# block 1

**Block 1: I/O nets highlighted**

Scale: 3 px per um.
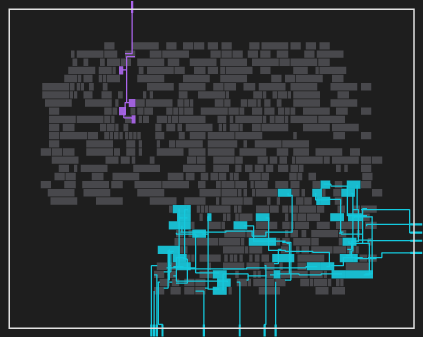
**Block 1: placement density heat map**

Scale: 3 px per um. The die is cut into 13 by 11 equal tiles; dark blue is low, red is high, 0 to 100% covered.
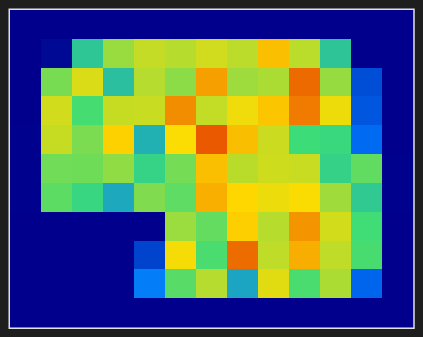
**Block 1: drive-strength map**

Scale: 3 px per um.
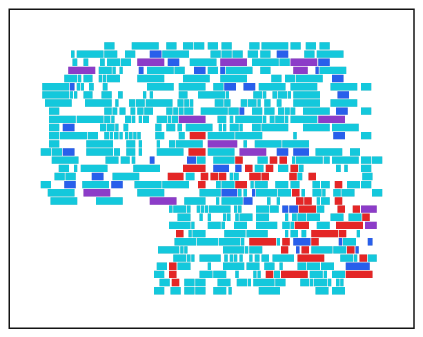
==> config.mk <==
export PLATFORM = sky130hd
export DESIGN_NAME = do_grayscale_conversion_flat
export DESIGN_NICKNAME = d
export VERILOG_FILES = /design/src/rtl/do_grayscale_conversion_if.sv /design/src/rtl/do_grayscale_conversion.sv /design/src/flat_wrapper.sv
export SDC_FILE = /design/constraint.sdc
export NUM_CORES = 1
export LEC_CHECK = 0
export ABC_CLOCK_PERIOD_IN_PS = 4300
export CAP_MARGIN = 20
export CORE_ASPECT_RATIO = 0.75
export CORE_MARGIN = 10
export CORE_UTILIZATION = 41
export CTS_CLUSTER_DIAMETER = 50
export DETAILED_ROUTE_END_ITERATION = 8
export PLACE_DENSITY_LB_ADDON = 0.3
export SLEW_MARGIN = 0
export SYNTH_ARGS = -nofsm -noshare
export SYNTH_HDL_FRONTEND = slang
export SYNTH_SLANG_ARGS = --single-unit
==> constraint.sdc <==
create_clock -name clk_i -period 4.3 [get_ports clk_i]
set_clock_uncertainty 0.2 [all_clocks]
set_input_delay 0.86 -clock clk_i [delete_from_list [all_inputs] [get_ports clk_i]]
set_output_delay 0.86 -clock clk_i [all_outputs]
set_load 0.02 [all_outputs]
==> src/rtl/do_grayscale_conversion_if.sv <==
// Frame-buffer 2 port bundle: one read address/data pair and one write port.
interface do_grayscale_conversion_if #(
  parameter int unsigned ADDR_W = 17
);
  logic [ADDR_W-1:0] rdaddr_o;
  logic [11:0]       din_i;
  logic [ADDR_W-1:0] wraddr_o;
  logic [11:0]       dout_o;
  logic              we_o;

  modport master (output rdaddr_o, wraddr_o, dout_o, we_o, input din_i);
  modport slave  (input rdaddr_o, wraddr_o, dout_o, we_o, output din_i);
endinterface

==> src/rtl/do_grayscale_conversion.sv <==
// In-place RGB444 -> grayscale pass over frame buffer 2; each word rewritten as {Y,Y,Y}.
module do_grayscale_conversion #(
  parameter int unsigned NUM_PIXELS = 76800,
  parameter int unsigned ADDR_W     = 17,
  parameter int unsigned RD_LAT     = 1
) (
  input  logic clk_i,
  input  logic rst_i,
  input  logic enable_i,
  output logic busy_o,
  output logic done_o,
  do_grayscale_conversion_if.master buf_if
);

  typedef enum logic [1:0] {IDLE, RUN, DRAIN, DONE} state_t;

  localparam logic [ADDR_W-1:0] LAST_ADDR  = ADDR_W'(NUM_PIXELS - 1);
  localparam logic [1:0]        DRAIN_LAST = 2'(RD_LAT);

  state_t            state_q, state_d;
  logic [ADDR_W-1:0] rd_cnt_q, rd_cnt_d;
  logic              iss_v_q, iss_v_d;
  logic [1:0]        drn_q, drn_d;
  logic              start;

  logic [RD_LAT-1:0] sh_v;
  logic [ADDR_W-1:0] sh_a [RD_LAT];
  logic              we_q;
  logic [ADDR_W-1:0] wraddr_q;
  logic [11:0]       dout_q;
  logic [11:0]       sum;
  logic [3:0]        y;

  always_ff @(posedge clk_i or posedge rst_i) begin
    if (rst_i) begin
      state_q  <= IDLE;
      rd_cnt_q <= '0;
      iss_v_q  <= 1'b0;
      drn_q    <= '0;
    end else begin
      state_q  <= state_d;
      rd_cnt_q <= rd_cnt_d;
      iss_v_q  <= iss_v_d;
      drn_q    <= drn_d;
    end
  end

  // iss_v marks the cycle in which rdaddr_o carries a fresh read for this frame
  always_comb begin
    state_d  = state_q;
    rd_cnt_d = rd_cnt_q;
    iss_v_d  = 1'b0;
    drn_d    = drn_q;
    start    = 1'b0;
    unique case (state_q)
      IDLE: begin
        if (enable_i) begin
          state_d  = RUN;
          rd_cnt_d = '0;
          iss_v_d  = 1'b1;
          start    = 1'b1;
        end
      end
      RUN: begin
        if (rd_cnt_q == LAST_ADDR) begin
          state_d = DRAIN;
          drn_d   = '0;
        end else begin
          rd_cnt_d = rd_cnt_q + 1'b1;
          iss_v_d  = 1'b1;
        end
      end
      DRAIN: begin
        if (drn_q == DRAIN_LAST) state_d = DONE;
        else                     drn_d   = drn_q + 1'b1;
      end
      DONE: begin
        if (!enable_i) state_d = IDLE;
      end
      default: state_d = IDLE;
    endcase
  end

  always_comb begin
    sum = 12'd77  * {8'd0, buf_if.din_i[11:8]}
        + 12'd150 * {8'd0, buf_if.din_i[7:4]}
        + 12'd29  * {8'd0, buf_if.din_i[3:0]};
    y   = 4'(sum >> 8);
  end

  // Valid/address shadow the buffer read latency so stage E sees the matching address
  always_ff @(posedge clk_i or posedge rst_i) begin
    if (rst_i) begin
      sh_v     <= '0;
      for (int unsigned i = 0; i < RD_LAT; i++) sh_a[i] <= '0;
      we_q     <= 1'b0;
      wraddr_q <= '0;
      dout_q   <= '0;
    end else begin
      sh_v[0] <= iss_v_q & ~start;
      sh_a[0] <= rd_cnt_q;
      for (int unsigned i = 1; i < RD_LAT; i++) begin
        sh_v[i] <= sh_v[i-1] & ~start;
        sh_a[i] <= sh_a[i-1];
      end
      we_q <= sh_v[RD_LAT-1] & ~start;
      if (sh_v[RD_LAT-1]) begin
        wraddr_q <= sh_a[RD_LAT-1];
        dout_q   <= {y, y, y};
      end
    end
  end

  assign buf_if.rdaddr_o = rd_cnt_q;
  assign buf_if.wraddr_o = wraddr_q;
  assign buf_if.dout_o   = dout_q;
  assign buf_if.we_o     = we_q;
  assign busy_o          = (state_q == RUN) || (state_q == DRAIN);
  assign done_o          = (state_q == DONE);

endmodule
==> src/flat_wrapper.sv <==
// flat-port wrapper written by rule: the top's interface ports become plain ports
module do_grayscale_conversion_flat 
#(
  parameter int unsigned NUM_PIXELS = 76800,
  parameter int unsigned ADDR_W     = 17,
  parameter int unsigned RD_LAT     = 1
)
  (clk_i, rst_i, enable_i, busy_o, done_o, buf_if_rdaddr_o, buf_if_wraddr_o, buf_if_dout_o, buf_if_we_o, buf_if_din_i);
  do_grayscale_conversion_if #(.ADDR_W(ADDR_W)) buf_if_i ();
  input  logic clk_i;
  input  logic rst_i;
  input  logic enable_i;
  output logic busy_o;
  output logic done_o;
  output wire logic [$bits(buf_if_i.rdaddr_o)-1:0] buf_if_rdaddr_o;
  output wire logic [$bits(buf_if_i.wraddr_o)-1:0] buf_if_wraddr_o;
  output wire logic [$bits(buf_if_i.dout_o)-1:0] buf_if_dout_o;
  output wire logic [$bits(buf_if_i.we_o)-1:0] buf_if_we_o;
  input wire logic [$bits(buf_if_i.din_i)-1:0] buf_if_din_i;
  assign buf_if_rdaddr_o = buf_if_i.rdaddr_o;
  assign buf_if_wraddr_o = buf_if_i.wraddr_o;
  assign buf_if_dout_o = buf_if_i.dout_o;
  assign buf_if_we_o = buf_if_i.we_o;
  assign buf_if_i.din_i = buf_if_din_i;
  do_grayscale_conversion #(.NUM_PIXELS(NUM_PIXELS), .ADDR_W(ADDR_W), .RD_LAT(RD_LAT)) u_core (.clk_i(clk_i), .rst_i(rst_i), .enable_i(enable_i), .busy_o(busy_o), .done_o(done_o), .buf_if(buf_if_i));
endmodule
==> run summary <==
fresh numbers from the pnr run: final period utilization=129.9%, Max-area cell share=38.55%, Layout clock area frac=4.912%, num rows=31, status=finished with violations, final setup fails=4, CP peak stage delay=0.53 ns, WL met3=527 um, slew of the pin with the lowest slew margin=0.6585 ns, # diodes=0, clk sink count=62, Yosys Instances=374, failing checks=negative setup slack, Chip Height=105.8 um, Met1 Wirelength=3.993 mm, Horiz. Die Dim=134.4 um, Final WS setup=-1.285 ns, Commonest cells post-synth=dfrtp_1 (62), inv_1 (59), ha_1 (50), Tap Cells=132, CTS Hold Bufs=0, Sw Pwr=1253 uW, post-synthesis instance area=4025 sq um
## Picture notes: 'I/O nets highlighted' of block 1
Key: cyan = `buf_if_din_i` [bits 12, direction input, end cells 33, buffers 24, wire 827 um]; purple = `enable_i` [bits 1, direction input, end cells 4, buffers 1, wire 46.8 um]
IO Port Bufs: 63
I/O pins: 64

## Picture notes: 'placement density heat map' of block 1
The mean over all tiles is 37%. 39% of the tiles are nearly empty. The fullest tile reaches 90%. The densest ninth of the die: middle. 11% of the tiles are over 75% full. The emptiest ninth of the die: bottom left.
Core ar.: 9619 sq um
floorplan utilization: 41.84%

## Picture notes: 'drive-strength map' of block 1
Key: cyan = drive 1 or less [cells 375, share 79%]; red = drive 3 to 4 [cells 47, share 9.9%]; blue = drive 2 [cells 38, share 8.0%]; purple = drive 6 and up [cells 13, share 2.7%]
Syn-to-layout area delta: 35.44%
post-route design area: 5451 sq um
bufs w/o clock: 97

worst paths after layout:
check | from | to | cells after the start
max in group asynchronous | rst_i | u_core.sh_a[10] | 3
setup / recovery | buf_if_din_i[6] | u_core.buf_if.dout_o[7] | 22
setup reg to reg | u_core.buf_if.rdaddr_o[13] | u_core.buf_if.rdaddr_o[7] | 6
min in group asynchronous | rst_i | u_core.buf_if.wraddr_o[13] | 2
hold reg to reg | u_core.iss_v_q | u_core.sh_v | 1
hold / removal | u_core.iss_v_q | u_core.sh_v | 1

# block 2

`src/rtl/volume_pkg.sv`:
```
// Shared volume types and default sizing for the button, ramp and display blocks.
package volume_pkg;

    typedef enum logic [1:0] {
        IDLE      = 2'd0,
        RAMP_UP   = 2'd1,
        RAMP_DOWN = 2'd2
    } ramp_state_t;

    localparam int VOL_WIDTH     = 4;
    localparam int VOL_MAX_LEVEL = 15;

endpackage

```
`src/rtl/volume_pwm.sv`:
```
// PWM generator: period MAX_LEVEL cycles, duty level/MAX_LEVEL, registered output.
module volume_pwm #(
    parameter int WIDTH     = 4,
    parameter int MAX_LEVEL = 15
) (
    input  logic             clk,
    input  logic             reset,
    input  logic [WIDTH-1:0] level,
    output logic             pwm
);

    localparam int PW = (MAX_LEVEL > 1) ? $clog2(MAX_LEVEL) : 1;

    logic [PW-1:0] pwm_cnt;

    // Free-running period counter 0..MAX_LEVEL-1 and registered duty compare
    always_ff @(posedge clk or posedge reset) begin
        if (reset) begin
            pwm_cnt <= '0;
            pwm     <= 1'b0;
        end else begin
            pwm_cnt <= (32'(pwm_cnt) == MAX_LEVEL - 1) ? '0 : pwm_cnt + PW'(1);
            pwm     <= (32'(pwm_cnt) < 32'(level));
        end
    end

endmodule

```
`src/rtl/volume_ctrl.sv`:
```
// Volume controller: saturating target, soft-ramped level, PWM output and status flags.
module volume_ctrl
    import volume_pkg::*;
#(
    parameter int WIDTH      = VOL_WIDTH,
    parameter int MAX_LEVEL  = VOL_MAX_LEVEL,
    parameter int INIT_LEVEL = 8,
    parameter int RAMP_DIV   = 1000
) (
    input  logic             clk,
    input  logic             reset,
    input  logic             increment,
    input  logic             decrement,
    input  logic             mute,
    output logic [WIDTH-1:0] target,
    output logic [WIDTH-1:0] level,
    output logic             pwm,
    output logic             busy,
    output logic             at_max,
    output logic             at_min
);

    localparam int                CW     = $clog2(RAMP_DIV);
    localparam logic [WIDTH-1:0]  MAX_L  = WIDTH'(MAX_LEVEL);
    localparam logic [WIDTH-1:0]  INIT_L = WIDTH'(INIT_LEVEL);
    localparam logic [CW-1:0]     CNT_TC = CW'(RAMP_DIV - 1);

    ramp_state_t      state, state_nxt;
    logic [CW-1:0]    ramp_cnt, cnt_nxt;
    logic [WIDTH-1:0] level_nxt;
    logic [WIDTH-1:0] eff;

    // Saturating user target; simultaneous inc/dec cancel out
    always_ff @(posedge clk or posedge reset) begin
        if (reset)
            target <= INIT_L;
        else if (increment && !decrement && target < MAX_L)
            target <= target + WIDTH'(1);
        else if (decrement && !increment && target != '0)
            target <= target - WIDTH'(1);
    end

    assign eff = mute ? '0 : target;

    // Ramp state, level and divider registers
    always_ff @(posedge clk or posedge reset) begin
        if (reset) begin
            state    <= IDLE;
            level    <= INIT_L;
            ramp_cnt <= '0;
        end else begin
            state    <= state_nxt;
            level    <= level_nxt;
            ramp_cnt <= cnt_nxt;
        end
    end

    // Next ramp state: direction reversal or arrival wins over the divider
    always_comb begin
        state_nxt = state;
        case (state)
            IDLE: begin
                if (eff > level)      state_nxt = RAMP_UP;
                else if (eff < level) state_nxt = RAMP_DOWN;
            end
            RAMP_UP: begin
                if (eff == level)         state_nxt = IDLE;
                else if (eff < level)     state_nxt = RAMP_DOWN;
                else if (ramp_cnt == CNT_TC && level + WIDTH'(1) == eff)
                                          state_nxt = IDLE;
            end
            RAMP_DOWN: begin
                if (eff == level)         state_nxt = IDLE;
                else if (eff > level)     state_nxt = RAMP_UP;
                else if (ramp_cnt == CNT_TC && level - WIDTH'(1) == eff)
                                          state_nxt = IDLE;
            end
            default: state_nxt = IDLE;
        endcase
    end

    // Level stepping and divider; any exit from a ramp restarts the divider
    always_comb begin
        level_nxt = level;
        cnt_nxt   = '0;
        case (state)
            RAMP_UP: begin
                if (eff > level) begin
                    if (ramp_cnt == CNT_TC) level_nxt = level + WIDTH'(1);
                    else                    cnt_nxt   = ramp_cnt + CW'(1);
                end
            end
            RAMP_DOWN: begin
                if (eff < level) begin
                    if (ramp_cnt == CNT_TC) level_nxt = level - WIDTH'(1);
                    else                    cnt_nxt   = ramp_cnt + CW'(1);
                end
            end
            default: ;
        endcase
    end

    // Status flags
    always_comb begin
        busy   = (state != IDLE);
        at_max = (target == MAX_L);
        at_min = (target == '0);
    end

    volume_pwm #(
        .WIDTH     (WIDTH),
        .MAX_LEVEL (MAX_LEVEL)
    ) u_pwm (
        .clk   (clk),
        .reset (reset),
        .level (level),
        .pwm   (pwm)
    );

endmodule

```
`config.mk`:
```
export PLATFORM = sky130hd
export DESIGN_NAME = volume_ctrl
export DESIGN_NICKNAME = d
export VERILOG_FILES = /design/src/rtl/volume_pkg.sv /design/src/rtl/volume_pwm.sv /design/src/rtl/volume_ctrl.sv
export SDC_FILE = /design/constraint.sdc
export NUM_CORES = 1
export LEC_CHECK = 0
export ABC_CLOCK_PERIOD_IN_PS = 2400
export CAP_MARGIN = 20
export CORE_UTILIZATION = 63
export DETAILED_ROUTE_END_ITERATION = 16
export DONT_BUFFER_PORTS = 1
export MAX_ROUTING_LAYER = met4
export PLACE_DENSITY_LB_ADDON = 0.05
export REMOVE_ABC_BUFFERS = 1
export SLEW_MARGIN = 20
export SYNTH_ARGS = -nofsm -noshare
export SYNTH_HDL_FRONTEND = slang
export SYNTH_SLANG_ARGS = --single-unit
```
`constraint.sdc`:
```
create_clock -name clk -period 2.4 [get_ports clk]
set_input_delay 0.72 -clock clk [delete_from_list [all_inputs] [get_ports clk]]
set_output_delay 0.72 -clock clk [all_outputs]
set_load 0.02 [all_outputs]
```
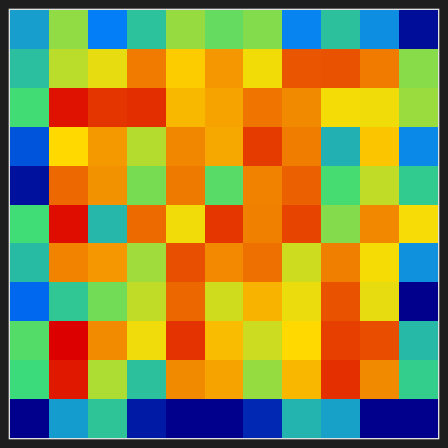
**Above:** block 2 (placement density heat map).
Scale: 8 px per um. The die is cut into 11 by 11 equal tiles; dark blue is low, red is high, 0 to 100% covered.
The fullest tile reaches 100%. The densest ninth of the die: middle. 44% of the tiles are over 75% full. 5.0% of the tiles are nearly empty.
final core occ: 74.27%
floorplan utilization: 66.82%
Core ar.: 2500 sq um

==> run summary <==
fresh numbers from the pnr run: met2 WL post-DR=1.564 mm, drt pass-1 iters=4, largest cell class by area=combinational gates, Reg clk slew, reported paths=0.13 ns, Yosys Instances=176, status=finished clean, worst r2r dst=state[1], Clock Buffer Count=4, Synth Area in Simple Gates=22.10%, pwr dens=829.9 nW/um^2, Tap Cells=30, Synth warnings=0, share of cells above drive strength 1=15.38%, final sequential cell count=25, largest net degree at the start of global routing=26, met3 usage in global routing=3.161%, Avg Vias per Cell=5.716, hold_ws=0.3178 ns, Dominant comb cell=simple AND/OR/NAND/NOR gates
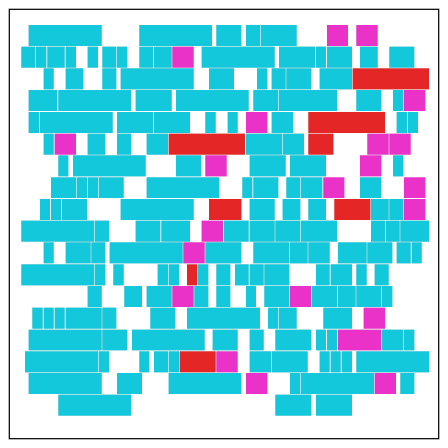
**Above:** block 2 (drive-strength map).
Scale: 8 px per um.
Key: magenta = drive 3 to 4 [cells 22, share 11%]; cyan = drive 1 or less [cells 165, share 85%]; red = drive 2 [cells 8, share 4.1%]
Syn-to-layout area delta: 11.16%
bufs w/o clock: 18

[synth_stat cells, types with 3 or more instances]
master,n,share of area [%]
inv_1,10,2.2
xnor2_1,13,6.8
nor2_1,19,4.3
nand2_1,16,3.6
nand2b_1,3,1.1
a21oi_1,6,1.8
nand3_1,10,3.0
xor2_1,9,4.7
nor3_1,3,0.90
mux2i_1,3,1.8
o21ai_0,6,1.8
ha_1,16,12
dfrtp_1,23,34
[worst reg2reg max path, delay by kind of cell (launching register included)]
kind,cells,cell delay [ns]
AOI/OAI and AO/OA,3,0.61
and+or+nand+nor,3,0.53
DFF,1,0.48
muxes,1,0.30
adders and majority gates,1,0.27

# block 3

==> config.mk <==
export PLATFORM = sky130hd
export DESIGN_NAME = rom_rd_arbiter
export DESIGN_NICKNAME = d
export VERILOG_FILES = /design/src/rtl/rom_rd_arbiter_pkg.sv /design/src/rtl/rom_rd_arbiter_tag_fifo.sv /design/src/rtl/rom_rd_arbiter.sv
export SDC_FILE = /design/constraint.sdc
export NUM_CORES = 1
export LEC_CHECK = 0
export CORE_ASPECT_RATIO = 0.75
export CORE_UTILIZATION = 25
export CTS_BUF_LIST = sky130_fd_sc_hd__clkbuf_8
export DETAILED_ROUTE_END_ITERATION = 10
export PLACE_DENSITY = 0.61
export RECOVER_POWER = 25
export SLEW_MARGIN = 40
export SYNTH_ARGS = -nofsm -noshare
export SYNTH_HDL_FRONTEND = slang
export SYNTH_HIERARCHICAL = 1
export SYNTH_SLANG_ARGS = --single-unit
==> constraint.sdc <==
create_clock -name clk -period 6.9 [get_ports clk]
set_input_delay 1.38 -clock clk [delete_from_list [all_inputs] [get_ports clk]]
set_output_delay 1.38 -clock clk [all_outputs]
set_load 0.1 [all_outputs]
==> src/rtl/rom_rd_arbiter_pkg.sv <==
// Shared types and helpers for the ROM read-port arbiter: FSM state,
// index-width function and the round-robin pick used by the grant logic.
package rom_arb_pkg;

   localparam int MAX_REQ = 8;

   typedef enum logic {
      ARB_FREE   = 1'b0,
      ARB_LOCKED = 1'b1
   } arb_state_e;

   typedef struct packed {
      logic       found;
      logic [2:0] idx;
   } rr_pick_t;

   function automatic int w_idx(input int n);
      return (n > 1) ? $clog2(n) : 1;
   endfunction

   // Scan from the highest offset down so the lowest offset from ptr wins.
   function automatic rr_pick_t rr_pick(input logic [MAX_REQ-1:0] req,
                                        input int n, input int ptr);
      rr_pick_t r;
      int       i;
      r = '0;
      for (int k = MAX_REQ - 1; k >= 0; k--) begin
         if (k < n) begin
            i = ptr + k;
            if (i >= n) i = i - n;
            if (req[i[2:0]]) begin
               r.found = 1'b1;
               r.idx   = i[2:0];
            end
         end
      end
      return r;
   endfunction

endpackage

==> src/rtl/rom_rd_arbiter_tag_fifo.sv <==
// In-order tag FIFO: records which requester owns each outstanding ROM read.
module tag_fifo #(
   parameter int W     = 2,
   parameter int DEPTH = 4
) (
   input  logic         clk,
   input  logic         rst,
   input  logic         push,
   input  logic         pop,
   input  logic [W-1:0] din,
   output logic [W-1:0] dout,
   output logic         full,
   output logic         empty
);

   localparam int AW = (DEPTH > 1) ? $clog2(DEPTH) : 1;
   localparam int CW = $clog2(DEPTH) + 1;

   logic [W-1:0]  mem [DEPTH];
   logic [AW-1:0] wr_ptr;
   logic [AW-1:0] rd_ptr;
   logic [CW-1:0] count;
   logic          do_push;
   logic          do_pop;

   assign do_push = push && !full;
   assign do_pop  = pop && !empty;
   assign full    = (count == CW'(DEPTH));
   assign empty   = (count == '0);
   assign dout    = mem[rd_ptr];

   always_ff @(posedge clk) begin
      if (do_push) mem[wr_ptr] <= din;
   end

   always_ff @(posedge clk or negedge rst) begin
      if (!rst) begin
         wr_ptr <= '0;
         rd_ptr <= '0;
         count  <= '0;
      end else begin
         if (do_push) wr_ptr <= wr_ptr + AW'(1);
         if (do_pop)  rd_ptr <= rd_ptr + AW'(1);
         case ({do_push, do_pop})
            2'b10:   count <= count + CW'(1);
            2'b01:   count <= count - CW'(1);
            default: count <= count;
         endcase
      end
   end

endmodule

==> src/rtl/rom_rd_arbiter.sv <==
// Round-robin arbiter sharing one rom_mem read port among N_REQ requesters;
// read data is routed back to its issuer through an in-order tag FIFO.
module rom_rd_arbiter
   import rom_arb_pkg::*;
#(
   parameter int N_REQ   = 4,
   parameter int W_ADDR  = 12,
   parameter int W_DATA  = 8,
   parameter int MAX_OUT = 4
) (
   input  logic                    clk,
   input  logic                    rst,
   input  logic [N_REQ-1:0]        req_addr_valid,
   output logic [N_REQ-1:0]        req_addr_ready,
   input  logic [N_REQ*W_ADDR-1:0] req_addr_data,
   output logic [N_REQ-1:0]        rsp_data_valid,
   input  logic [N_REQ-1:0]        rsp_data_ready,
   output logic [W_DATA-1:0]       rsp_data,
   output logic                    mem_addr_valid,
   input  logic                    mem_addr_ready,
   output logic [W_ADDR-1:0]       mem_addr_data,
   input  logic                    mem_data_valid,
   output logic                    mem_data_ready,
   input  logic [W_DATA-1:0]       mem_data
);

   localparam int W_IDX = w_idx(N_REQ);

   arb_state_e       state_q, state_d;
   logic [W_IDX-1:0] lock_idx_q;
   logic [W_IDX-1:0] prio_ptr_q;
   logic [W_IDX-1:0] grant;
   logic             addr_valid;
   logic             addr_hs;
   rr_pick_t         pick;
   logic [W_IDX-1:0] head;
   logic             fifo_full;
   logic             fifo_empty;
   logic             pop;

   assign pick = rr_pick(MAX_REQ'(req_addr_valid), N_REQ, int'(prio_ptr_q));

   always_ff @(posedge clk or negedge rst) begin
      if (!rst) state_q <= ARB_FREE;
      else      state_q <= state_d;
   end

   always_comb begin
      state_d = state_q;
      case (state_q)
         ARB_FREE:   if (addr_valid && !mem_addr_ready) state_d = ARB_LOCKED;
         ARB_LOCKED: if (addr_hs) state_d = ARB_FREE;
         default:    state_d = ARB_FREE;
      endcase
   end

   // A full tag FIFO blocks the grant even if a pop lands this cycle.
   always_comb begin
      grant      = W_IDX'(pick.idx);
      addr_valid = pick.found && !fifo_full;
      if (state_q == ARB_LOCKED) begin
         grant      = lock_idx_q;
         addr_valid = 1'b1;
      end
   end

   always_ff @(posedge clk or negedge rst) begin
      if (!rst) begin
         lock_idx_q <= '0;
         prio_ptr_q <= '0;
      end else begin
         if (state_q == ARB_FREE && addr_valid && !mem_addr_ready) lock_idx_q <= grant;
         if (addr_hs)
            prio_ptr_q <= (grant == W_IDX'(N_REQ - 1)) ? '0 : grant + W_IDX'(1);
      end
   end

   assign mem_addr_valid = rst && addr_valid;
   assign addr_hs        = mem_addr_valid && mem_addr_ready;
   assign mem_addr_data  = rst ? req_addr_data[int'(grant)*W_ADDR +: W_ADDR] : '0;

   always_comb begin
      req_addr_ready = '0;
      if (addr_hs) req_addr_ready[grant] = 1'b1;
   end

   tag_fifo #(
      .W     (W_IDX),
      .DEPTH (MAX_OUT)
   ) u_tag_fifo (
      .clk   (clk),
      .rst   (rst),
      .push  (addr_hs),
      .pop   (pop),
      .din   (grant),
      .dout  (head),
      .full  (fifo_full),
      .empty (fifo_empty)
   );

   // Memory data with no outstanding tag is never accepted.
   assign mem_data_ready = rst && !fifo_empty && rsp_data_ready[head];
   assign pop            = mem_data_valid && mem_data_ready;
   assign rsp_data       = rst ? mem_data : '0;

   always_comb begin
      rsp_data_valid = '0;
      if (rst && mem_data_valid && !fifo_empty) rsp_data_valid[head] = 1'b1;
   end

endmodule

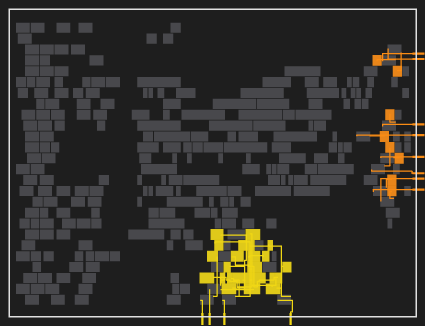
**Above:** block 3 (I/O nets highlighted).
Scale: 4 px per um.
Key: orange = `mem_data` [bits 8, direction input, end cells 8, buffers 8, wire 115 um]; yellow = `req_addr_valid` [bits 4, direction input, end cells 21, buffers 4, wire 189 um]
I/O pins: 98
IO Port Bufs: 97

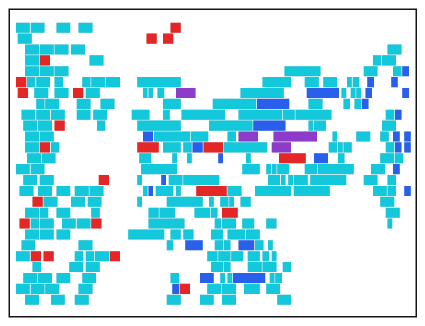
**Above:** block 3 (drive-strength map).
Scale: 4 px per um.
Key: red = drive 3 to 4 [cells 22, share 8.1%]; blue = drive 2 [cells 27, share 9.9%]; cyan = drive 1 or less [cells 219, share 81%]; purple = drive 6 and up [cells 4, share 1.5%]
bufs w/o clock: 99
Syn-to-layout area delta: 52.20%

==> run summary <==
fresh numbers from the pnr run: wire length per cell=13.05 um, final period utilization=83.29%, Dominant comb cell=multiplexers, Seq pwr share=16.7%, YS chip area=1851 sq um, Comb power frac=75.3%, status=finished clean, Synth flops=20, CP top delay family=buffers and inverters, multi-input combinational area share=41.23%, slowest stage cell, crit path=dlygate4sd3_1, highest-count logic cell in the final layout=clkdlybuf4s50_1, Reg clk slew, reported paths=0.08 ns, MUX area fraction=24.34%, Synth area leader=dfrtp_1, Sw Pwr=868.0 uW, Clock Buffer Count=3, Met1 Wirelength=2.059 mm, CTS Hold Bufs=0, layout filler cell count=703, CP arrival=4.37 ns, hold_ws=0.4932 ns, post-synthesis instance area=1851 sq um, final net count=349, placed instance area=2759 sq um, post-layout min period=5.747 ns
synth_stat cells (3+ instances only):
| library cell | count |
|---|---|
| nand2_1 | 10 |
| ha_1 | 7 |
| o22ai_1 | 12 |
| buf_2 | 4 |
| a21oi_1 | 3 |
| mux2_1 | 3 |
| edfxtp_1 | 8 |
| dfrtp_1 | 12 |
| xor2_1 | 3 |
| and2_1 | 10 |
| nor2_1 | 7 |
| xnor2_1 | 3 |
| inv_2 | 3 |
| mux2i_1 | 30 |
| nor3_1 | 6 |
| mux4_2 | 4 |
| inv_1 | 10 |

# block 4

<file path="src/rtl/hazard_ctrl.sv">
// hazard_ctrl: hazard controller for the 5-stage RV32I pipeline.
// It tracks the producers that are in flight in EX and MEM. From them it
// generates the load-use stall, the taken-branch/jump flush and the
// registered ALU operand forwarding selects. It also counts stall and flush
// cycles in saturating counters.
// Ports:
//   clk, rst_n                        clock, async active-low reset
//   id_valid, id_opcode(inst[6:2]),
//   id_rs1, id_rs2, id_rd             instruction currently in ID
//   ex_redirect                       EX instruction redirects the PC
//   stall, flush_ifid, flush_idex     combinational pipeline controls
//   fwd_sel1, fwd_sel2                EX operand source: 00 rf, 01 EX/MEM, 10 MEM/WB
//   stall_cnt, flush_cnt              saturating event counters (CNT_W bits)
module hazard_ctrl #(
  parameter int CNT_W = 32
) (
  input  logic             clk,
  input  logic             rst_n,
  input  logic             id_valid,
  input  logic [4:0]       id_opcode,
  input  logic [4:0]       id_rs1,
  input  logic [4:0]       id_rs2,
  input  logic [4:0]       id_rd,
  input  logic             ex_redirect,
  output logic             stall,
  output logic             flush_ifid,
  output logic             flush_idex,
  output logic [1:0]       fwd_sel1,
  output logic [1:0]       fwd_sel2,
  output logic [CNT_W-1:0] stall_cnt,
  output logic [CNT_W-1:0] flush_cnt
);

  localparam logic [4:0] OP_LOAD   = 5'b00000;
  localparam logic [4:0] OP_IMME   = 5'b00100;
  localparam logic [4:0] OP_AUIPC  = 5'b00101;
  localparam logic [4:0] OP_STORE  = 5'b01000;
  localparam logic [4:0] OP_R_TYPE = 5'b01100;
  localparam logic [4:0] OP_LUI    = 5'b01101;
  localparam logic [4:0] OP_BRANCH = 5'b11000;
  localparam logic [4:0] OP_JALR   = 5'b11001;
  localparam logic [4:0] OP_JAL    = 5'b11011;

  typedef struct packed {
    logic       valid;
    logic [4:0] rd;
    logic       wr;   // writes a non-x0 destination
    logic       ld;
  } slot_t;

  // The WB slot is not kept. Nothing reads it, because WB producers reach
  // the EX stage through the regfile's write-before-read path.
  slot_t ex_q, mem_q, id_slot;

  logic uses_rs1, uses_rs2, writes_rd, is_load;
  logic hit1_ex, hit2_ex, hit1_mem, hit2_mem;
  logic load_use, id_kill;
  logic [1:0] sel1_d, sel2_d, sel1_q, sel2_q;
  logic [CNT_W-1:0] stall_cnt_q, flush_cnt_q;

  function automatic logic src_hit(logic used, logic [4:0] src, slot_t s);
    return used && (src != 5'd0) && s.valid && s.wr && (s.rd == src);
  endfunction

  always_comb begin
    uses_rs1  = 1'b0;
    uses_rs2  = 1'b0;
    writes_rd = 1'b0;
    is_load   = 1'b0;
    unique case (id_opcode)
      OP_R_TYPE: begin uses_rs1 = 1'b1; uses_rs2 = 1'b1; writes_rd = 1'b1; end
      OP_IMME:   begin uses_rs1 = 1'b1; writes_rd = 1'b1; end
      OP_LOAD:   begin uses_rs1 = 1'b1; writes_rd = 1'b1; is_load = 1'b1; end
      OP_STORE:  begin uses_rs1 = 1'b1; uses_rs2 = 1'b1; end
      OP_BRANCH: begin uses_rs1 = 1'b1; uses_rs2 = 1'b1; end
      OP_JALR:   begin uses_rs1 = 1'b1; writes_rd = 1'b1; end
      OP_JAL, OP_LUI, OP_AUIPC: writes_rd = 1'b1;
      default: ;
    endcase
  end

  always_comb begin
    hit1_ex  = src_hit(uses_rs1, id_rs1, ex_q);
    hit2_ex  = src_hit(uses_rs2, id_rs2, ex_q);
    hit1_mem = src_hit(uses_rs1, id_rs1, mem_q);
    hit2_mem = src_hit(uses_rs2, id_rs2, mem_q);

    // A redirect kills the ID instruction, so the redirect wins over a stall.
    load_use   = id_valid && ex_q.ld && (hit1_ex || hit2_ex);
    stall      = rst_n && load_use && !ex_redirect;
    flush_ifid = rst_n && ex_redirect;
    flush_idex = rst_n && ex_redirect;

    id_kill = !id_valid || stall || ex_redirect;

    id_slot.valid = !id_kill;
    id_slot.rd    = id_rd;
    id_slot.wr    = writes_rd && (id_rd != 5'd0);
    id_slot.ld    = is_load;

    // The youngest producer (EX) takes priority. A load in EX never reaches
    // this point, because it forces a stall and so a bubble.
    sel1_d = 2'b00;
    sel2_d = 2'b00;
    if (!id_kill) begin
      if (hit1_ex)       sel1_d = 2'b01;
      else if (hit1_mem) sel1_d = 2'b10;
      if (hit2_ex)       sel2_d = 2'b01;
      else if (hit2_mem) sel2_d = 2'b10;
    end
  end

  always_ff @(posedge clk or negedge rst_n) begin
    if (!rst_n) begin
      ex_q        <= '0;
      mem_q       <= '0;
      sel1_q      <= 2'b00;
      sel2_q      <= 2'b00;
      stall_cnt_q <= '0;
      flush_cnt_q <= '0;
    end else begin
      mem_q  <= ex_q;
      ex_q   <= id_slot;
      sel1_q <= sel1_d;
      sel2_q <= sel2_d;
      if (stall && (stall_cnt_q != '1))
        stall_cnt_q <= stall_cnt_q + CNT_W'(1);
      if (flush_idex && (flush_cnt_q != '1))
        flush_cnt_q <= flush_cnt_q + CNT_W'(1);
    end
  end

  assign fwd_sel1  = sel1_q;
  assign fwd_sel2  = sel2_q;
  assign stall_cnt = stall_cnt_q;
  assign flush_cnt = flush_cnt_q;

endmodule
</file>
<file path="config.mk">
export PLATFORM = sky130hd
export DESIGN_NAME = hazard_ctrl
export DESIGN_NICKNAME = d
export VERILOG_FILES = /design/src/rtl/hazard_ctrl.sv
export SDC_FILE = /design/constraint.sdc
export NUM_CORES = 1
export LEC_CHECK = 0
export CAP_MARGIN = 15
export CORE_UTILIZATION = 54
export DETAILED_ROUTE_END_ITERATION = 6
export PLACE_DENSITY = 0.85
export SETUP_SLACK_MARGIN = 0.2
export SYNTH_ARGS = -nofsm -noshare
export SYNTH_HDL_FRONTEND = slang
export SYNTH_SLANG_ARGS = --single-unit
</file>
<file path="constraint.sdc">
create_clock -name clk -period 3.7 [get_ports clk]
set_input_delay 1.11 -clock clk [delete_from_list [all_inputs] [get_ports clk]]
set_output_delay 1.11 -clock clk [all_outputs]
set_load 0.005 [all_outputs]
</file>
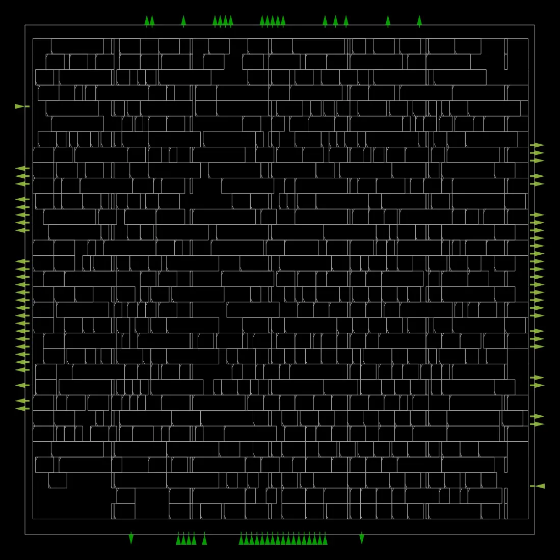
**Above:** block 4 (cell placement).
num rows: 31
final sequential cell count: 83
final core occ: 82.10%

==> run summary <==
fresh numbers from the pnr run: post-layout min period=3.553 ns, CP arrival=3.84 ns, aoi share=2.001%, floorplan utilization=56.31%, Synth warnings=0, routed vias=3936, grt total ovfl=0, Avg Vias per Cell=5.991, Worst Setup EP=stall_cnt[21], Horiz. Die Dim=89.43 um, Core ar.=7331 sq um, Top FF cell, synth=dfrtp_1, post-cts resize count=33, status=finished clean, worst flop-to-flop path startpoint=ex_q[6], clock skew=0.01087 ns, critical path endpoint category=register, final setup fails=0, Sw Pwr=519.1 uW, pwr dens=320.4 nW/um^2
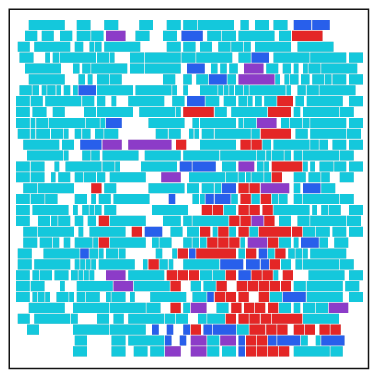
**Above:** block 4 (drive-strength map).
Scale: 4 px per um.
Key: blue = drive 2 [cells 40, share 7.2%]; cyan = drive 1 or less [cells 415, share 75%]; purple = drive 6 and up [cells 19, share 3.4%]; red = drive 3 to 4 [cells 83, share 15%]
bufs w/o clock: 170
post-route design area: 6018 sq um

[final cells by class]
type	count	area (sq um)
Clock inverter	5	61.31
Fill cell	415	1313
Clock buffer	11	131.4
Multi-Input combinational cell	282	2088
Antenna cell	1	2.502
Timing Repair Buffer	170	1511
Sequential cell	83	2077
Tap cell	99	123.9
Inverter	6	22.52
[metal layers]
metal	track usage (%)	part of all wire, %	vias up
met5	0	0	-
met4	20.49	4.5	0
met3	5.910	8.5	65
met2	51.77	49	274
met1	38.18	38	1918
li1	-	-	1679

# block 5

**Block 5: drive-strength map**

Scale: 8 px per um.
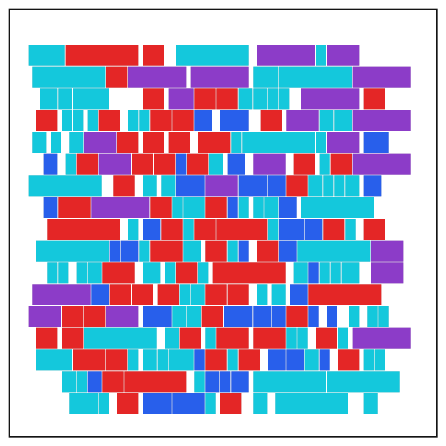
**Block 5: I/O nets highlighted**

Scale: 8 px per um.
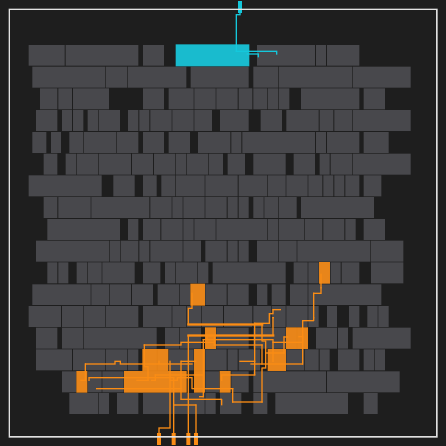
## src/rtl/tff_count_sequencer.sv

```systemverilog
// Modulo-M up/down counter sequencer for a T flip-flop bank, with run/hold/abort handshake.
// Define TFF_SEQ_AUTORELOAD_EN to wrap to init at terminal count instead of stopping in DONE.
module tff_count_sequencer #(
  parameter int WIDTH = 4
) (
  input  logic             clk,
  input  logic             reset,
  input  logic             start,
  input  logic             stop,
  input  logic             up_dn,
  input  logic [WIDTH-1:0] mod_val,
  output logic [WIDTH-1:0] count,
  output logic [WIDTH-1:0] t_en,
  output logic             busy,
  output logic             done,
  output logic             tc
);

  typedef enum logic [1:0] {IDLE, RUN, HOLD, DONE} state_t;

  state_t           state_q, state_d;
  logic [WIDTH-1:0] count_q;
  logic [WIDTH-1:0] mod_q, mod_d;
  logic             dir_q, dir_d;
  logic             tc_q, tc_d;
  logic [WIDTH-1:0] tEn;
  logic [WIDTH-1:0] lastVal, initVal, loadInit;
  logic [WIDTH-1:0] upMask, dnMask;
  logic             carryUp, carryDn;

  // dir_q=1 counts up from 0 to M-1; dir_q=0 counts down from M-1 to 0 (M=0 means 2^WIDTH).
  assign lastVal  = dir_q ? (mod_q - WIDTH'(1)) : '0;
  assign initVal  = dir_q ? '0 : (mod_q - WIDTH'(1));
  assign loadInit = up_dn ? '0 : (mod_val - WIDTH'(1));

  // Toggle masks: bit i flips when all lower bits are 1 (up) or all 0 (down).
  always_comb begin
    upMask  = '0;
    dnMask  = '0;
    carryUp = 1'b1;
    carryDn = 1'b1;
    for (int i = 0; i < WIDTH; i++) begin
      upMask[i] = carryUp;
      dnMask[i] = carryDn;
      carryUp   = carryUp & count_q[i];
      carryDn   = carryDn & ~count_q[i];
    end
  end

  always_comb begin
    state_d = state_q;
    mod_d   = mod_q;
    dir_d   = dir_q;
    tc_d    = 1'b0;
    tEn     = '0;
    case (state_q)
      IDLE, DONE: begin
        if (start && !stop) begin
          mod_d   = mod_val;
          dir_d   = up_dn;
          tEn     = count_q ^ loadInit;
          state_d = RUN;
        end else if (state_q == DONE) begin
          state_d = IDLE;
        end
      end
      RUN: begin
        if (stop) begin
          state_d = HOLD;
        end else if (count_q == lastVal) begin
          tc_d = 1'b1;
`ifdef TFF_SEQ_AUTORELOAD_EN
          tEn = count_q ^ initVal;
`else
          state_d = DONE;
`endif
        end else begin
          tEn = dir_q ? upMask : dnMask;
        end
      end
      HOLD: begin
        if (stop) begin
          state_d = IDLE;
        end else if (start) begin
          state_d = RUN;
        end
      end
      default: state_d = IDLE;
    endcase
  end

  // All state advances on the falling edge of clk.
  always_ff @(negedge clk or posedge reset) begin
    if (reset) begin
      state_q <= IDLE;
      count_q <= '0;
      mod_q   <= '0;
      dir_q   <= 1'b0;
      tc_q    <= 1'b0;
    end else begin
      state_q <= state_d;
      count_q <= count_q ^ tEn;
      mod_q   <= mod_d;
      dir_q   <= dir_d;
      tc_q    <= tc_d;
    end
  end

  assign count = count_q;
  assign t_en  = tEn;
  assign busy  = (state_q == RUN) || (state_q == HOLD);
  assign done  = (state_q == DONE);
  assign tc    = tc_q;

endmodule

```

## config.mk

```make
export PLATFORM = sky130hd
export DESIGN_NAME = tff_count_sequencer
export DESIGN_NICKNAME = d
export VERILOG_FILES = /design/src/rtl/tff_count_sequencer.sv
export SDC_FILE = /design/constraint.sdc
export NUM_CORES = 1
export LEC_CHECK = 0
export ABC_AREA = 1
export ABC_CLOCK_PERIOD_IN_PS = 4300
export CORE_MARGIN = 2
export CORE_UTILIZATION = 40
export DETAILED_ROUTE_END_ITERATION = 6
export PLACE_DENSITY_LB_ADDON = 0.25
export SYNTH_ARGS = -nofsm -noshare
export SYNTH_HDL_FRONTEND = slang
export SYNTH_SLANG_ARGS = --single-unit
```

## constraint.sdc

```tcl
create_clock -name clk -period 4.3 [get_ports clk]
set_input_delay 1.29 -clock clk [delete_from_list [all_inputs] [get_ports clk]]
set_output_delay 1.29 -clock clk [all_outputs]
set_load 0.05 [all_outputs]
```

==> run summary <==
fresh numbers from the pnr run: final setup fails=15, GR Layer Usage met2=49.18%, num rows=17, worst hold path endpoint=count[1], placed instance area=1609 sq um, peak supply drop=0.6488 mV, Post-CTS Setup Inserts=11, Worst Path Buf+Inv=6, largest net degree at the start of global routing=13, Syn Area/Cell=6.560 sq um, clock skew=0.001240 ns, post-synthesis instance area=970.9 sq um, CP top delay family=simple AND/OR/NAND/NOR gates, Pins Over Slew Limit=0, final sequential cell count=12, logic area=725.7 sq um, routed vias=1357, Adder Area Share=9.021%, distinct lib cells=22, Final WS setup=-1.278 ns, number of global-route vias before repair=1247, met1 usage=28.00%, Worst Path Required=3.01 ns, top sig layer=met4, inverters=29, final net count=240, failing checks=negative setup slack, Commonest cells post-synth=nand2_1 (42), inv_1 (26), nand3_1 (17), status=finished with violations, FF/Latch Area=300.3 sq um, Rel. slew slack=73.85%, Pwr Total=1488 uW, MUX area fraction=0%, # diodes=0, Yosys Instances=148, crit path kind=reg -> out, slew of the pin with the lowest slew margin=0.3922 ns, Met1 Wirelength=1.527 mm, final core occ=85.24%
Notes on 'drive-strength map' of block 5 above:
Key: blue = drive 2 [cells 39, share 18%]; cyan = drive 1 or less [cells 97, share 44%]; red = drive 3 to 4 [cells 64, share 29%]; purple = drive 6 and up [cells 22, share 9.9%]
post-route design area: 1922 sq um
bufs w/o clock: 73

Notes on 'I/O nets highlighted' of block 5 above:
Key: orange = `mod_val` [bits 4, direction input, end cells 13, buffers 6, wire 238 um]; cyan = `tc` [bits 1, direction output, end cells 1, buffers 1, wire 12.5 um]
I/O pins: 20
IO Port Bufs: 19

==> report_power, final <==
part	switching (uW)	leakage (uW)	internal [uW]
registers	59.1	0.000151	167
logic	628	0.000786	558
clock network	44.0	0.0000138	32.6
total	731	0.000951	757
==> flip-flops by register name (all words and copies together), names as in the netlist <==
| signal | cells |
|---|---|
| state_q | 2 |
| tc | 1 |
| dir_q | 1 |
| count | 4 |
| mod_q | 4 |

# block 6

$ cat src/rtl/jedro_1_mem_arbiter.sv
// jedro_1_mem_arbiter
// Shares one single-port synchronous RAM between the jedro_1 instruction-fetch
// port and the load/store data port. Data wins conflicts unless fetch has been
// denied STARVE_LIMIT consecutive cycles. Grants are combinational. Responses
// come back one cycle later, routed by a registered owner state, so a new
// access can issue every cycle.
//
// Ports:
//   clk_i, rst_i                    clock, synchronous active-high reset
//   instr_req_i/addr_i              fetch request and address
//   instr_gnt_o/rvalid_o/rdata_o    fetch grant, response valid, response data
//   data_req_i/we_i/be_i/addr_i     load/store request, write flag, byte enables, address
//   data_wdata_i                    store data
//   data_gnt_o/rvalid_o/rdata_o     data grant, response valid/store ack, load data
//   mem_en_o/we_o/addr_o/wdata_o    RAM enable, per-byte write mask, address, write data
//   mem_rdata_i                     RAM read data, valid one cycle after mem_en_o
//
// Response owner states:
//   state      | meaning
//   RESP_NONE  | no access was granted last cycle; no rvalid
//   RESP_INSTR | last cycle granted fetch; mem_rdata_i goes to the fetch port
//   RESP_DATA  | last cycle granted data; mem_rdata_i goes to the data port

module jedro_1_mem_arbiter #(
  parameter int ADDR_WIDTH   = 32,
  parameter int DATA_WIDTH   = 32,
  parameter int STARVE_LIMIT = 4
) (
  input  logic                    clk_i,
  input  logic                    rst_i,

  input  logic                    instr_req_i,
  input  logic [ADDR_WIDTH-1:0]   instr_addr_i,
  output logic                    instr_gnt_o,
  output logic                    instr_rvalid_o,
  output logic [DATA_WIDTH-1:0]   instr_rdata_o,

  input  logic                    data_req_i,
  input  logic                    data_we_i,
  input  logic [DATA_WIDTH/8-1:0] data_be_i,
  input  logic [ADDR_WIDTH-1:0]   data_addr_i,
  input  logic [DATA_WIDTH-1:0]   data_wdata_i,
  output logic                    data_gnt_o,
  output logic                    data_rvalid_o,
  output logic [DATA_WIDTH-1:0]   data_rdata_o,

  output logic                    mem_en_o,
  output logic [DATA_WIDTH/8-1:0] mem_we_o,
  output logic [ADDR_WIDTH-1:0]   mem_addr_o,
  output logic [DATA_WIDTH-1:0]   mem_wdata_o,
  input  logic [DATA_WIDTH-1:0]   mem_rdata_i
);

  localparam int BE_W = DATA_WIDTH / 8;
  // $clog2(1) is 0, so a zero limit still needs a 1-bit counter
  localparam int SW = (STARVE_LIMIT > 0) ? $clog2(STARVE_LIMIT + 1) : 1;
  localparam logic [SW-1:0] LIMIT = SW'(STARVE_LIMIT);

  typedef enum logic [1:0] {
    RESP_NONE,
    RESP_INSTR,
    RESP_DATA
  } resp_e;

  resp_e         r_owner;
  logic [SW-1:0] r_starve_cnt;

  logic w_instr_win;
  logic w_instr_gnt;
  logic w_data_gnt;

  // With STARVE_LIMIT = 0 the counter sits at 0 == LIMIT, so fetch always wins
  assign w_instr_win = instr_req_i && (!data_req_i || (r_starve_cnt == LIMIT));
  assign w_instr_gnt = !rst_i && w_instr_win;
  assign w_data_gnt  = !rst_i && data_req_i && !w_instr_win;

  assign instr_gnt_o = w_instr_gnt;
  assign data_gnt_o  = w_data_gnt;

  assign mem_en_o    = w_instr_gnt || w_data_gnt;
  assign mem_addr_o  = w_instr_gnt ? instr_addr_i : data_addr_i;
  assign mem_we_o    = (w_data_gnt && data_we_i) ? data_be_i : {BE_W{1'b0}};
  assign mem_wdata_o = data_wdata_i;

  always_ff @(posedge clk_i) begin
    if (rst_i) begin
      r_owner      <= RESP_NONE;
      r_starve_cnt <= '0;
    end else begin
      if (w_instr_gnt) begin
        r_owner <= RESP_INSTR;
      end else if (w_data_gnt) begin
        r_owner <= RESP_DATA;
      end else begin
        r_owner <= RESP_NONE;
      end

      if (!instr_req_i || w_instr_gnt) begin
        r_starve_cnt <= '0;
      end else if (r_starve_cnt != LIMIT) begin
        r_starve_cnt <= r_starve_cnt + SW'(1);
      end
    end
  end

  // RAM data is only valid the cycle after an access, so route it by owner
  assign instr_rvalid_o = (r_owner == RESP_INSTR);
  assign data_rvalid_o  = (r_owner == RESP_DATA);
  assign instr_rdata_o  = (r_owner == RESP_INSTR) ? mem_rdata_i : {DATA_WIDTH{1'b0}};
  assign data_rdata_o   = (r_owner == RESP_DATA)  ? mem_rdata_i : {DATA_WIDTH{1'b0}};

endmodule

$ cat config.mk
export PLATFORM = sky130hd
export DESIGN_NAME = jedro_1_mem_arbiter
export DESIGN_NICKNAME = d
export VERILOG_FILES = /design/src/rtl/jedro_1_mem_arbiter.sv
export SDC_FILE = /design/constraint.sdc
export NUM_CORES = 1
export LEC_CHECK = 0
export CAP_MARGIN = 30
export CORE_AREA = 2 2 107 109
export DETAILED_ROUTE_END_ITERATION = 8
export DIE_AREA = 0 0 109 111
export DONT_BUFFER_PORTS = 1
export MAX_ROUTING_LAYER = met4
export PLACE_DENSITY = 0.31
export SETUP_SLACK_MARGIN = 0.2
export SLEW_MARGIN = 15
export SYNTH_ARGS = -nofsm -noshare
export SYNTH_HDL_FRONTEND = slang
export SYNTH_SLANG_ARGS = --single-unit
$ cat constraint.sdc
create_clock -name clk_i -period 4 [get_ports clk_i]
set_input_delay 0.4 -clock clk_i [delete_from_list [all_inputs] [get_ports clk_i]]
set_output_delay 0.4 -clock clk_i [all_outputs]
set_load 0.01 [all_outputs]
==> run summary <==
fresh numbers from the pnr run: status=finished clean, Post-synth area hogs=mux2_4 (29%), and2_1 (27%), buf_4 (16%), Layout clock area frac=5.455%, clk sink count=5, Max Freq=370.0 MHz, Log Warnings=27, RSZ-0062 raised after global routing=false, GRT Overall Usage=6.670%, largest net degree at the start of global routing=34, Synth flops=5, CP peak stage delay=0.61 ns, Worst Path Buf+Inv=2, initial antenna violation count=0, synthesized net count=307, Comb power frac=33.7%, Post-CTS Setup Inserts=0, placed instance area=1356 sq um, multi-input combinational area share=73.59%, number of global-route vias before repair=1043, setup TNS=0 ns, Syn Area/Cell=8.863 sq um, Post-Layout Cell Count=275, Rel. slew slack=50.46%, distinct lib cells=21, hold_ws=0.2521 ns, HPWL after detailed placement=4.078 mm, peak supply drop=0.1043 mV, Int Power=234.8 uW, num rows=39, Avg Vias per Cell=3.862
## logic make-up (layout without fill, tap and decap cells)
logic type / Yosys count / count (layout) / synth area share, %
flops: 5 / 5 / 6.723
buf+inv: 45 / 9 / 23.19
mux: 33 / 33 / 32.18
fa+ha+maj: 2 / 2 / 1.680
compound gates: 3 / 3 / 2.437
simple gates: 80 / 80 / 33.78
## flip-flops by register name (all words and copies together), names as in the netlist
signal	cells
r_owner	2
r_starve_cnt	3
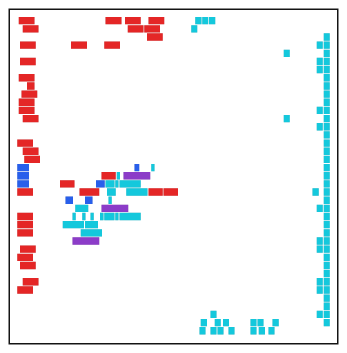
**Above:** block 6 (drive-strength map).
Scale: 3 px per um.
Key: blue = drive 2 [cells 7, share 5.3%]; purple = drive 6 and up [cells 3, share 2.3%]; cyan = drive 1 or less [cells 87, share 66%]; red = drive 3 to 4 [cells 35, share 27%]
bufs w/o clock: 2
Syn-to-layout area delta: -2.941%
post-route design area: 1445 sq um
Final WS setup: 1.297 ns

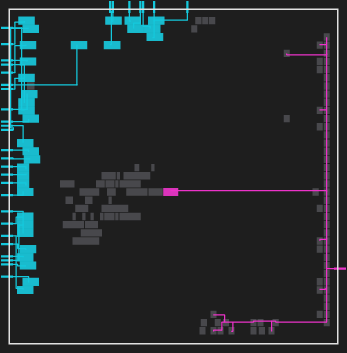
**Above:** block 6 (I/O nets highlighted).
Scale: 3 px per um.
Key: magenta = `data_rvalid_o` [bits 1, direction output, end cells 1, buffers 0, wire 229 um]; cyan = `instr_addr_i` [bits 32, direction input, end cells 32, buffers 0, wire 366 um]
I/O pins: 274
IO Port Bufs: 0

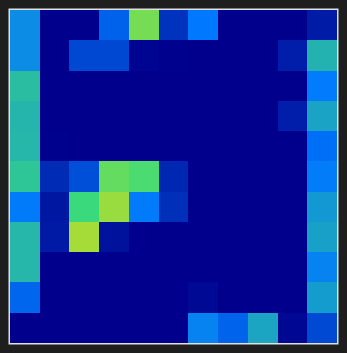
**Above:** block 6 (placement density heat map).
Scale: 3 px per um. The die is cut into 11 by 11 equal tiles; dark blue is low, red is high, 0 to 100% covered.
The mean over all tiles is 11%. 63% of the tiles are nearly empty. The emptiest ninth of the die: bottom middle. The densest ninth of the die: left middle.
floorplan utilization: 13.44%
final core occ: 13.05%
Core ar.: 11080 sq um


# block 7

**Block 7: cell placement**

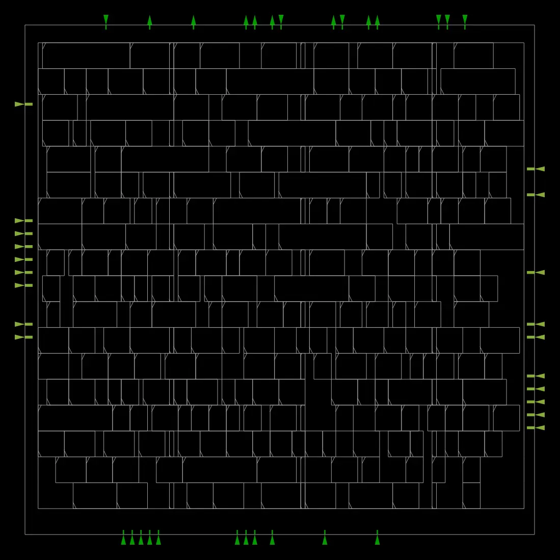
==> config.mk <==
export PLATFORM = sky130hd
export DESIGN_NAME = rr_priority_encoder
export DESIGN_NICKNAME = d
export VERILOG_FILES = /design/src/rtl/encoder_pkg.sv /design/src/rtl/priority_scan.sv /design/src/rtl/rr_priority_encoder.sv
export SDC_FILE = /design/constraint.sdc
export NUM_CORES = 1
export LEC_CHECK = 0
export ABC_CLOCK_PERIOD_IN_PS = 1600
export CORE_UTILIZATION = 38
export DETAILED_ROUTE_END_ITERATION = 8
export PLACE_DENSITY_LB_ADDON = 0.08
export SLEW_MARGIN = 20
export SYNTH_ARGS = -nofsm -noshare
export SYNTH_HDL_FRONTEND = slang
export SYNTH_SLANG_ARGS = --single-unit
export TNS_END_PERCENT = 30
==> constraint.sdc <==
create_clock -name clk -period 1.6 [get_ports clk]
set_input_delay 0.32 -clock clk [delete_from_list [all_inputs] [get_ports clk]]
set_output_delay 0.32 -clock clk [all_outputs]
set_load 0.01 [all_outputs]
==> src/rtl/encoder_pkg.sv <==
// Shared constants and helpers for the registered priority encoder.
// Round-robin priority is enabled by defining RR_PRIORITY_ENCODER_ROUND_ROBIN_EN.
package encoder_pkg;

  localparam int ENC_N_DEFAULT = 32;
  localparam int ENC_PTR_RESET = 0;

  // Index width for n request lines; a 1-bit index is the floor even for n <= 2.
  function automatic int idx_w(input int n);
    return (n <= 2) ? 1 : $clog2(n);
  endfunction

endpackage

==> src/rtl/priority_scan.sv <==
// Combinational search for the first set request at or above start, wrapping to 0.
// Also reports whether any request is set and whether two or more are set.
module priority_scan #(
  parameter int N = 32,
  parameter int W = 5
) (
  input  logic [N-1:0] req,
  input  logic [W-1:0] start,
  output logic [W-1:0] idx,
  output logic         any,
  output logic         multi
);

  logic [W-1:0] idx_hi;
  logic [W-1:0] idx_lo;
  logic         found_hi;

  // Descending loops so the last assignment is the lowest qualifying index.
  always_comb begin
    idx_hi   = '0;
    idx_lo   = '0;
    found_hi = 1'b0;
    for (int i = N - 1; i >= 0; i--) begin
      if (req[i]) begin
        idx_lo = W'(i);
        if (i >= int'(start)) begin
          idx_hi   = W'(i);
          found_hi = 1'b1;
        end
      end
    end
  end

  assign idx   = found_hi ? idx_hi : idx_lo;
  assign any   = |req;
  // Clearing the lowest set bit leaves something behind only when two or more bits were set.
  assign multi = |(req & (req - {{(N-1){1'b0}}, 1'b1}));

endmodule

==> src/rtl/rr_priority_encoder.sv <==
// Registered N-to-log2(N) priority encoder with valid/ready output and multi-hot flag.
// Define RR_PRIORITY_ENCODER_ROUND_ROBIN_EN to rotate priority with a ptr register.
module rr_priority_encoder
  import encoder_pkg::*;
#(
  parameter int N = ENC_N_DEFAULT,
  parameter int W = idx_w(N)
) (
  input  logic         clk,
  input  logic         rst_n,
  input  logic         en,
  input  logic [N-1:0] req,
  output logic [W-1:0] y,
  output logic         y_valid,
  input  logic         y_ready,
  output logic         y_any,
  output logic         y_multi
);

  // Handshake: a result is transferred on any cycle with y_valid=1 and y_ready=1.
  // While y_valid=1 and y_ready=0 all outputs and ptr hold and req is ignored.
  // A new req is captured when en=1 and the slot is empty or being drained this cycle.
  logic         acc;
  logic [W-1:0] start;
  logic [W-1:0] scan_idx;
  logic         scan_any;
  logic         scan_multi;

  assign acc = en & (~y_valid | y_ready);

  priority_scan #(
    .N(N),
    .W(W)
  ) u_scan (
    .req  (req),
    .start(start),
    .idx  (scan_idx),
    .any  (scan_any),
    .multi(scan_multi)
  );

`ifdef RR_PRIORITY_ENCODER_ROUND_ROBIN_EN
  logic [W-1:0] ptr;

  assign start = ptr;

  // An all-zero accept has no winner, so the rotation point stays put.
  always_ff @(posedge clk or negedge rst_n) begin
    if (!rst_n) begin
      ptr <= W'(ENC_PTR_RESET);
    end else if (acc && scan_any) begin
      ptr <= (scan_idx == W'(N - 1)) ? '0 : scan_idx + 1'b1;
    end
  end
`else
  assign start = '0;
`endif

  always_ff @(posedge clk or negedge rst_n) begin
    if (!rst_n) begin
      y       <= '0;
      y_valid <= 1'b0;
      y_any   <= 1'b0;
      y_multi <= 1'b0;
    end else if (acc) begin
      y       <= scan_any ? scan_idx : '0;
      y_valid <= 1'b1;
      y_any   <= scan_any;
      y_multi <= scan_multi;
    end else if (y_valid && y_ready) begin
      y_valid <= 1'b0;
    end
  end

endmodule
==> run summary <==
fresh numbers from the pnr run: Synth flops=8, Detailed Route Iter0 Violations=85, path depth of the worst reg2reg path=6, logic area=875.8 sq um, CP top delay family=simple AND/OR/NAND/NOR gates, I/O pins=44, Max-area cell share=19.83%, status=finished with violations, MUX area fraction=0%, Yosys Instances=142, Met1 Wirelength=1.725 mm, Post-synth EDFFs=0, share of cells above drive strength 1=44.22%, Final WS setup=-0.5105 ns, YS chip area=1010 sq um, RSZ-0062 raised after global routing=true, final setup fails=5, Worst Path Required=1.73 ns, met1 usage=36.01%, failing checks=negative setup slack, Worst path depth=10, Top cells excl fill/tap=buf_4 (62), nor2_1 (19), a21oi_1 (14), clkdlybuf4s50_1 (11), dlygate4sd2_1 (10)
## Picture notes: 'cell placement' of block 7
num rows: 18
Core ar.: 2500 sq um
final core occ: 81.78%

## cells in the mapped netlist, types with 2 or more instances
cell type	number
nor2_1	24
a21oi_1	15
nand2_1	11
nor3_1	11
o21ai_0	10
inv_1	9
dfrtp_1	8
nor4_1	7
a211oi_1	5
o31ai_1	5
nand4_1	3
a21o_1	2
a32o_1	2
clkbuf_1	2
nand2b_1	2
nor4_2	2
nor4_4	2
or4_1	2
## report_power, final
| part | switching [uW] | internal, uW |
|---|---|---|
| registers | 6.58 | 215 |
| clock network | 67.2 | 85.7 |
| logic | 180 | 197 |
| total | 253 | 498 |

# block 8

**Block 8: I/O nets highlighted**

Scale: 1 px per um.
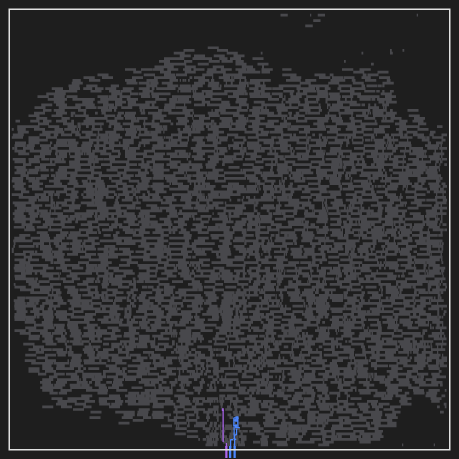
**Block 8: met1 routing**

Scale: 1 px per um. Supply wires on this layer in grey.
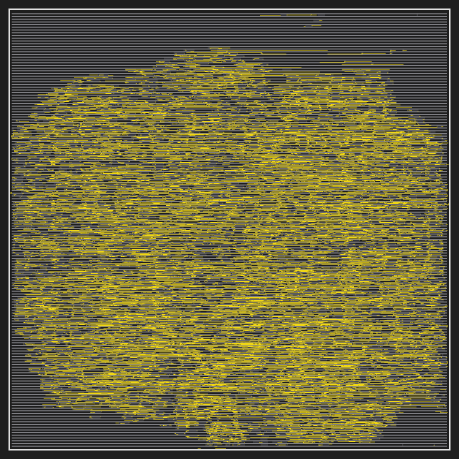
**Block 8: placement density heat map**

The die is cut into 22 by 22 equal tiles; dark blue is low, red is high, 0 to 100% covered.
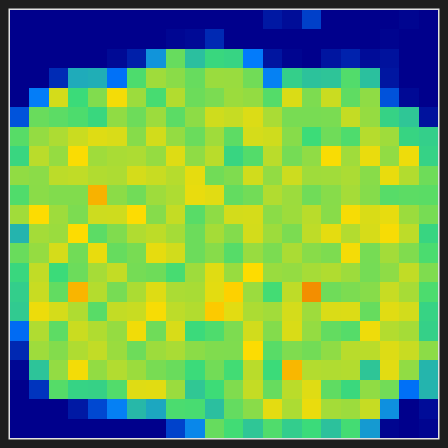
$ cat src/rtl/pecell_chan_buf.sv
// Multi-channel stream buffer: one FIFO per channel, command-driven WRITE/READ/FLUSH
// sequencing, with an APB register window for channel enables, flags and status.
module pecell_chan_buf #(
    parameter int WID_BUS = 32,
    parameter int DEPTH   = 16,
    parameter int NUM_CH  = 4
) (
    input  logic               clk,
    input  logic               rst,
    input  logic               psel,
    input  logic [3:0]         paddr,
    input  logic               pwrite,
    input  logic [7:0]         pwdata,
    input  logic               penable,
    output logic [7:0]         prdata,
    output logic               pready,
    input  logic [WID_BUS-1:0] wdata,
    input  logic               wdata_valid,
    output logic               wdata_busy,
    input  logic               wdata_last,
    output logic [WID_BUS-1:0] rdata,
    output logic               rdata_valid,
    input  logic               rdata_busy,
    output logic               rdata_last,
    input  logic               cs_n,
    input  logic               cvalid,
    input  logic [1:0]         work_mode,
    input  logic [4:0]         waddr,
    output logic               pe_busy
);
    localparam int CW = $clog2(NUM_CH);
    localparam int AW = $clog2(DEPTH);

    // state   | meaning
    // S_IDLE  | waiting for a command
    // S_WRITE | accepting beats into the selected channel until last
    // S_READ  | presenting head entries of the selected channel until last
    // S_FLUSH | clearing the selected channel, back to idle next edge
    typedef enum logic [1:0] {
        S_IDLE  = 2'd0,
        S_WRITE = 2'd1,
        S_READ  = 2'd2,
        S_FLUSH = 2'd3
    } state_e;

    state_e            r_state, w_state_nxt;
    logic [CW-1:0]     r_ch, w_cmd_ch;
    logic              r_err;
    logic [NUM_CH-1:0] r_ch_en, w_empty, w_full;
    logic [AW-1:0]     r_wptr [NUM_CH];
    logic [AW-1:0]     r_rptr [NUM_CH];
    logic [AW:0]       r_cnt  [NUM_CH];
    logic [WID_BUS:0]  r_mem  [NUM_CH][DEPTH];
    logic              w_cmd, w_accept, w_err_set, w_wr, w_rd, w_apb_wr;
    logic [WID_BUS:0]  w_head;
    logic [7:0]        w_rd_word;
    logic              w_unused_ok;

    assign w_cmd       = !cs_n && cvalid;
    assign w_cmd_ch    = waddr[CW-1:0];
    assign w_apb_wr    = psel && penable && pwrite;
    assign w_unused_ok = &{1'b0, waddr, pwdata, w_accept};

    always_comb begin
        w_empty = '0;
        w_full  = '0;
        for (int i = 0; i < NUM_CH; i++) begin
            w_empty[i] = (r_cnt[i] == '0);
            w_full[i]  = (r_cnt[i] == (AW+1)'(DEPTH));
        end
    end

    // Outputs are forced to their idle values while rst is asserted.
    assign pe_busy     = !rst && (r_state != S_IDLE);
    assign wdata_busy  = rst || (r_state != S_WRITE) || w_full[r_ch];
    assign w_wr        = wdata_valid && !wdata_busy;
    assign w_head      = r_mem[r_ch][r_rptr[r_ch]];
    assign rdata_valid = !rst && (r_state == S_READ) && !w_empty[r_ch];
    assign rdata       = rdata_valid ? w_head[WID_BUS-1:0] : '0;
    assign rdata_last  = rdata_valid && w_head[WID_BUS];
    assign w_rd        = rdata_valid && !rdata_busy;
    assign pready      = 1'b1;

    always_comb begin
        w_state_nxt = r_state;
        w_accept    = 1'b0;
        w_err_set   = 1'b0;
        case (r_state)
            S_IDLE: begin
                if (w_cmd) begin
                    if (work_mode == 2'd3 || !r_ch_en[w_cmd_ch]) begin
                        w_err_set = 1'b1;
                    end else begin
                        w_accept = 1'b1;
                        case (work_mode)
                            2'd0:    w_state_nxt = S_WRITE;
                            2'd1:    w_state_nxt = S_READ;
                            default: w_state_nxt = S_FLUSH;
                        endcase
                    end
                end
            end
            S_WRITE: begin
                w_err_set = w_cmd;
                if (w_wr && wdata_last) w_state_nxt = S_IDLE;
            end
            S_READ: begin
                w_err_set = w_cmd;
                if (w_rd && w_head[WID_BUS]) w_state_nxt = S_IDLE;
            end
            default: begin
                w_err_set   = w_cmd;
                w_state_nxt = S_IDLE;
            end
        endcase
    end

    always_ff @(posedge clk) begin
        if (w_wr) r_mem[r_ch][r_wptr[r_ch]] <= {wdata_last, wdata};
    end

    always_ff @(posedge clk) begin
        if (rst) begin
            r_state <= S_IDLE;
            r_ch    <= '0;
            r_err   <= 1'b0;
            r_ch_en <= '1;
            for (int i = 0; i < NUM_CH; i++) begin
                r_wptr[i] <= '0;
                r_rptr[i] <= '0;
                r_cnt[i]  <= '0;
            end
        end else begin
            r_state <= w_state_nxt;
            if (w_accept) r_ch <= w_cmd_ch;
            // A new error outranks a simultaneous write-1-to-clear.
            if (w_err_set) begin
                r_err <= 1'b1;
            end else if (w_apb_wr && paddr == 4'h3 && pwdata[0]) begin
                r_err <= 1'b0;
            end
            if (w_apb_wr && paddr == 4'h0) r_ch_en <= pwdata[NUM_CH-1:0];
            if (w_wr) begin
                r_wptr[r_ch] <= r_wptr[r_ch] + 1'b1;
                r_cnt[r_ch]  <= r_cnt[r_ch] + 1'b1;
            end
            if (w_rd) begin
                r_rptr[r_ch] <= r_rptr[r_ch] + 1'b1;
                r_cnt[r_ch]  <= r_cnt[r_ch] - 1'b1;
            end
            if (r_state == S_FLUSH) begin
                r_wptr[r_ch] <= '0;
                r_rptr[r_ch] <= '0;
                r_cnt[r_ch]  <= '0;
            end
        end
    end

    always_comb begin
        w_rd_word = '0;
        case (paddr)
            4'h0:    w_rd_word[NUM_CH-1:0] = r_ch_en;
            4'h1:    w_rd_word[NUM_CH-1:0] = w_empty;
            4'h2:    w_rd_word[NUM_CH-1:0] = w_full;
            4'h3:    w_rd_word[2:0]        = {r_state, r_err};
            default: w_rd_word             = '0;
        endcase
    end

    assign prdata = (psel && !pwrite && !rst) ? w_rd_word : '0;

endmodule

$ cat config.mk
export PLATFORM = sky130hd
export DESIGN_NAME = pecell_chan_buf
export DESIGN_NICKNAME = d
export VERILOG_FILES = /design/src/rtl/pecell_chan_buf.sv
export SDC_FILE = /design/constraint.sdc
export NUM_CORES = 2
export LEC_CHECK = 0
export ABC_AREA = 0
export CORE_MARGIN = 1.5
export CORE_UTILIZATION = 45
export CTS_BUF_LIST = sky130_fd_sc_hd__clkbuf_16
export CTS_CLUSTER_DIAMETER = 120
export CTS_CLUSTER_SIZE = 24
export DETAILED_ROUTE_END_ITERATION = 8
export GPL_ROUTABILITY_DRIVEN = 0
export SYNTH_ARGS = -nofsm -noshare
export SYNTH_HDL_FRONTEND = slang
export SYNTH_SLANG_ARGS = --single-unit
$ cat constraint.sdc
create_clock -name clk -period 4.4 [get_ports clk]
set_input_delay 0.66 -clock clk [delete_from_list [all_inputs] [get_ports clk]]
set_output_delay 0.66 -clock clk [all_outputs]
set_load 0.05 [all_outputs]
==> run summary <==
fresh numbers from the pnr run: final setup fails=20, MUX area fraction=12.15%, post-cts resize count=156, root buf cell=clkbuf_16, register area share after synthesis=76.24%, critical path endpoint category=primary output, worst hold path endpoint=r_mem[3][371], CP top delay family=buffers and inverters, worst-path maximum fanout=7, multi-input combinational area share=20.91%, failing checks=negative setup slack, GRT Overall Usage=24.08%, antenna viol nets, final=0, post-layout min period=4.501 ns, Post-synth EDFFs=2164, Final WS setup=-0.1009 ns, Post-CTS Setup Inserts=16, pwr dens=374.4 nW/um^2, status=finished with violations, crit path kind=reg -> out, busiest grt layer=met2, largest cell class by area=flip-flops and latches, clk sink count=2175, Worst Path Buf+Inv=7, Top FF cell, synth=edfxtp_1, final sequential cell count=2175, logic area=20190 sq um, WL met3=17.90 mm, Max-area cell share=75.98%, Clock Buffer Count=101, max_cap viols=0, critical-path cell list=mux4_4, buf_6, buf_16, buf_16, buf_6, mux2i_1, mux2i_1, a32o_2, nor4_2, buf_4, o41ai_2, buf_4, buf_12, Tap Cells=2495, final net count=4943, Synth async-reset ratio=0%, Seq pwr share=63.1%, Synth area leader=edfxtp_1
Notes on 'I/O nets highlighted' of block 8 above:
Key: purple = `wdata_busy` [bits 1, direction output, end cells 1, buffers 1, wire 37.7 um]; blue = `work_mode` [bits 2, direction input, end cells 4, buffers 2, wire 83.2 um]
I/O pins: 106
IO Port Bufs: 93

Notes on 'met1 routing' of block 8 above:
The longest straight run is 145 um. The layer holds 41% of the routed length. 4725 nets have wire on it. The wires run mostly horizontal.
routed vias: 45647
met1 usage: 34.61%
WL final: 237.1 mm

Notes on 'placement density heat map' of block 8 above:
The fullest tile reaches 84%. 1.2% of the tiles are over 75% full. The mean over all tiles is 49%. 15% of the tiles are nearly empty.
final core occ: 51.30%
Core ar.: 188200 sq um
floorplan utilization: 45.44%

==> per-stage QoR <==
stage,setup WS [ns],hold slack (ns),power (uW),utilization [%],cells
after CTS,-0.1183,0.05086,36130,50.74,7344
final,-0.1009,0.1070,36150,51.30,7391
after floorplan,0.1333,0.4440,24680,-,4623
after global routing,-0.2149,0.05722,37100,51.30,7388
after detailed placement,0.2327,0.4720,25930,48.69,7199
after global placement,0.2394,0.4675,25900,48.69,7199
==> state kept, by name, summed over array words and instances (netlist names), named ones only <==
register  count
r_ch          2
r_ch_en       4
r_err         1
r_rptr       16
r_cnt        20
r_mem      2112
r_wptr       16
r_state       2

# block 9

**Block 9: I/O nets highlighted**

Scale: 4 px per um.
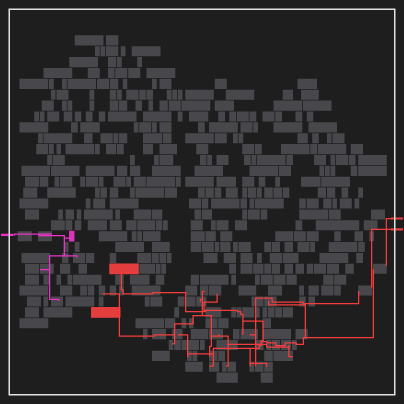
**Block 9: placement density heat map**

Scale: 4 px per um. The die is cut into 10 by 10 equal tiles; dark blue is low, red is high, 0 to 100% covered.
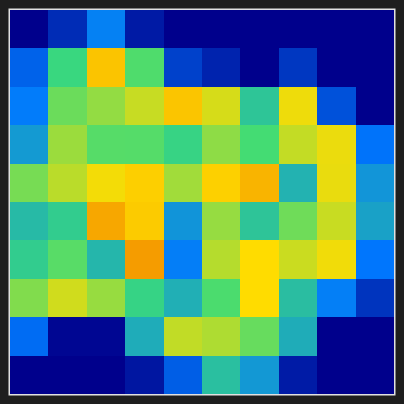
## config.mk

```make
export PLATFORM = sky130hd
export DESIGN_NAME = sfx_scheduler
export DESIGN_NICKNAME = d
export VERILOG_FILES = /design/src/rtl/sfx_pkg.sv /design/src/rtl/sfx_tone_gen.sv /design/src/rtl/sfx_scheduler.sv
export SDC_FILE = /design/constraint.sdc
export NUM_CORES = 1
export LEC_CHECK = 0
export CAP_MARGIN = 20
export CORE_MARGIN = 1.5
export CORE_UTILIZATION = 39
export CTS_CLUSTER_SIZE = 28
export DETAILED_ROUTE_END_ITERATION = 8
export REMOVE_ABC_BUFFERS = 1
export SLEW_MARGIN = 30
export SYNTH_ARGS = -nofsm -noshare
export SYNTH_HDL_FRONTEND = slang
export SYNTH_SLANG_ARGS = --single-unit
```

## constraint.sdc

```tcl
create_clock -name clk -period 8.66 [get_ports clk]
set_input_delay 0.866 -clock clk [delete_from_list [all_inputs] [get_ports clk]]
set_output_delay 0.866 -clock clk [all_outputs]
set_load 0.01 [all_outputs]
```

## src/rtl/sfx_pkg.sv

```systemverilog
// Shared definitions for the sound-effect scheduler: effect ids, FSM encoding,
// note entry layout and the effect ROM.
package sfx_pkg;

  localparam int HP_W = 20;

  localparam logic [1:0] SFX_PADDLE      = 2'd0;
  localparam logic [1:0] SFX_BLOCK_HIT   = 2'd1;
  localparam logic [1:0] SFX_LEVEL_CLEAR = 2'd2;
  localparam logic [1:0] SFX_GAME_OVER   = 2'd3;

  localparam logic [1:0] ST_IDLE = 2'd0;
  localparam logic [1:0] ST_PLAY = 2'd1;
  localparam logic [1:0] ST_GAP  = 2'd2;

  typedef struct packed {
    logic            last;
    logic [HP_W-1:0] hp;
  } note_t;

  // Half-periods in clk cycles; hp==0 is a rest. Unused slots read as a terminating rest.
  function automatic note_t sfx_note(input logic [1:0] id, input logic [1:0] idx);
    note_t n;
    case ({id, idx})
      {SFX_PADDLE,      2'd0}: n = '{1'b1, 20'd40000};
      {SFX_BLOCK_HIT,   2'd0}: n = '{1'b0, 20'd30000};
      {SFX_BLOCK_HIT,   2'd1}: n = '{1'b1, 20'd25000};
      {SFX_LEVEL_CLEAR, 2'd0}: n = '{1'b0, 20'd40000};
      {SFX_LEVEL_CLEAR, 2'd1}: n = '{1'b0, 20'd35000};
      {SFX_LEVEL_CLEAR, 2'd2}: n = '{1'b0, 20'd30000};
      {SFX_LEVEL_CLEAR, 2'd3}: n = '{1'b1, 20'd25000};
      {SFX_GAME_OVER,   2'd0}: n = '{1'b0, 20'd50000};
      {SFX_GAME_OVER,   2'd1}: n = '{1'b0, 20'd0};
      {SFX_GAME_OVER,   2'd2}: n = '{1'b1, 20'd60000};
      default:                 n = '{1'b1, 20'd0};
    endcase
    return n;
  endfunction

  function automatic logic [1:0] hi_id(input logic [3:0] v);
    logic [1:0] id;
    if (v[3])      id = 2'd3;
    else if (v[2]) id = 2'd2;
    else if (v[1]) id = 2'd1;
    else           id = 2'd0;
    return id;
  endfunction

endpackage

```

## src/rtl/sfx_tone_gen.sv

```systemverilog
// Square-wave generator: toggles beep_raw every hp cycles; load restarts the
// note low with a cleared counter, hp==0 holds the output silent.
module sfx_tone_gen
  import sfx_pkg::*;
(
  input  logic            clk,
  input  logic            RST,
  input  logic            load,
  input  logic [HP_W-1:0] hp,
  output logic            beep_raw
);

  logic [HP_W-1:0] hp_cnt_reg;

  always_ff @(posedge clk) begin
    if (RST || load || (hp == '0)) begin
      hp_cnt_reg <= '0;
      beep_raw   <= 1'b0;
    end else if (hp_cnt_reg == hp - HP_W'(1)) begin
      hp_cnt_reg <= '0;
      beep_raw   <= ~beep_raw;
    end else begin
      hp_cnt_reg <= hp_cnt_reg + HP_W'(1);
    end
  end

endmodule

```

## src/rtl/sfx_scheduler.sv

```systemverilog
// Sound-effect scheduler: latches request pulses, grants the highest pending
// effect and sequences its notes. Define SFX_PREEMPT_EN to let a higher effect abort the current one.
module sfx_scheduler
  import sfx_pkg::*;
#(
  parameter int NOTE_CYC = 2_500_000,
  parameter int GAP_CYC  = 250_000,
  parameter int HP_SHIFT = 0
) (
  input  logic       clk,
  input  logic       RST,
  input  logic [3:0] req,
  input  logic       mute,
  output logic [3:0] ack,
  output logic       busy,
  output logic [1:0] cur_sfx,
  output logic       beep
);

  localparam int CNT_MAX = (NOTE_CYC > GAP_CYC) ? NOTE_CYC : GAP_CYC;
  localparam int CNT_W   = $clog2(CNT_MAX + 1);

  logic [1:0]       state_reg, state_next;
  logic [3:0]       pending_reg, pending_next;
  logic [3:0]       ack_reg, ack_next;
  logic [3:0]       grant_mask;
  logic [1:0]       cur_sfx_reg, cur_sfx_next;
  logic [1:0]       note_idx_reg, note_idx_next;
  logic [CNT_W-1:0] dur_cnt_reg, dur_cnt_next;
  logic             load;
  logic             do_grant;
  logic [1:0]       win_id;
  note_t            cur_note;
  logic [HP_W-1:0]  hp_play;
  logic             beep_raw;

  assign cur_note = sfx_note(cur_sfx_reg, note_idx_reg);
  assign win_id   = hi_id(pending_reg);

`ifdef SFX_PREEMPT_EN
  assign do_grant = (pending_reg != 4'd0) &&
                    ((state_reg == ST_IDLE) || (win_id > cur_sfx_reg));
`else
  assign do_grant = (state_reg == ST_IDLE) && (pending_reg != 4'd0);
`endif

  // Repeat pulses of an id already pending collapse into a single replay.
  for (genvar gi = 0; gi < 4; gi++) begin : g_pend
    assign pending_next[gi] = (pending_reg[gi] | req[gi]) & ~grant_mask[gi];
  end

  always_comb begin
    state_next    = state_reg;
    cur_sfx_next  = cur_sfx_reg;
    note_idx_next = note_idx_reg;
    dur_cnt_next  = dur_cnt_reg;
    ack_next      = 4'd0;
    grant_mask    = 4'd0;
    load          = 1'b0;
    case (state_reg)
      ST_IDLE: ;
      ST_PLAY: begin
        if (dur_cnt_reg == CNT_W'(NOTE_CYC - 1)) begin
          state_next   = ST_GAP;
          dur_cnt_next = '0;
        end else begin
          dur_cnt_next = dur_cnt_reg + CNT_W'(1);
        end
      end
      ST_GAP: begin
        if (dur_cnt_reg == CNT_W'(GAP_CYC - 1)) begin
          dur_cnt_next = '0;
          if (cur_note.last) begin
            state_next = ST_IDLE;
          end else begin
            note_idx_next = note_idx_reg + 2'd1;
            state_next    = ST_PLAY;
            load          = 1'b1;
          end
        end else begin
          dur_cnt_next = dur_cnt_reg + CNT_W'(1);
        end
      end
      default: state_next = ST_IDLE;
    endcase
    // A grant (fresh or preempting) overrides whatever the sequencer chose.
    if (do_grant) begin
      state_next    = ST_PLAY;
      cur_sfx_next  = win_id;
      note_idx_next = 2'd0;
      dur_cnt_next  = '0;
      ack_next      = 4'd1 << win_id;
      grant_mask    = 4'd1 << win_id;
      load          = 1'b1;
    end
  end

  always_ff @(posedge clk) begin
    if (RST) begin
      state_reg    <= ST_IDLE;
      pending_reg  <= 4'd0;
      ack_reg      <= 4'd0;
      cur_sfx_reg  <= 2'd0;
      note_idx_reg <= 2'd0;
      dur_cnt_reg  <= '0;
    end else begin
      state_reg    <= state_next;
      pending_reg  <= pending_next;
      ack_reg      <= ack_next;
      cur_sfx_reg  <= cur_sfx_next;
      note_idx_reg <= note_idx_next;
      dur_cnt_reg  <= dur_cnt_next;
    end
  end

  assign hp_play = (state_reg == ST_PLAY) ? (cur_note.hp >> HP_SHIFT) : '0;

  sfx_tone_gen u_tone (
    .clk      (clk),
    .RST      (RST),
    .load     (load),
    .hp       (hp_play),
    .beep_raw (beep_raw)
  );

  assign ack     = ack_reg;
  assign busy    = (state_reg != ST_IDLE);
  assign cur_sfx = cur_sfx_reg;
  assign beep    = beep_raw & (state_reg == ST_PLAY) & ~mute;

endmodule

```

==> run summary <==
fresh numbers from the pnr run: WL final=7.125 mm, Commonest cells post-synth=dfxtp_1 (57), nor2_1 (49), nand2_1 (37), Post-synth area hogs=dfxtp_1 (34%), xnor2_1 (6.5%), xor2_1 (6.2%), Pleak=0.001235 uW, drt pass-1 iters=4, top sig layer=met4, Pwr Total=644.4 uW, Final Hold Vio Count=0, post-layout min period=3.603 ns, post-synthesis instance area=3372 sq um, CP arrival=3.78 ns, RSZ-0062 raised after global routing=false, highest-count logic cell in the final layout=dfxtp_1, clk sink count=57, hold_ws=0.4644 ns, WL met3=232 um, Min-Delay Path Class=reg -> reg, Clock Buffer Count=9, final setup fails=0, logic area=2063 sq um, status=finished clean, Detailed Route Iter0 Violations=154, inverters=15, setup TNS=0 ns, met2 WL post-DR=3.350 mm, met1 usage=22.28%, htree depth=3, Synth Area in Simple Gates=29.91%, max reg flops=22, Synth flops=57, Comb power frac=19.2%, GR Layer Usage met2=27.52%
## Picture notes: 'I/O nets highlighted' of block 9
Key: red = `cur_sfx` [bits 2, direction output, end cells 2, buffers 2, wire 357 um]; magenta = `busy` [bits 1, direction output, end cells 1, buffers 1, wire 46.7 um]
IO Port Bufs: 14
I/O pins: 15

## Picture notes: 'placement density heat map' of block 9
The fullest tile reaches 82%. 10% of the tiles are over 75% full. The emptiest ninth of the die: top right.
floorplan utilization: 40.63%
Core ar.: 8299 sq um
final core occ: 44.90%

-- worst paths after layout --
path | end | slack (ns) | cells after the start | startpoint
hold reg to reg | u_tone.hp_cnt_reg[0] | 0.46 | 1 | u_tone.hp_cnt_reg[0]
setup / recovery | u_tone.hp_cnt_reg[3] | 5.06 | 13 | state_reg[1]
hold / removal | u_tone.hp_cnt_reg[0] | 0.46 | 1 | u_tone.hp_cnt_reg[0]
setup reg to reg | u_tone.hp_cnt_reg[3] | 5.06 | 13 | state_reg[1]

# block 10

**Block 10: drive-strength map**

Scale: 8 px per um.
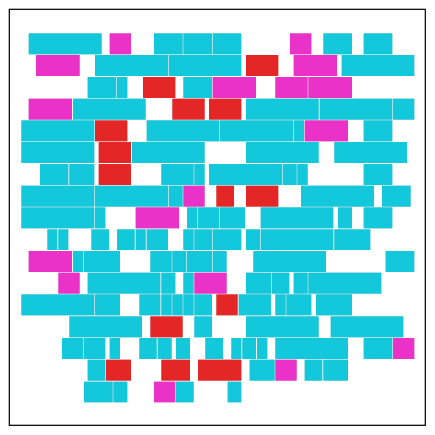
## config.mk

```make
export PLATFORM = sky130hd
export DESIGN_NAME = fwuart_rx
export DESIGN_NICKNAME = d
export VERILOG_FILES = /design/src/rtl/fwuart_pkg.sv /design/src/rtl/fwuart_sync.sv /design/src/rtl/fwuart_rx.sv
export SDC_FILE = /design/constraint.sdc
export NUM_CORES = 1
export LEC_CHECK = 0
export ABC_AREA = 0
export CORE_UTILIZATION = 59
export DETAILED_ROUTE_END_ITERATION = 12
export PLACE_DENSITY = 0.83
export SLEW_MARGIN = 20
export SYNTH_ARGS = -nofsm -noshare
export SYNTH_HDL_FRONTEND = slang
export SYNTH_SLANG_ARGS = --single-unit
```

## constraint.sdc

```tcl
create_clock -name clock -period 2.95 [get_ports clock]
set_input_delay 0.59 -clock clock [delete_from_list [all_inputs] [get_ports clock]]
set_output_delay 0.59 -clock clock [all_outputs]
set_load 0.05 [all_outputs]
```

## src/rtl/fwuart_pkg.sv

```systemverilog
// Shared definitions for the fwuart receiver: state encoding and fixed frame geometry.
package fwuart_pkg;

  typedef enum logic [2:0] {
    IDLE,
    START,
    DATA,
    STOP,
    BREAK
  } fwuart_state_e;

  localparam int unsigned FWUART_OVERSAMPLE = 16;
  localparam int unsigned FWUART_MID_TICK   = 7;
  localparam int unsigned FWUART_DATA_BITS  = 8;

endpackage

```

## src/rtl/fwuart_sync.sv

```systemverilog
// Two-flop synchronizer with a configurable reset value.
module fwuart_sync #(
  parameter logic RESET_VAL = 1'b1
) (
  input  logic clock,
  input  logic reset_n,
  input  logic d,
  output logic q
);

  logic meta;

  always_ff @(posedge clock or negedge reset_n) begin
    if (!reset_n) begin
      meta <= RESET_VAL;
      q    <= RESET_VAL;
    end else begin
      meta <= d;
      q    <= meta;
    end
  end

endmodule

```

## src/rtl/fwuart_rx.sv

```systemverilog
// fwuart 8N1 receiver, 16x oversampled, ready/valid byte output with error pulses.
// Define FWUART_RX_SYNC_EN to put rx through a 2-flop synchronizer (adds 2 cycles of latency).
module fwuart_rx
  import fwuart_pkg::*;
(
  input  logic       clock,
  input  logic       reset_n,
  input  logic       clock_x16,
  input  logic       rx,
  output logic [7:0] i_dat,
  output logic       i_valid,
  input  logic       i_ready,
  output logic       frame_err,
  output logic       overrun
);

  localparam int unsigned CNT_W = $clog2(FWUART_OVERSAMPLE);
  localparam int unsigned BIT_W = $clog2(FWUART_DATA_BITS);
  localparam logic [CNT_W-1:0] CNT_MID  = CNT_W'(FWUART_MID_TICK);
  localparam logic [CNT_W-1:0] CNT_LAST = CNT_W'(FWUART_OVERSAMPLE - 1);
  localparam logic [BIT_W-1:0] BIT_LAST = BIT_W'(FWUART_DATA_BITS - 1);

  fwuart_state_e    state, state_nxt;
  logic [CNT_W-1:0] cnt;
  logic [BIT_W-1:0] bit_cnt;
  logic [7:0]       shreg;
  logic             rxs;
  logic             shift_en;
  logic             deliver;
  logic             ferr_set;

`ifdef FWUART_RX_SYNC_EN
  fwuart_sync #(.RESET_VAL(1'b1)) u_sync (
    .clock   (clock),
    .reset_n (reset_n),
    .d       (rx),
    .q       (rxs)
  );
`else
  assign rxs = rx;
`endif

  always_ff @(posedge clock or negedge reset_n) begin
    if (!reset_n) state <= IDLE;
    else          state <= state_nxt;
  end

  always_comb begin
    state_nxt = state;
    if (clock_x16) begin
      case (state)
        IDLE:    if (!rxs) state_nxt = START;
        START:   if (cnt == CNT_MID) state_nxt = rxs ? IDLE : DATA;
        DATA:    if (cnt == CNT_LAST && bit_cnt == BIT_LAST) state_nxt = STOP;
        STOP:    if (cnt == CNT_LAST) state_nxt = rxs ? IDLE : BREAK;
        BREAK:   if (rxs) state_nxt = IDLE;
        default: state_nxt = IDLE;
      endcase
    end
  end

  always_comb begin
    shift_en = 1'b0;
    deliver  = 1'b0;
    ferr_set = 1'b0;
    if (clock_x16 && cnt == CNT_LAST) begin
      case (state)
        DATA:    shift_en = 1'b1;
        STOP: begin
          deliver  = rxs;
          ferr_set = !rxs;
        end
        default: ;
      endcase
    end
  end

  // cnt restarts on every state change so each state measures from its own entry tick
  always_ff @(posedge clock or negedge reset_n) begin
    if (!reset_n) begin
      cnt     <= '0;
      bit_cnt <= '0;
      shreg   <= '0;
    end else if (clock_x16) begin
      cnt <= (state_nxt != state) ? '0 : cnt + 1'b1;
      if (state == START)
        bit_cnt <= '0;
      else if (shift_en)
        bit_cnt <= bit_cnt + 1'b1;
      if (shift_en)
        shreg <= {rxs, shreg[7:1]};
    end
  end

  always_ff @(posedge clock or negedge reset_n) begin
    if (!reset_n) begin
      i_dat     <= '0;
      i_valid   <= 1'b0;
      frame_err <= 1'b0;
      overrun   <= 1'b0;
    end else begin
      frame_err <= ferr_set;
      overrun   <= deliver && i_valid && !i_ready;
      if (deliver && (!i_valid || i_ready)) begin
        i_dat   <= shreg;
        i_valid <= 1'b1;
      end else if (i_ready) begin
        i_valid <= 1'b0;
      end
    end
  end

endmodule

```

==> run summary <==
fresh numbers from the pnr run: Hold Path Depth=1, Clk power=227 uW, worst r2r dst=shreg[0], Rel. slew slack=61.65%, htree depth=2, slowest stage cell, crit path=clkdlybuf4s50_1, Log Warnings=26, Top cells excl fill/tap=dfrtp_1 (29), clkdlybuf4s50_1 (15), nand2_1 (8), mux2_2 (8), mux2_4 (8), Post-synth area hogs=dfrtp_1 (50%), mux2_4 (8.2%), mux2_2 (6.1%), Seq pwr share=55.4%, Comb power frac=20.4%, Post-Layout Cell Count=167, Min-Delay Path Class=reg -> reg, Layout non-clock buf frac=9.992%, antenna viol nets, final=0, Final Hold Vio Count=0, worst-path maximum fanout=2, Pwr Total=934.8 uW, Synth async-reset ratio=100.0%, largest cell class by area=flip-flops and latches, Pwr top=sequential cells, Yosys Instances=122, clock skew=0.007454 ns, Post-synth EDFFs=0, first-pass GRT wire length=4.588 mm, register area share after synthesis=49.53%, final period utilization=71.44%, Int Power=609.2 uW, initial antenna violation count=0, IO Port Bufs=15, Layout clock area frac=2.952%, Avg Vias per Cell=6.036, status=finished clean, Commonest cells post-synth=dfrtp_1 (29), mux2_2 (8), mux2_4 (8), nand2_1 (8), Flop+latch power=517 uW, Synth area leader=dfrtp_1, setup TNS=0 ns, Core ar.=2276 sq um, max_cap viols=0
## Picture notes: 'drive-strength map' of block 10
Key: cyan = drive 1 or less [cells 108, share 78%]; red = drive 2 [cells 14, share 10%]; magenta = drive 3 to 4 [cells 17, share 12%]
Final WS setup: 0.8425 ns
bufs w/o clock: 17
Syn-to-layout area delta: 12.81%
post-route design area: 1653 sq um

## state kept, by name (all words and copies together) (netlist names)
signal,cells
i_dat,8
bit_cnt,3
state,3
overrun,1
shreg,8
i_valid,1
cnt,4
frame_err,1
## worst reg2reg max path, delay by kind of cell, from the launching register on
kind | cells | cell delay, ns
adder cells (fa/ha/maj) | 1 | 0.28
flip-flops | 1 | 0.39
multiplexers | 1 | 0.39
AND/OR/NAND/NOR | 3 | 0.86

# block 11

**src/rtl/cfg_chain_loader.sv**
```systemverilog
// Host-side loader for the fabric's serial configuration chain: serializes 32-bit words MSB-first
// onto prog_in with a divided prog_clk, and reassembles the chain's shifted-out bits as readback.
module cfg_chain_loader #(
   parameter int unsigned CHAIN_LEN = 4096,
   parameter int unsigned CLK_DIV   = 2,
   parameter int unsigned CNT_W     = 16
) (
   input  logic        clk,
   input  logic        rst,
   input  logic        start,
   input  logic [31:0] s_data,
   input  logic        s_valid,
   output logic        s_ready,
   output logic        prog_in,
   output logic        prog_en,
   output logic        prog_clk,
   input  logic        prog_out,
   output logic [31:0] rb_data,
   output logic        rb_valid,
   output logic        busy,
   output logic        done
);

   localparam int unsigned     PH_W      = (CLK_DIV > 1) ? $clog2(CLK_DIV) : 1;
   localparam logic [PH_W-1:0]  PH_LAST   = PH_W'(CLK_DIV - 1);
   localparam logic [CNT_W-1:0] BITS_LAST = CNT_W'(CHAIN_LEN);

   typedef enum logic [2:0] {StIdle, StFetch, StLow, StHigh, StFlush, StFin} state_e;

   state_e           state_q, state_d;
   logic [PH_W-1:0]  phase_q, phase_d;
   logic [CNT_W-1:0] bit_cnt_q, bit_cnt_d;
   logic [5:0]       word_left_q, word_left_d;
   logic [31:0]      tx_q, tx_d;
   logic [31:0]      rb_sh_q, rb_sh_d;
   logic [5:0]       rb_cnt_q, rb_cnt_d;
   logic [31:0]      rb_data_q, rb_data_d;
   logic             rb_valid_q, rb_valid_d;
   logic             prog_in_q, prog_in_d;
   logic             prog_clk_q;
   logic             accept;
   logic             phase_end;
   logic             capture;

   assign accept    = (state_q == StFetch) && s_valid;
   assign phase_end = (phase_q == PH_LAST);
   // prog_out is sampled on the same clk edge that raises prog_clk, i.e. before the chain shifts.
   assign capture   = (state_q == StLow) && phase_end;

   always_ff @(posedge clk) begin
      if (rst) begin
         state_q <= StIdle;
      end else begin
         state_q <= state_d;
      end
   end

   always_comb begin
      state_d = state_q;
      unique case (state_q)
         StIdle: begin
            if (start) state_d = StFetch;
         end
         StFetch: begin
            if (s_valid) state_d = StLow;
         end
         StLow: begin
            if (phase_end) state_d = StHigh;
         end
         StHigh: begin
            if (phase_end) begin
               if (bit_cnt_q == BITS_LAST) begin
                  state_d = StFlush;
               end else if (word_left_q == 6'd0) begin
                  state_d = StFetch;
               end else begin
                  state_d = StLow;
               end
            end
         end
         StFlush: state_d = StFin;
         StFin:   state_d = StIdle;
         default: state_d = StIdle;
      endcase
   end

   always_comb begin
      phase_d     = '0;
      bit_cnt_d   = bit_cnt_q;
      word_left_d = word_left_q;
      tx_d        = tx_q;
      rb_sh_d     = rb_sh_q;
      rb_cnt_d    = rb_cnt_q;
      rb_data_d   = rb_data_q;
      rb_valid_d  = 1'b0;
      prog_in_d   = prog_in_q;

      if (state_d == state_q && (state_q == StLow || state_q == StHigh)) begin
         phase_d = phase_q + PH_W'(1);
      end

      if (state_q == StIdle) begin
         bit_cnt_d = '0;
         rb_sh_d   = '0;
         rb_cnt_d  = '0;
      end

      if (accept) begin
         tx_d        = s_data;
         word_left_d = 6'd32;
      end else if (state_q == StHigh && phase_end) begin
         tx_d = {tx_q[30:0], 1'b0};
      end

      if (capture) begin
         bit_cnt_d   = bit_cnt_q + CNT_W'(1);
         word_left_d = word_left_q - 6'd1;
         rb_sh_d     = {rb_sh_q[30:0], prog_out};
         if (rb_cnt_q == 6'd31) begin
            rb_cnt_d   = 6'd0;
            rb_data_d  = {rb_sh_q[30:0], prog_out};
            rb_valid_d = 1'b1;
         end else begin
            rb_cnt_d = rb_cnt_q + 6'd1;
         end
      end

      // A partial last readback word is left-aligned so the first-out bit stays at bit 31.
      if (state_q == StHigh && state_d == StFlush && rb_cnt_q != 6'd0) begin
         rb_data_d  = rb_sh_q << (6'd32 - rb_cnt_q);
         rb_valid_d = 1'b1;
      end

      // prog_in only moves on entry to the low phase, so it is stable across every rise.
      if (state_d == StLow && state_q != StLow) begin
         prog_in_d = tx_d[31];
      end else if (state_d == StIdle || state_d == StFin) begin
         prog_in_d = 1'b0;
      end
   end

   always_ff @(posedge clk) begin
      if (rst) begin
         phase_q     <= '0;
         bit_cnt_q   <= '0;
         word_left_q <= '0;
         tx_q        <= '0;
         rb_sh_q     <= '0;
         rb_cnt_q    <= '0;
         rb_data_q   <= '0;
         rb_valid_q  <= 1'b0;
         prog_in_q   <= 1'b0;
         prog_clk_q  <= 1'b0;
      end else begin
         phase_q     <= phase_d;
         bit_cnt_q   <= bit_cnt_d;
         word_left_q <= word_left_d;
         tx_q        <= tx_d;
         rb_sh_q     <= rb_sh_d;
         rb_cnt_q    <= rb_cnt_d;
         rb_data_q   <= rb_data_d;
         rb_valid_q  <= rb_valid_d;
         prog_in_q   <= prog_in_d;
         prog_clk_q  <= (state_d == StHigh);
      end
   end

   always_comb begin
      s_ready = 1'b0;
      prog_en = 1'b0;
      busy    = 1'b0;
      done    = 1'b0;
      unique case (state_q)
         StFetch: begin
            s_ready = 1'b1;
            prog_en = 1'b1;
            busy    = 1'b1;
         end
         StLow, StHigh, StFlush: begin
            prog_en = 1'b1;
            busy    = 1'b1;
         end
         StFin:   done = 1'b1;
         default: ;
      endcase
   end

   assign prog_in  = prog_in_q;
   assign prog_clk = prog_clk_q;
   assign rb_data  = rb_data_q;
   assign rb_valid = rb_valid_q;

endmodule

```
**config.mk**
```make
export PLATFORM = sky130hd
export DESIGN_NAME = cfg_chain_loader
export DESIGN_NICKNAME = d
export VERILOG_FILES = /design/src/rtl/cfg_chain_loader.sv
export SDC_FILE = /design/constraint.sdc
export NUM_CORES = 1
export LEC_CHECK = 0
export CORE_MARGIN = 1.5
export CORE_UTILIZATION = 58
export DETAILED_ROUTE_END_ITERATION = 6
export PLACE_DENSITY = 0.81
export SLEW_MARGIN = 20
export SYNTH_ARGS = -nofsm -noshare
export SYNTH_HDL_FRONTEND = slang
export SYNTH_SLANG_ARGS = --single-unit
export TNS_END_PERCENT = 100
```
**constraint.sdc**
```tcl
create_clock -name clk -period 3.6 [get_ports clk]
set_input_delay 0.54 -clock clk [delete_from_list [all_inputs] [get_ports clk]]
set_output_delay 0.54 -clock clk [all_outputs]
set_load 0.02 [all_outputs]
```
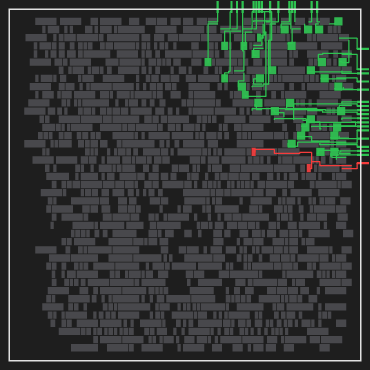
**Above:** block 11 (I/O nets highlighted).
Scale: 3 px per um.
Key: green = `s_data` [bits 32, direction input, end cells 32, buffers 32, wire 702 um]; red = `prog_out` [bits 1, direction input, end cells 2, buffers 1, wire 49.8 um]
IO Port Bufs: 75
I/O pins: 76

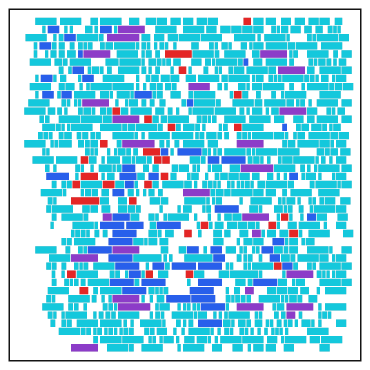
**Above:** block 11 (drive-strength map).
Scale: 3 px per um.
Key: blue = drive 2 [cells 57, share 5.8%]; purple = drive 6 and up [cells 26, share 2.7%]; red = drive 3 to 4 [cells 30, share 3.1%]; cyan = drive 1 or less [cells 866, share 88%]
bufs w/o clock: 96
Final WS setup: 0.5923 ns
Syn-to-layout area delta: 18.95%

==> run summary <==
fresh numbers from the pnr run: status=finished clean, synthesized net count=975, RSZ-0062 raised after global routing=false, switching power share of the total=23.29%, highest-count logic cell in the final layout=nand2_1, Post-synth area hogs=dfxtp_1 (35%), nand2_1 (11%), a21oi_1 (6.7%), initial antenna violation count=0, crit path kind=reg -> reg, Clock power frac=52.2%, # diodes=0, max_cap viols=0, Horiz. Die Dim=116.7 um, Rel. slew slack=43.93%, CP top delay family=AND-OR/OR-AND gates, critical-path cell list=inv_1, ha_1, xor2_2, buf_4, mux2_2, nor2_1, a311oi_1, a2111oi_0, a311oi_1, DRC violations left=0, number of global-route vias before repair=6383, Insertion Delay late pin=0.43 ns, die area=13610 sq um, setup TNS=0 ns, post-route design area=8912 sq um, Avg Vias per Cell=6.329, Synth warnings=0, first-pass GRT wire length=33.16 mm, clk sink count=131, met3 usage in global routing=10.43%, Log Warnings=29, num rows=41, CP peak stage delay=0.53 ns, YS chip area=7492 sq um, Commonest cells post-synth=nand2_1 (216), dfxtp_1 (131), a21oi_1 (100), CTS Hold Bufs=0, number of CTS-inserted buffers=17, Min-Delay Path Class=reg -> reg
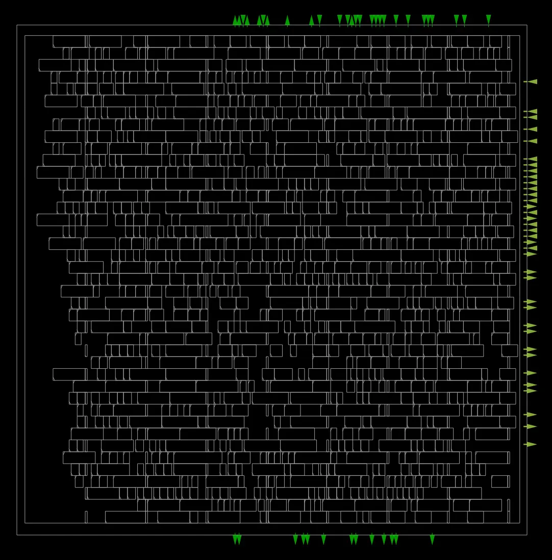
**Above:** block 11 (cell placement).
Tap Cells: 172
final core occ: 70.62%
layout filler cell count: 1023

[final timing paths]
path	start	endpoint	slack (ns)	cells past startpoint
max reg2reg	rb_cnt_q[1]	rb_data[26]	0.59	9
min	tx_q[19]	tx_q[19]	0.46	2
min reg2reg	tx_q[19]	tx_q[19]	0.46	2
max	rb_cnt_q[1]	rb_data[26]	0.59	9
[layout make-up]
class,instances,area (sq um)
multi-input combinational,708,4481
fill,1023,3707
sequential,131,2624
timing repair buffer,96,918.4
clock buffer,17,425.4
tap,172,215.2
clock inverter,15,203.9
inverter,12,45.04

# block 12

[config.mk]
export PLATFORM = sky130hd
export DESIGN_NAME = regfile_sb
export DESIGN_NICKNAME = d
export VERILOG_FILES = /design/src/rtl/regfile_sb.sv
export SDC_FILE = /design/constraint.sdc
export NUM_CORES = 2
export LEC_CHECK = 0
export CORE_MARGIN = 4
export CORE_UTILIZATION = 37
export DETAILED_ROUTE_END_ITERATION = 10
export GPL_TIMING_DRIVEN = 0
export PLACE_DENSITY = 0.53
export SYNTH_ARGS = -nofsm -noshare
export SYNTH_HDL_FRONTEND = slang
export SYNTH_SLANG_ARGS = --single-unit
[constraint.sdc]
create_clock -name clk -period 8.91 [get_ports clk]
set_input_delay 1.3365 -clock clk [delete_from_list [all_inputs] [get_ports clk]]
set_output_delay 1.3365 -clock clk [all_outputs]
set_load 0.03 [all_outputs]
[src/rtl/regfile_sb.sv]
// Register file with per-register busy (scoreboard) bits.
// It has two combinational read ports with write bypass, and one write port that can
// extend the written field to the full register width.
// A sticky waw_err flags a busy_set issued to a register that still has a result outstanding.
module regfile_sb #(
    parameter int unsigned XLEN    = 64,
    parameter int unsigned NREGS   = 16,
    parameter int unsigned ZERO_R0 = 0,
    localparam int unsigned SELW   = $clog2(NREGS)
) (
    input  logic            clk,
    input  logic            reset,
    input  logic            wr_en,
    input  logic [SELW-1:0] wr_sel,
    input  logic [1:0]      wr_width,
    input  logic            wr_sext,
    input  logic [XLEN-1:0] wr_data,
    input  logic [SELW-1:0] rda_sel,
    input  logic [SELW-1:0] rdb_sel,
    output logic [XLEN-1:0] rda_data,
    output logic [XLEN-1:0] rdb_data,
    input  logic            busy_set,
    input  logic [SELW-1:0] busy_sel,
    output logic            rda_busy,
    output logic            rdb_busy,
    output logic            any_busy,
    output logic            waw_err
);

    logic [XLEN-1:0] regs_q [NREGS];
    logic [NREGS-1:0] busy_q, busy_d;
    logic            waw_q, waw_d;
    logic [XLEN-1:0] wr_val;
    logic [XLEN-1:0] keep;
    logic            sign;
    logic            wr_eff, bs_eff;

    // Register 0 is hard-wired when ZERO_R0 is set, so writes and marks to it are dropped.
    assign wr_eff = wr_en && !((ZERO_R0 != 0) && (wr_sel == '0));
    assign bs_eff = busy_set && !((ZERO_R0 != 0) && (busy_sel == '0));

    // Build the extended write value: keep the selected low field, fill the rest.
    always_comb begin
        keep = '1;
        sign = wr_data[XLEN-1];
        unique case (wr_width)
            2'd0: begin
                keep = {XLEN{1'b1}} >> (XLEN - 8);
                sign = wr_data[7];
            end
            2'd1: begin
                keep = {XLEN{1'b1}} >> (XLEN - 16);
                sign = wr_data[15];
            end
            2'd2: begin
                // For XLEN=32 this is the full register, identical to width 3.
                keep = {XLEN{1'b1}} >> (XLEN - 32);
                sign = wr_data[31];
            end
            default: begin
                keep = '1;
                sign = wr_data[XLEN-1];
            end
        endcase
        wr_val = (wr_data & keep) | ({XLEN{wr_sext & sign}} & ~keep);
    end

    // Read port A: stored value, or the in-flight write when it targets the same register.
    always_comb begin
        rda_data = regs_q[rda_sel];
        rda_busy = busy_q[rda_sel];
        if (wr_eff && (wr_sel == rda_sel)) begin
            rda_data = wr_val;
            // A completing write hides the busy bit unless it is re-marked this cycle.
            if (!(bs_eff && (busy_sel == rda_sel))) rda_busy = 1'b0;
        end
        if ((ZERO_R0 != 0) && (rda_sel == '0)) begin
            rda_data = '0;
            rda_busy = 1'b0;
        end
    end

    // Read port B: same rules as port A.
    always_comb begin
        rdb_data = regs_q[rdb_sel];
        rdb_busy = busy_q[rdb_sel];
        if (wr_eff && (wr_sel == rdb_sel)) begin
            rdb_data = wr_val;
            if (!(bs_eff && (busy_sel == rdb_sel))) rdb_busy = 1'b0;
        end
        if ((ZERO_R0 != 0) && (rdb_sel == '0)) begin
            rdb_data = '0;
            rdb_busy = 1'b0;
        end
    end

    // Next busy vector and error flag; a busy mark wins over a completing write.
    always_comb begin
        busy_d = busy_q;
        waw_d  = waw_q;
        if (bs_eff && busy_q[busy_sel] && !(wr_eff && (wr_sel == busy_sel))) waw_d = 1'b1;
        if (wr_eff) busy_d[wr_sel] = 1'b0;
        if (bs_eff) busy_d[busy_sel] = 1'b1;
    end

    // State update; reset overrides any write or busy mark in the same cycle.
    always_ff @(posedge clk) begin
        if (reset) begin
            for (int i = 0; i < int'(NREGS); i++) regs_q[i] <= '0;
            busy_q <= '0;
            waw_q  <= 1'b0;
        end else begin
            if (wr_eff) regs_q[wr_sel] <= wr_val;
            busy_q <= busy_d;
            waw_q  <= waw_d;
        end
    end

    assign any_busy = |busy_q;
    assign waw_err  = waw_q;

endmodule

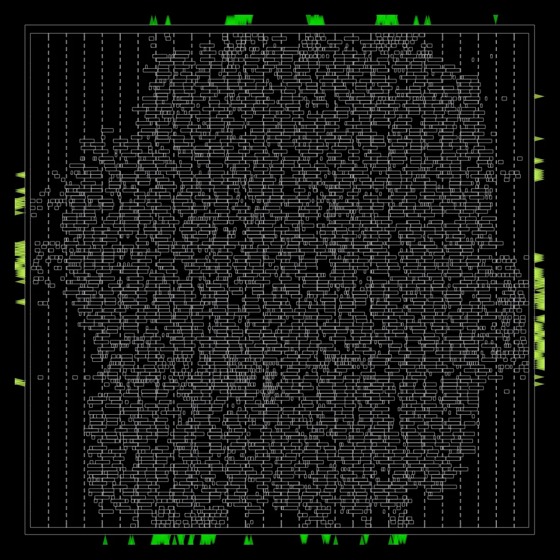
**Above:** block 12 (cell placement).
Core ar.: 146300 sq um
Tap Cells: 1917
num rows: 140

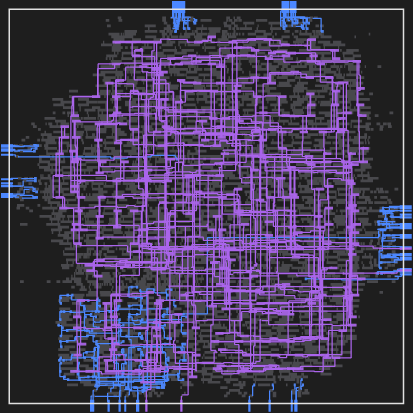
**Above:** block 12 (I/O nets highlighted).
Scale: 1 px per um.
Key: blue = `wr_data` [bits 64, direction input, end cells 204, buffers 73, wire 4200 um]; purple = `rdb_sel` [bits 4, direction input, end cells 333, buffers 74, wire 25.7 mm]
IO Port Bufs: 208
I/O pins: 219

==> run summary <==
fresh numbers from the pnr run: status=finished with violations, failing checks=max-capacitance violations, max-slew violations, grt total ovfl=0, most frequent cell after synthesis=edfxtp_1, YS chip area=54740 sq um, Seq pwr share=45.5%, Flop+latch power=5810 uW, initial antenna violation count=9, Pins Over Slew Limit=33, slew of the pin with the lowest slew margin=1.554 ns, multi-input combinational area share=34.54%, number of global-route vias before repair=37551, max_cap viols=3, path depth of the worst reg2reg path=4, Adder Area Share=0%, antenna viol nets, final=0, worst flop-to-flop path startpoint=busy_q[15], max reg flops=1024, Clk power=4690 uW, r2r setup slk=7.50 ns
==> cells in the final DEF, fill, tap and decap left out, types with 11 or more instances in the layout <==
master,n
edfxtp_1,1024
nor2_1,907
mux4_2,654
clkbuf_1,285
clkdlybuf4s50_1,208
clkbuf_16,118
o31ai_1,111
and3_1,99
o21ai_1,90
buf_2,86
and2_1,39
o21ai_0,33
buf_4,32
a22oi_1,32
nand2_1,30
buf_1,26
clkinv_1,23
clkinv_2,22
inv_1,20
mux2_2,17
dfxtp_1,17
a21oi_1,16
buf_16,14
a21o_4,12
xnor2_1,11

# block 13

**Block 13: placement density heat map**

Scale: 3 px per um. The die is cut into 11 by 11 equal tiles; dark blue is low, red is high, 0 to 100% covered.
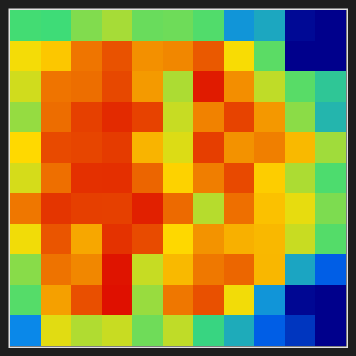
## src/rtl/cp0_intc.sv

```systemverilog
// Coprocessor-0 for the multicycle MIPS core: Status/Cause/EPC/Count/Compare,
// exception prioritisation, synchronised maskable interrupts and a timer interrupt.
module cp0_intc #(
  parameter int NIRQ = 6,
  parameter int SYNC = 2
) (
  input  logic            clk,
  input  logic            rst,
  input  logic            we,
  input  logic [4:0]      adr,
  input  logic [31:0]     wd,
  output logic [31:0]     rd,
  input  logic [31:0]     pc,
  input  logic            ov,
  input  logic            dz,
  input  logic            sys,
  input  logic            brk,
  input  logic            intok,
  input  logic            eret,
  input  logic [NIRQ-1:0] irq,
  output logic            ex,
  output logic [4:0]      excode,
  output logic [31:0]     epc,
  output logic            exl
);

  localparam logic [4:0] ADR_COUNT   = 5'd9;
  localparam logic [4:0] ADR_COMPARE = 5'd11;
  localparam logic [4:0] ADR_STATUS  = 5'd12;
  localparam logic [4:0] ADR_CAUSE   = 5'd13;
  localparam logic [4:0] ADR_EPC     = 5'd14;

  logic [NIRQ-1:0] sync_reg [SYNC];
  logic            ie_reg;
  logic            exl_reg;
  logic [NIRQ:0]   im_reg;
  logic [4:0]      exccode_reg;
  logic [31:0]     epc_reg;
  logic [31:0]     count_reg;
  logic [31:0]     compare_reg;
  logic            ti_reg;

  logic [NIRQ:0]   ip;
  logic            pend;
  logic            wr_count, wr_compare, wr_status, wr_epc;
  logic [31:0]     status_rd, cause_rd;

  assign wr_count   = we && (adr == ADR_COUNT);
  assign wr_compare = we && (adr == ADR_COMPARE);
  assign wr_status  = we && (adr == ADR_STATUS);
  assign wr_epc     = we && (adr == ADR_EPC);

  // Timer request sits above the external lines in both IP and IM.
  assign ip   = {ti_reg, sync_reg[SYNC-1]};
  assign pend = ie_reg & ~exl_reg & (|(ip & im_reg));

  always_ff @(posedge clk or posedge rst) begin
    if (rst) begin
      for (int i = 0; i < SYNC; i++) sync_reg[i] <= '0;
    end else begin
      sync_reg[0] <= irq;
      for (int i = 1; i < SYNC; i++) sync_reg[i] <= sync_reg[i-1];
    end
  end

  // Synchronous exceptions outrank the interrupt; dz is highest.
  always_comb begin
    excode = 5'd0;
    if (dz)       excode = 5'd15;
    else if (ov)  excode = 5'd12;
    else if (sys) excode = 5'd8;
    else if (brk) excode = 5'd9;
  end

  assign ex = dz | ov | sys | brk | (intok & pend);

  always_ff @(posedge clk or posedge rst) begin
    if (rst) begin
      ie_reg      <= 1'b0;
      exl_reg     <= 1'b0;
      im_reg      <= '0;
      exccode_reg <= 5'd0;
      epc_reg     <= 32'd0;
    end else if (ex) begin
      exl_reg     <= 1'b1;
      exccode_reg <= excode;
      epc_reg     <= pc;
    end else begin
      if (wr_status) begin
        ie_reg <= wd[0];
        im_reg <= wd[8+NIRQ:8];
      end
      if (eret)
        exl_reg <= 1'b0;
      else if (wr_status)
        exl_reg <= wd[1];
      if (wr_epc)
        epc_reg <= wd;
    end
  end

  // Count/Compare writes are honoured even on an exception edge.
  always_ff @(posedge clk or posedge rst) begin
    if (rst) begin
      count_reg   <= 32'd0;
      compare_reg <= 32'hFFFF_FFFF;
      ti_reg      <= 1'b0;
    end else begin
      count_reg <= wr_count ? wd : count_reg + 32'd1;
      if (wr_compare)
        compare_reg <= wd;
      if (wr_compare)
        ti_reg <= 1'b0;
      else if (count_reg == compare_reg)
        ti_reg <= 1'b1;
    end
  end

  always_comb begin
    status_rd              = '0;
    status_rd[0]           = ie_reg;
    status_rd[1]           = exl_reg;
    status_rd[8+NIRQ:8]    = im_reg;
    cause_rd               = '0;
    cause_rd[6:2]          = exccode_reg;
    cause_rd[8+NIRQ:8]     = ip;
  end

  always_comb begin
    rd = 32'd0;
    case (adr)
      ADR_COUNT:   rd = count_reg;
      ADR_COMPARE: rd = compare_reg;
      ADR_STATUS:  rd = status_rd;
      ADR_CAUSE:   rd = cause_rd;
      ADR_EPC:     rd = epc_reg;
      default:     rd = 32'd0;
    endcase
  end

  assign epc = epc_reg;
  assign exl = exl_reg;

endmodule

```

## config.mk

```make
export PLATFORM = sky130hd
export DESIGN_NAME = cp0_intc
export DESIGN_NICKNAME = d
export VERILOG_FILES = /design/src/rtl/cp0_intc.sv
export SDC_FILE = /design/constraint.sdc
export NUM_CORES = 1
export LEC_CHECK = 0
export ABC_CLOCK_PERIOD_IN_PS = 8200
export CORE_UTILIZATION = 55
export CTS_CLUSTER_SIZE = 25
export DETAILED_ROUTE_END_ITERATION = 7
export PLACE_DENSITY = 0.91
export SLEW_MARGIN = 20
export SYNTH_ARGS = -nofsm -noshare
export SYNTH_HDL_FRONTEND = slang
export SYNTH_SLANG_ARGS = --single-unit
```

## constraint.sdc

```tcl
create_clock -name clk -period 8.2 [get_ports clk]
set_input_delay 1.64 -clock clk [delete_from_list [all_inputs] [get_ports clk]]
set_output_delay 1.64 -clock clk [all_outputs]
set_load 0.005 [all_outputs]
```

==> run summary <==
fresh numbers from the pnr run: status=finished with violations, failing checks=design-rule violations, Max Freq=174.0 MHz, Top FF cell, synth=dfrtp_1, Avg Vias per Cell=6.207, DRC violations left=9, Synth warnings=0, Worst Path Required=6.56 ns, hold_ws=0.3473 ns, grt total ovfl=0, highest-count logic cell in the final layout=clkdlybuf4s50_1, Pleak=0.003438 uW, WL met3=1.466 mm, Seq pwr share=42.9%, CP peak stage delay=0.57 ns, number of CTS-inserted buffers=17, number of global-route vias before repair=5852, GRT Overall Usage=31.16%, Log Warnings=26, yosys xor share=7.614%, busiest grt layer=met2, Synth flops=122, Clock power frac=37.6%, clock skew=0.008211 ns, post-layout min period=5.749 ns
## Picture notes: 'placement density heat map' of block 13
5.8% of the tiles are nearly empty. The mean over all tiles is 69%. 53% of the tiles are over 75% full. The fullest tile reaches 98%.
floorplan utilization: 57.44%
Core ar.: 11610 sq um
final core occ: 76.32%

-- path summary, 6_finish.rpt --
kind / startpoint / depth (start not counted) / slack [ns] / to
max reg2reg: count_reg[1] / 6 / 5.75 / count_reg[28]
min: sync_reg[7] / 0 / 0.35 / cause_rd[9]
min reg2reg: sync_reg[7] / 0 / 0.35 / cause_rd[9]
max: adr[4] / 8 / 2.45 / rd[22]
max in group asynchronous: rst / 3 / 5.21 / exccode_reg[3]
min in group asynchronous: rst / 2 / 1.65 / epc[17]

# block 14

**Block 14: I/O nets highlighted**

Scale: 6 px per um.
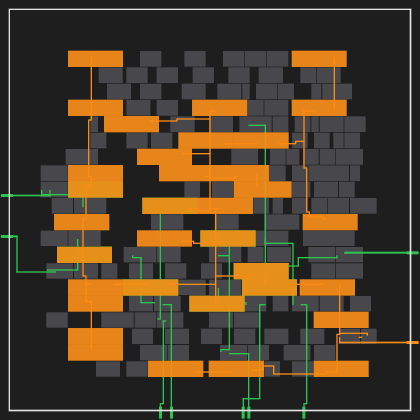
**Block 14: drive-strength map**

Scale: 6 px per um.
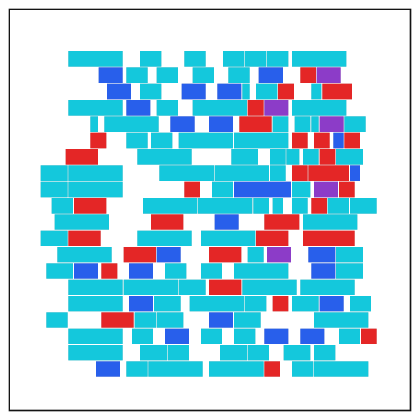
### src/rtl/uart_alu_pkg.sv
// Shared types and default widths for the UART <-> ALU sequencing controller.
package uart_alu_pkg;

    localparam int unsigned DEF_NB_DATA = 8;
    localparam int unsigned DEF_NB_OP   = 6;

    typedef enum logic [2:0] {
        ST_WAIT_A  = 3'd0,
        ST_WAIT_B  = 3'd1,
        ST_WAIT_OP = 3'd2,
        ST_EXEC    = 3'd3,
        ST_SEND    = 3'd4,
        ST_WAIT_TX = 3'd5
    } state_t;

endpackage

### src/rtl/uart_alu_timeout.sv
// Inter-byte timeout counter: runs while i_run, clears on i_clear or when idle,
// pulses o_expire on its last count. Built only with UART_ALU_CTRL_TIMEOUT_EN.
module uart_alu_timeout #(
    parameter int unsigned TIMEOUT_CYCLES = 1_000_000
) (
    input  logic i_clock,
    input  logic i_reset,
    input  logic i_run,
    input  logic i_clear,
    output logic o_expire
);

    localparam int unsigned CW = (TIMEOUT_CYCLES > 1) ? $clog2(TIMEOUT_CYCLES) : 1;
    localparam logic [CW-1:0] LAST = CW'(TIMEOUT_CYCLES - 1);

    logic [CW-1:0] count;

    always_ff @(posedge i_clock or negedge i_reset) begin
        if (!i_reset) begin
            count <= '0;
        end else if (!i_run || i_clear) begin
            count <= '0;
        end else begin
            count <= count + CW'(1);
        end
    end

    // A clear in the expiry cycle means a byte arrived, so it wins.
    assign o_expire = i_run && !i_clear && (count == LAST);

endmodule

### src/rtl/uart_alu_ctrl.sv
// Collects operand A, operand B and opcode from the UART, runs the ALU and
// starts the transmitter. Optional inter-byte timeout: UART_ALU_CTRL_TIMEOUT_EN.
module uart_alu_ctrl
    import uart_alu_pkg::*;
#(
    parameter int unsigned NB_DATA        = DEF_NB_DATA,
    parameter int unsigned NB_OP          = DEF_NB_OP,
    parameter int unsigned TIMEOUT_CYCLES = 1_000_000
) (
    input  logic               i_clock,
    input  logic               i_reset,
    input  logic [NB_DATA-1:0] i_rx_data,
    input  logic               i_rx_done_tick,
    input  logic               i_tx_done_tick,
    input  logic [NB_DATA-1:0] i_alu_result,
    output logic [NB_DATA-1:0] o_alu_a,
    output logic [NB_DATA-1:0] o_alu_b,
    output logic [NB_OP-1:0]   o_alu_op,
    output logic [NB_DATA-1:0] o_tx_data,
    output logic               o_tx_start,
    output logic               o_busy,
    output logic               o_overrun
);

    if (TIMEOUT_CYCLES == 0) begin : g_bad_timeout
        $error("uart_alu_ctrl: TIMEOUT_CYCLES must be nonzero");
    end

    state_t state, state_next;

`ifdef UART_ALU_CTRL_TIMEOUT_EN
    logic timeout_expire;

    uart_alu_timeout #(
        .TIMEOUT_CYCLES(TIMEOUT_CYCLES)
    ) u_timeout (
        .i_clock (i_clock),
        .i_reset (i_reset),
        .i_run   ((state == ST_WAIT_B) || (state == ST_WAIT_OP)),
        .i_clear (i_rx_done_tick),
        .o_expire(timeout_expire)
    );
`endif

    always_ff @(posedge i_clock or negedge i_reset) begin
        if (!i_reset) begin
            state <= ST_WAIT_A;
        end else begin
            state <= state_next;
        end
    end

    always_ff @(posedge i_clock or negedge i_reset) begin
        if (!i_reset) begin
            o_alu_a   <= '0;
            o_alu_b   <= '0;
            o_alu_op  <= '0;
            o_tx_data <= '0;
            o_overrun <= 1'b0;
        end else begin
            if (i_rx_done_tick) begin
                case (state)
                    ST_WAIT_A:  o_alu_a  <= i_rx_data;
                    ST_WAIT_B:  o_alu_b  <= i_rx_data;
                    ST_WAIT_OP: o_alu_op <= i_rx_data[NB_OP-1:0];
                    default:    o_overrun <= 1'b1;
                endcase
            end
            if (state == ST_EXEC) begin
                o_tx_data <= i_alu_result;
            end
        end
    end

    always_comb begin
        state_next = state;
        o_tx_start = 1'b0;
        o_busy     = 1'b0;
        case (state)
            ST_WAIT_A: begin
                if (i_rx_done_tick) state_next = ST_WAIT_B;
            end
            ST_WAIT_B: begin
                if (i_rx_done_tick) state_next = ST_WAIT_OP;
`ifdef UART_ALU_CTRL_TIMEOUT_EN
                else if (timeout_expire) state_next = ST_WAIT_A;
`endif
            end
            ST_WAIT_OP: begin
                if (i_rx_done_tick) state_next = ST_EXEC;
`ifdef UART_ALU_CTRL_TIMEOUT_EN
                else if (timeout_expire) state_next = ST_WAIT_A;
`endif
            end
            ST_EXEC: begin
                o_busy     = 1'b1;
                state_next = ST_SEND;
            end
            ST_SEND: begin
                o_busy     = 1'b1;
                o_tx_start = 1'b1;
                state_next = ST_WAIT_TX;
            end
            ST_WAIT_TX: begin
                o_busy = 1'b1;
                if (i_tx_done_tick) state_next = ST_WAIT_A;
            end
            default: state_next = ST_WAIT_A;
        endcase
    end

endmodule

### config.mk
export PLATFORM = sky130hd
export DESIGN_NAME = uart_alu_ctrl
export DESIGN_NICKNAME = d
export VERILOG_FILES = /design/src/rtl/uart_alu_pkg.sv /design/src/rtl/uart_alu_timeout.sv /design/src/rtl/uart_alu_ctrl.sv
export SDC_FILE = /design/constraint.sdc
export NUM_CORES = 1
export LEC_CHECK = 0
export CORE_MARGIN = 5
export CORE_UTILIZATION = 43
export DETAILED_ROUTE_END_ITERATION = 10
export GPL_ROUTABILITY_DRIVEN = 0
export PLACE_DENSITY = 0.84
export SETUP_SLACK_MARGIN = 0.15
export SYNTH_ARGS = -nofsm -noshare
export SYNTH_HDL_FRONTEND = slang
export SYNTH_SLANG_ARGS = --single-unit
export TNS_END_PERCENT = 10
### constraint.sdc
create_clock -name i_clock -period 1.6 [get_ports i_clock]
set_input_delay 0.32 -clock i_clock [delete_from_list [all_inputs] [get_ports i_clock]]
set_output_delay 0.32 -clock i_clock [all_outputs]
set_load 0.005 [all_outputs]
==> run summary <==
fresh numbers from the pnr run: post-synthesis instance area=1379 sq um, drt pass-1 iters=5, number of CTS-inserted buffers=5, Post-synth EDFFs=0, WL final=3.383 mm, Int Power=2968 uW, MUX area fraction=24.50%, max_cap viols=0, multi-input combinational area share=25.04%, clk sink count=34, Adder Area Share=0%, top sig layer=met4, Tap Cells=44, Post-Layout Cell Count=201, CP top delay family=buffers and inverters, Synth Area in Simple Gates=9.165%, Post-CTS Setup Inserts=7, Worst Path Buf+Inv=3, Rel. slew slack=71.45%, Layout clock area frac=2.054%, busiest grt layer=met2, grt total ovfl=0, Core ar.=3053 sq um, status=finished clean, Clock power frac=10.4%, CTS Hold Bufs=0, Final Hold Vio Count=0, Worst Path Required=1.82 ns, register area share after synthesis=61.71%, number of global-route vias before repair=1120, final sequential cell count=34, Horiz. Die Dim=66.63 um, peak supply drop=0.9678 mV, logic area=549.3 sq um, Yosys Instances=88, floorplan utilization=45.16%, Log Warnings=29, synthesized net count=108, pwr dens=1905 nW/um^2, biggest regs=o_alu_a (8), o_alu_b (8), o_tx_data (8), Clk power=435 uW, final net count=177, GRT Overall Usage=17.56%, post-layout min period=1.594 ns, antenna viol nets, final=0
Notes on 'I/O nets highlighted' of block 14 above:
Key: green = `o_alu_a` [bits 8, direction output, end cells 8, buffers 8, wire 278 um]; orange = `i_reset` [bits 1, direction input, end cells 34, buffers 2, wire 250 um]
IO Port Bufs: 52
I/O pins: 53

Notes on 'drive-strength map' of block 14 above:
Key: red = drive 3 to 4 [cells 30, share 19%]; cyan = drive 1 or less [cells 98, share 62%]; blue = drive 2 [cells 24, share 15%]; purple = drive 6 and up [cells 5, share 3.2%]
bufs w/o clock: 68
Final WS setup: 0.006096 ns
post-route design area: 2193 sq um

-- worst max-delay path by stage --
stage	cells past startpoint	from	end	slack, ns
floorplan	3	state[1]	o_alu_a[0]	0.14
global placement	3	i_rx_done_tick	o_alu_b[1]	-0.12
detailed placement	3	i_rx_done_tick	o_alu_b[7]	-0.16
CTS	5	state[1]	o_alu_a[6]	0.02
global route	5	state[1]	o_alu_a[4]	-0.05
finish	5	state[1]	o_alu_a[4]	0.006


==> gallery <==
Drive-strength map.
shot_01.png
Scale: 6 px per um.
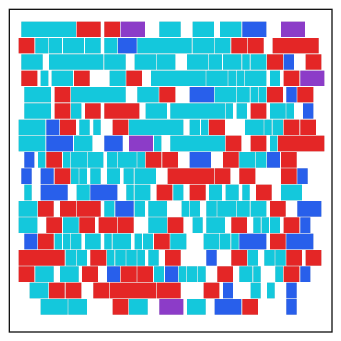
shot_02.png
Scale: 3 px per um.
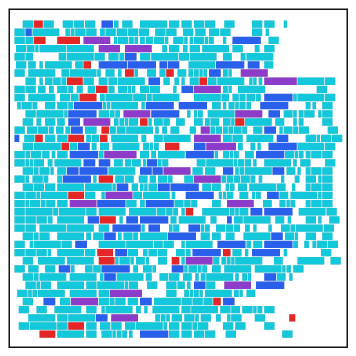
shot_03.png
Scale: 4 px per um.
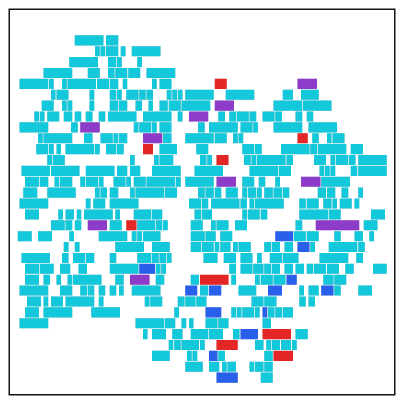
shot_03.png -> block 9
shot_02.png -> block 13
shot_01.png -> block 7
The one with the most cells is shot_02.png.

Key to shot_02.png:
Key: blue = drive 2 [cells 79, share 9.8%]; red = drive 3 to 4 [cells 30, share 3.7%]; purple = drive 6 and up [cells 23, share 2.9%]; cyan = drive 1 or less [cells 673, share 84%]


==> gallery <==
Met1 routing.
(a)
Scale: 6 px per um. Supply wires on this layer in grey.
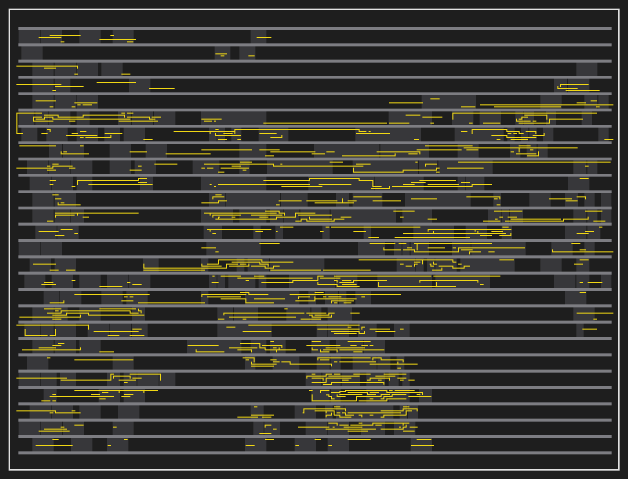
(b)
Scale: 6 px per um. Supply wires on this layer in grey.
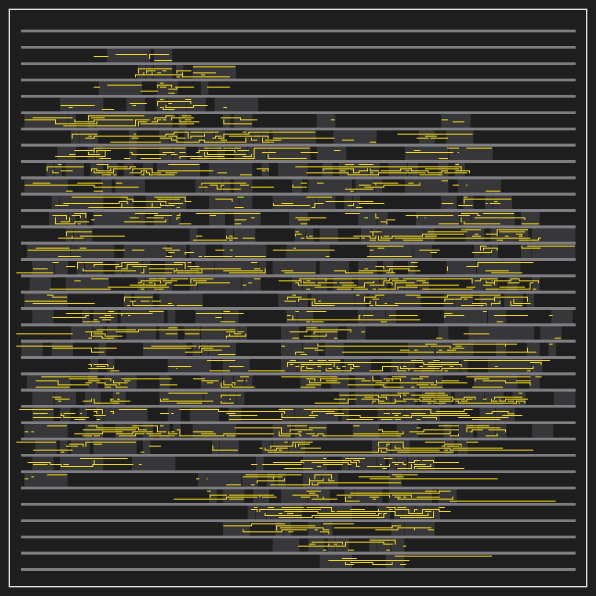
(c)
Scale: 12 px per um. Supply wires on this layer in grey.
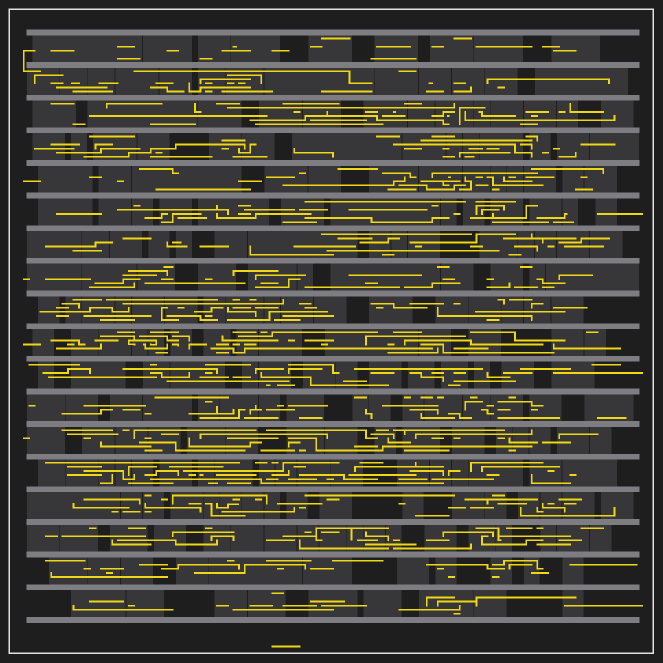
(d)
Scale: 1.5 px per um. Supply wires on this layer in grey.
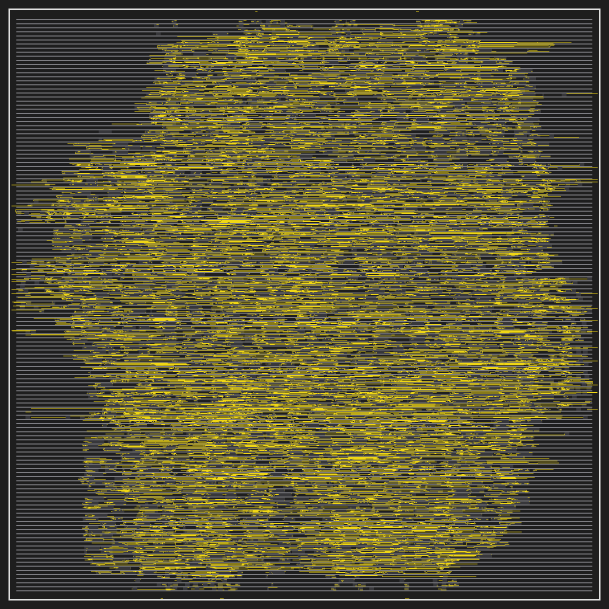
(e)
Scale: 12 px per um. Supply wires on this layer in grey.
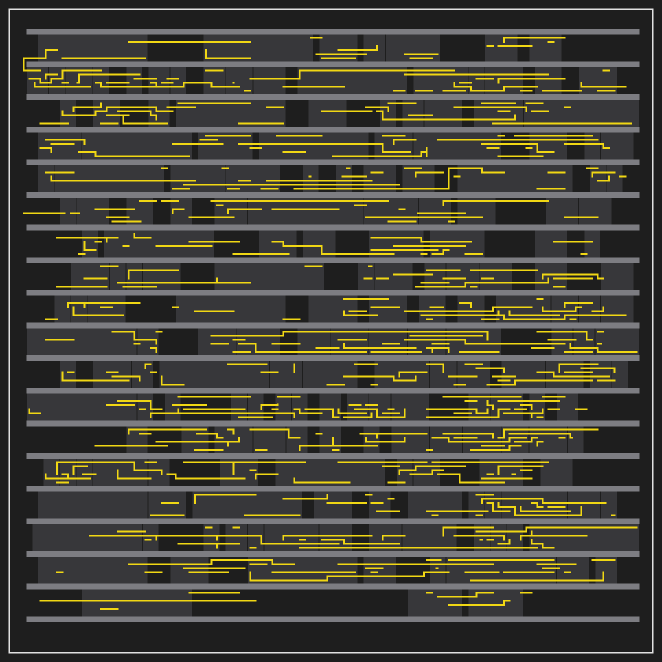
(f)
Scale: 4 px per um. Supply wires on this layer in grey.
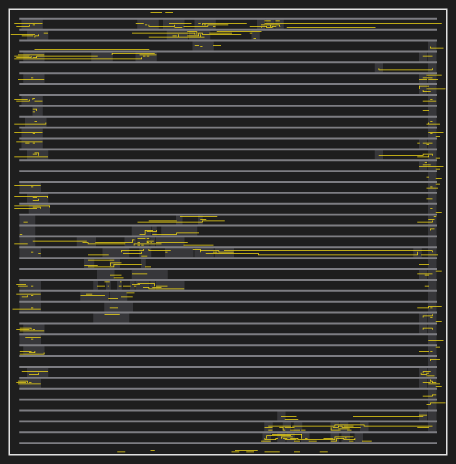
(f) comes from block 6.
(b) comes from block 9.
(a) comes from block 3.
(e) comes from block 2.
(c) comes from block 7.
(d) comes from block 12.
Of these, largest die: (d)

No activity file was given, so power comes from the tool's default toggle rates.
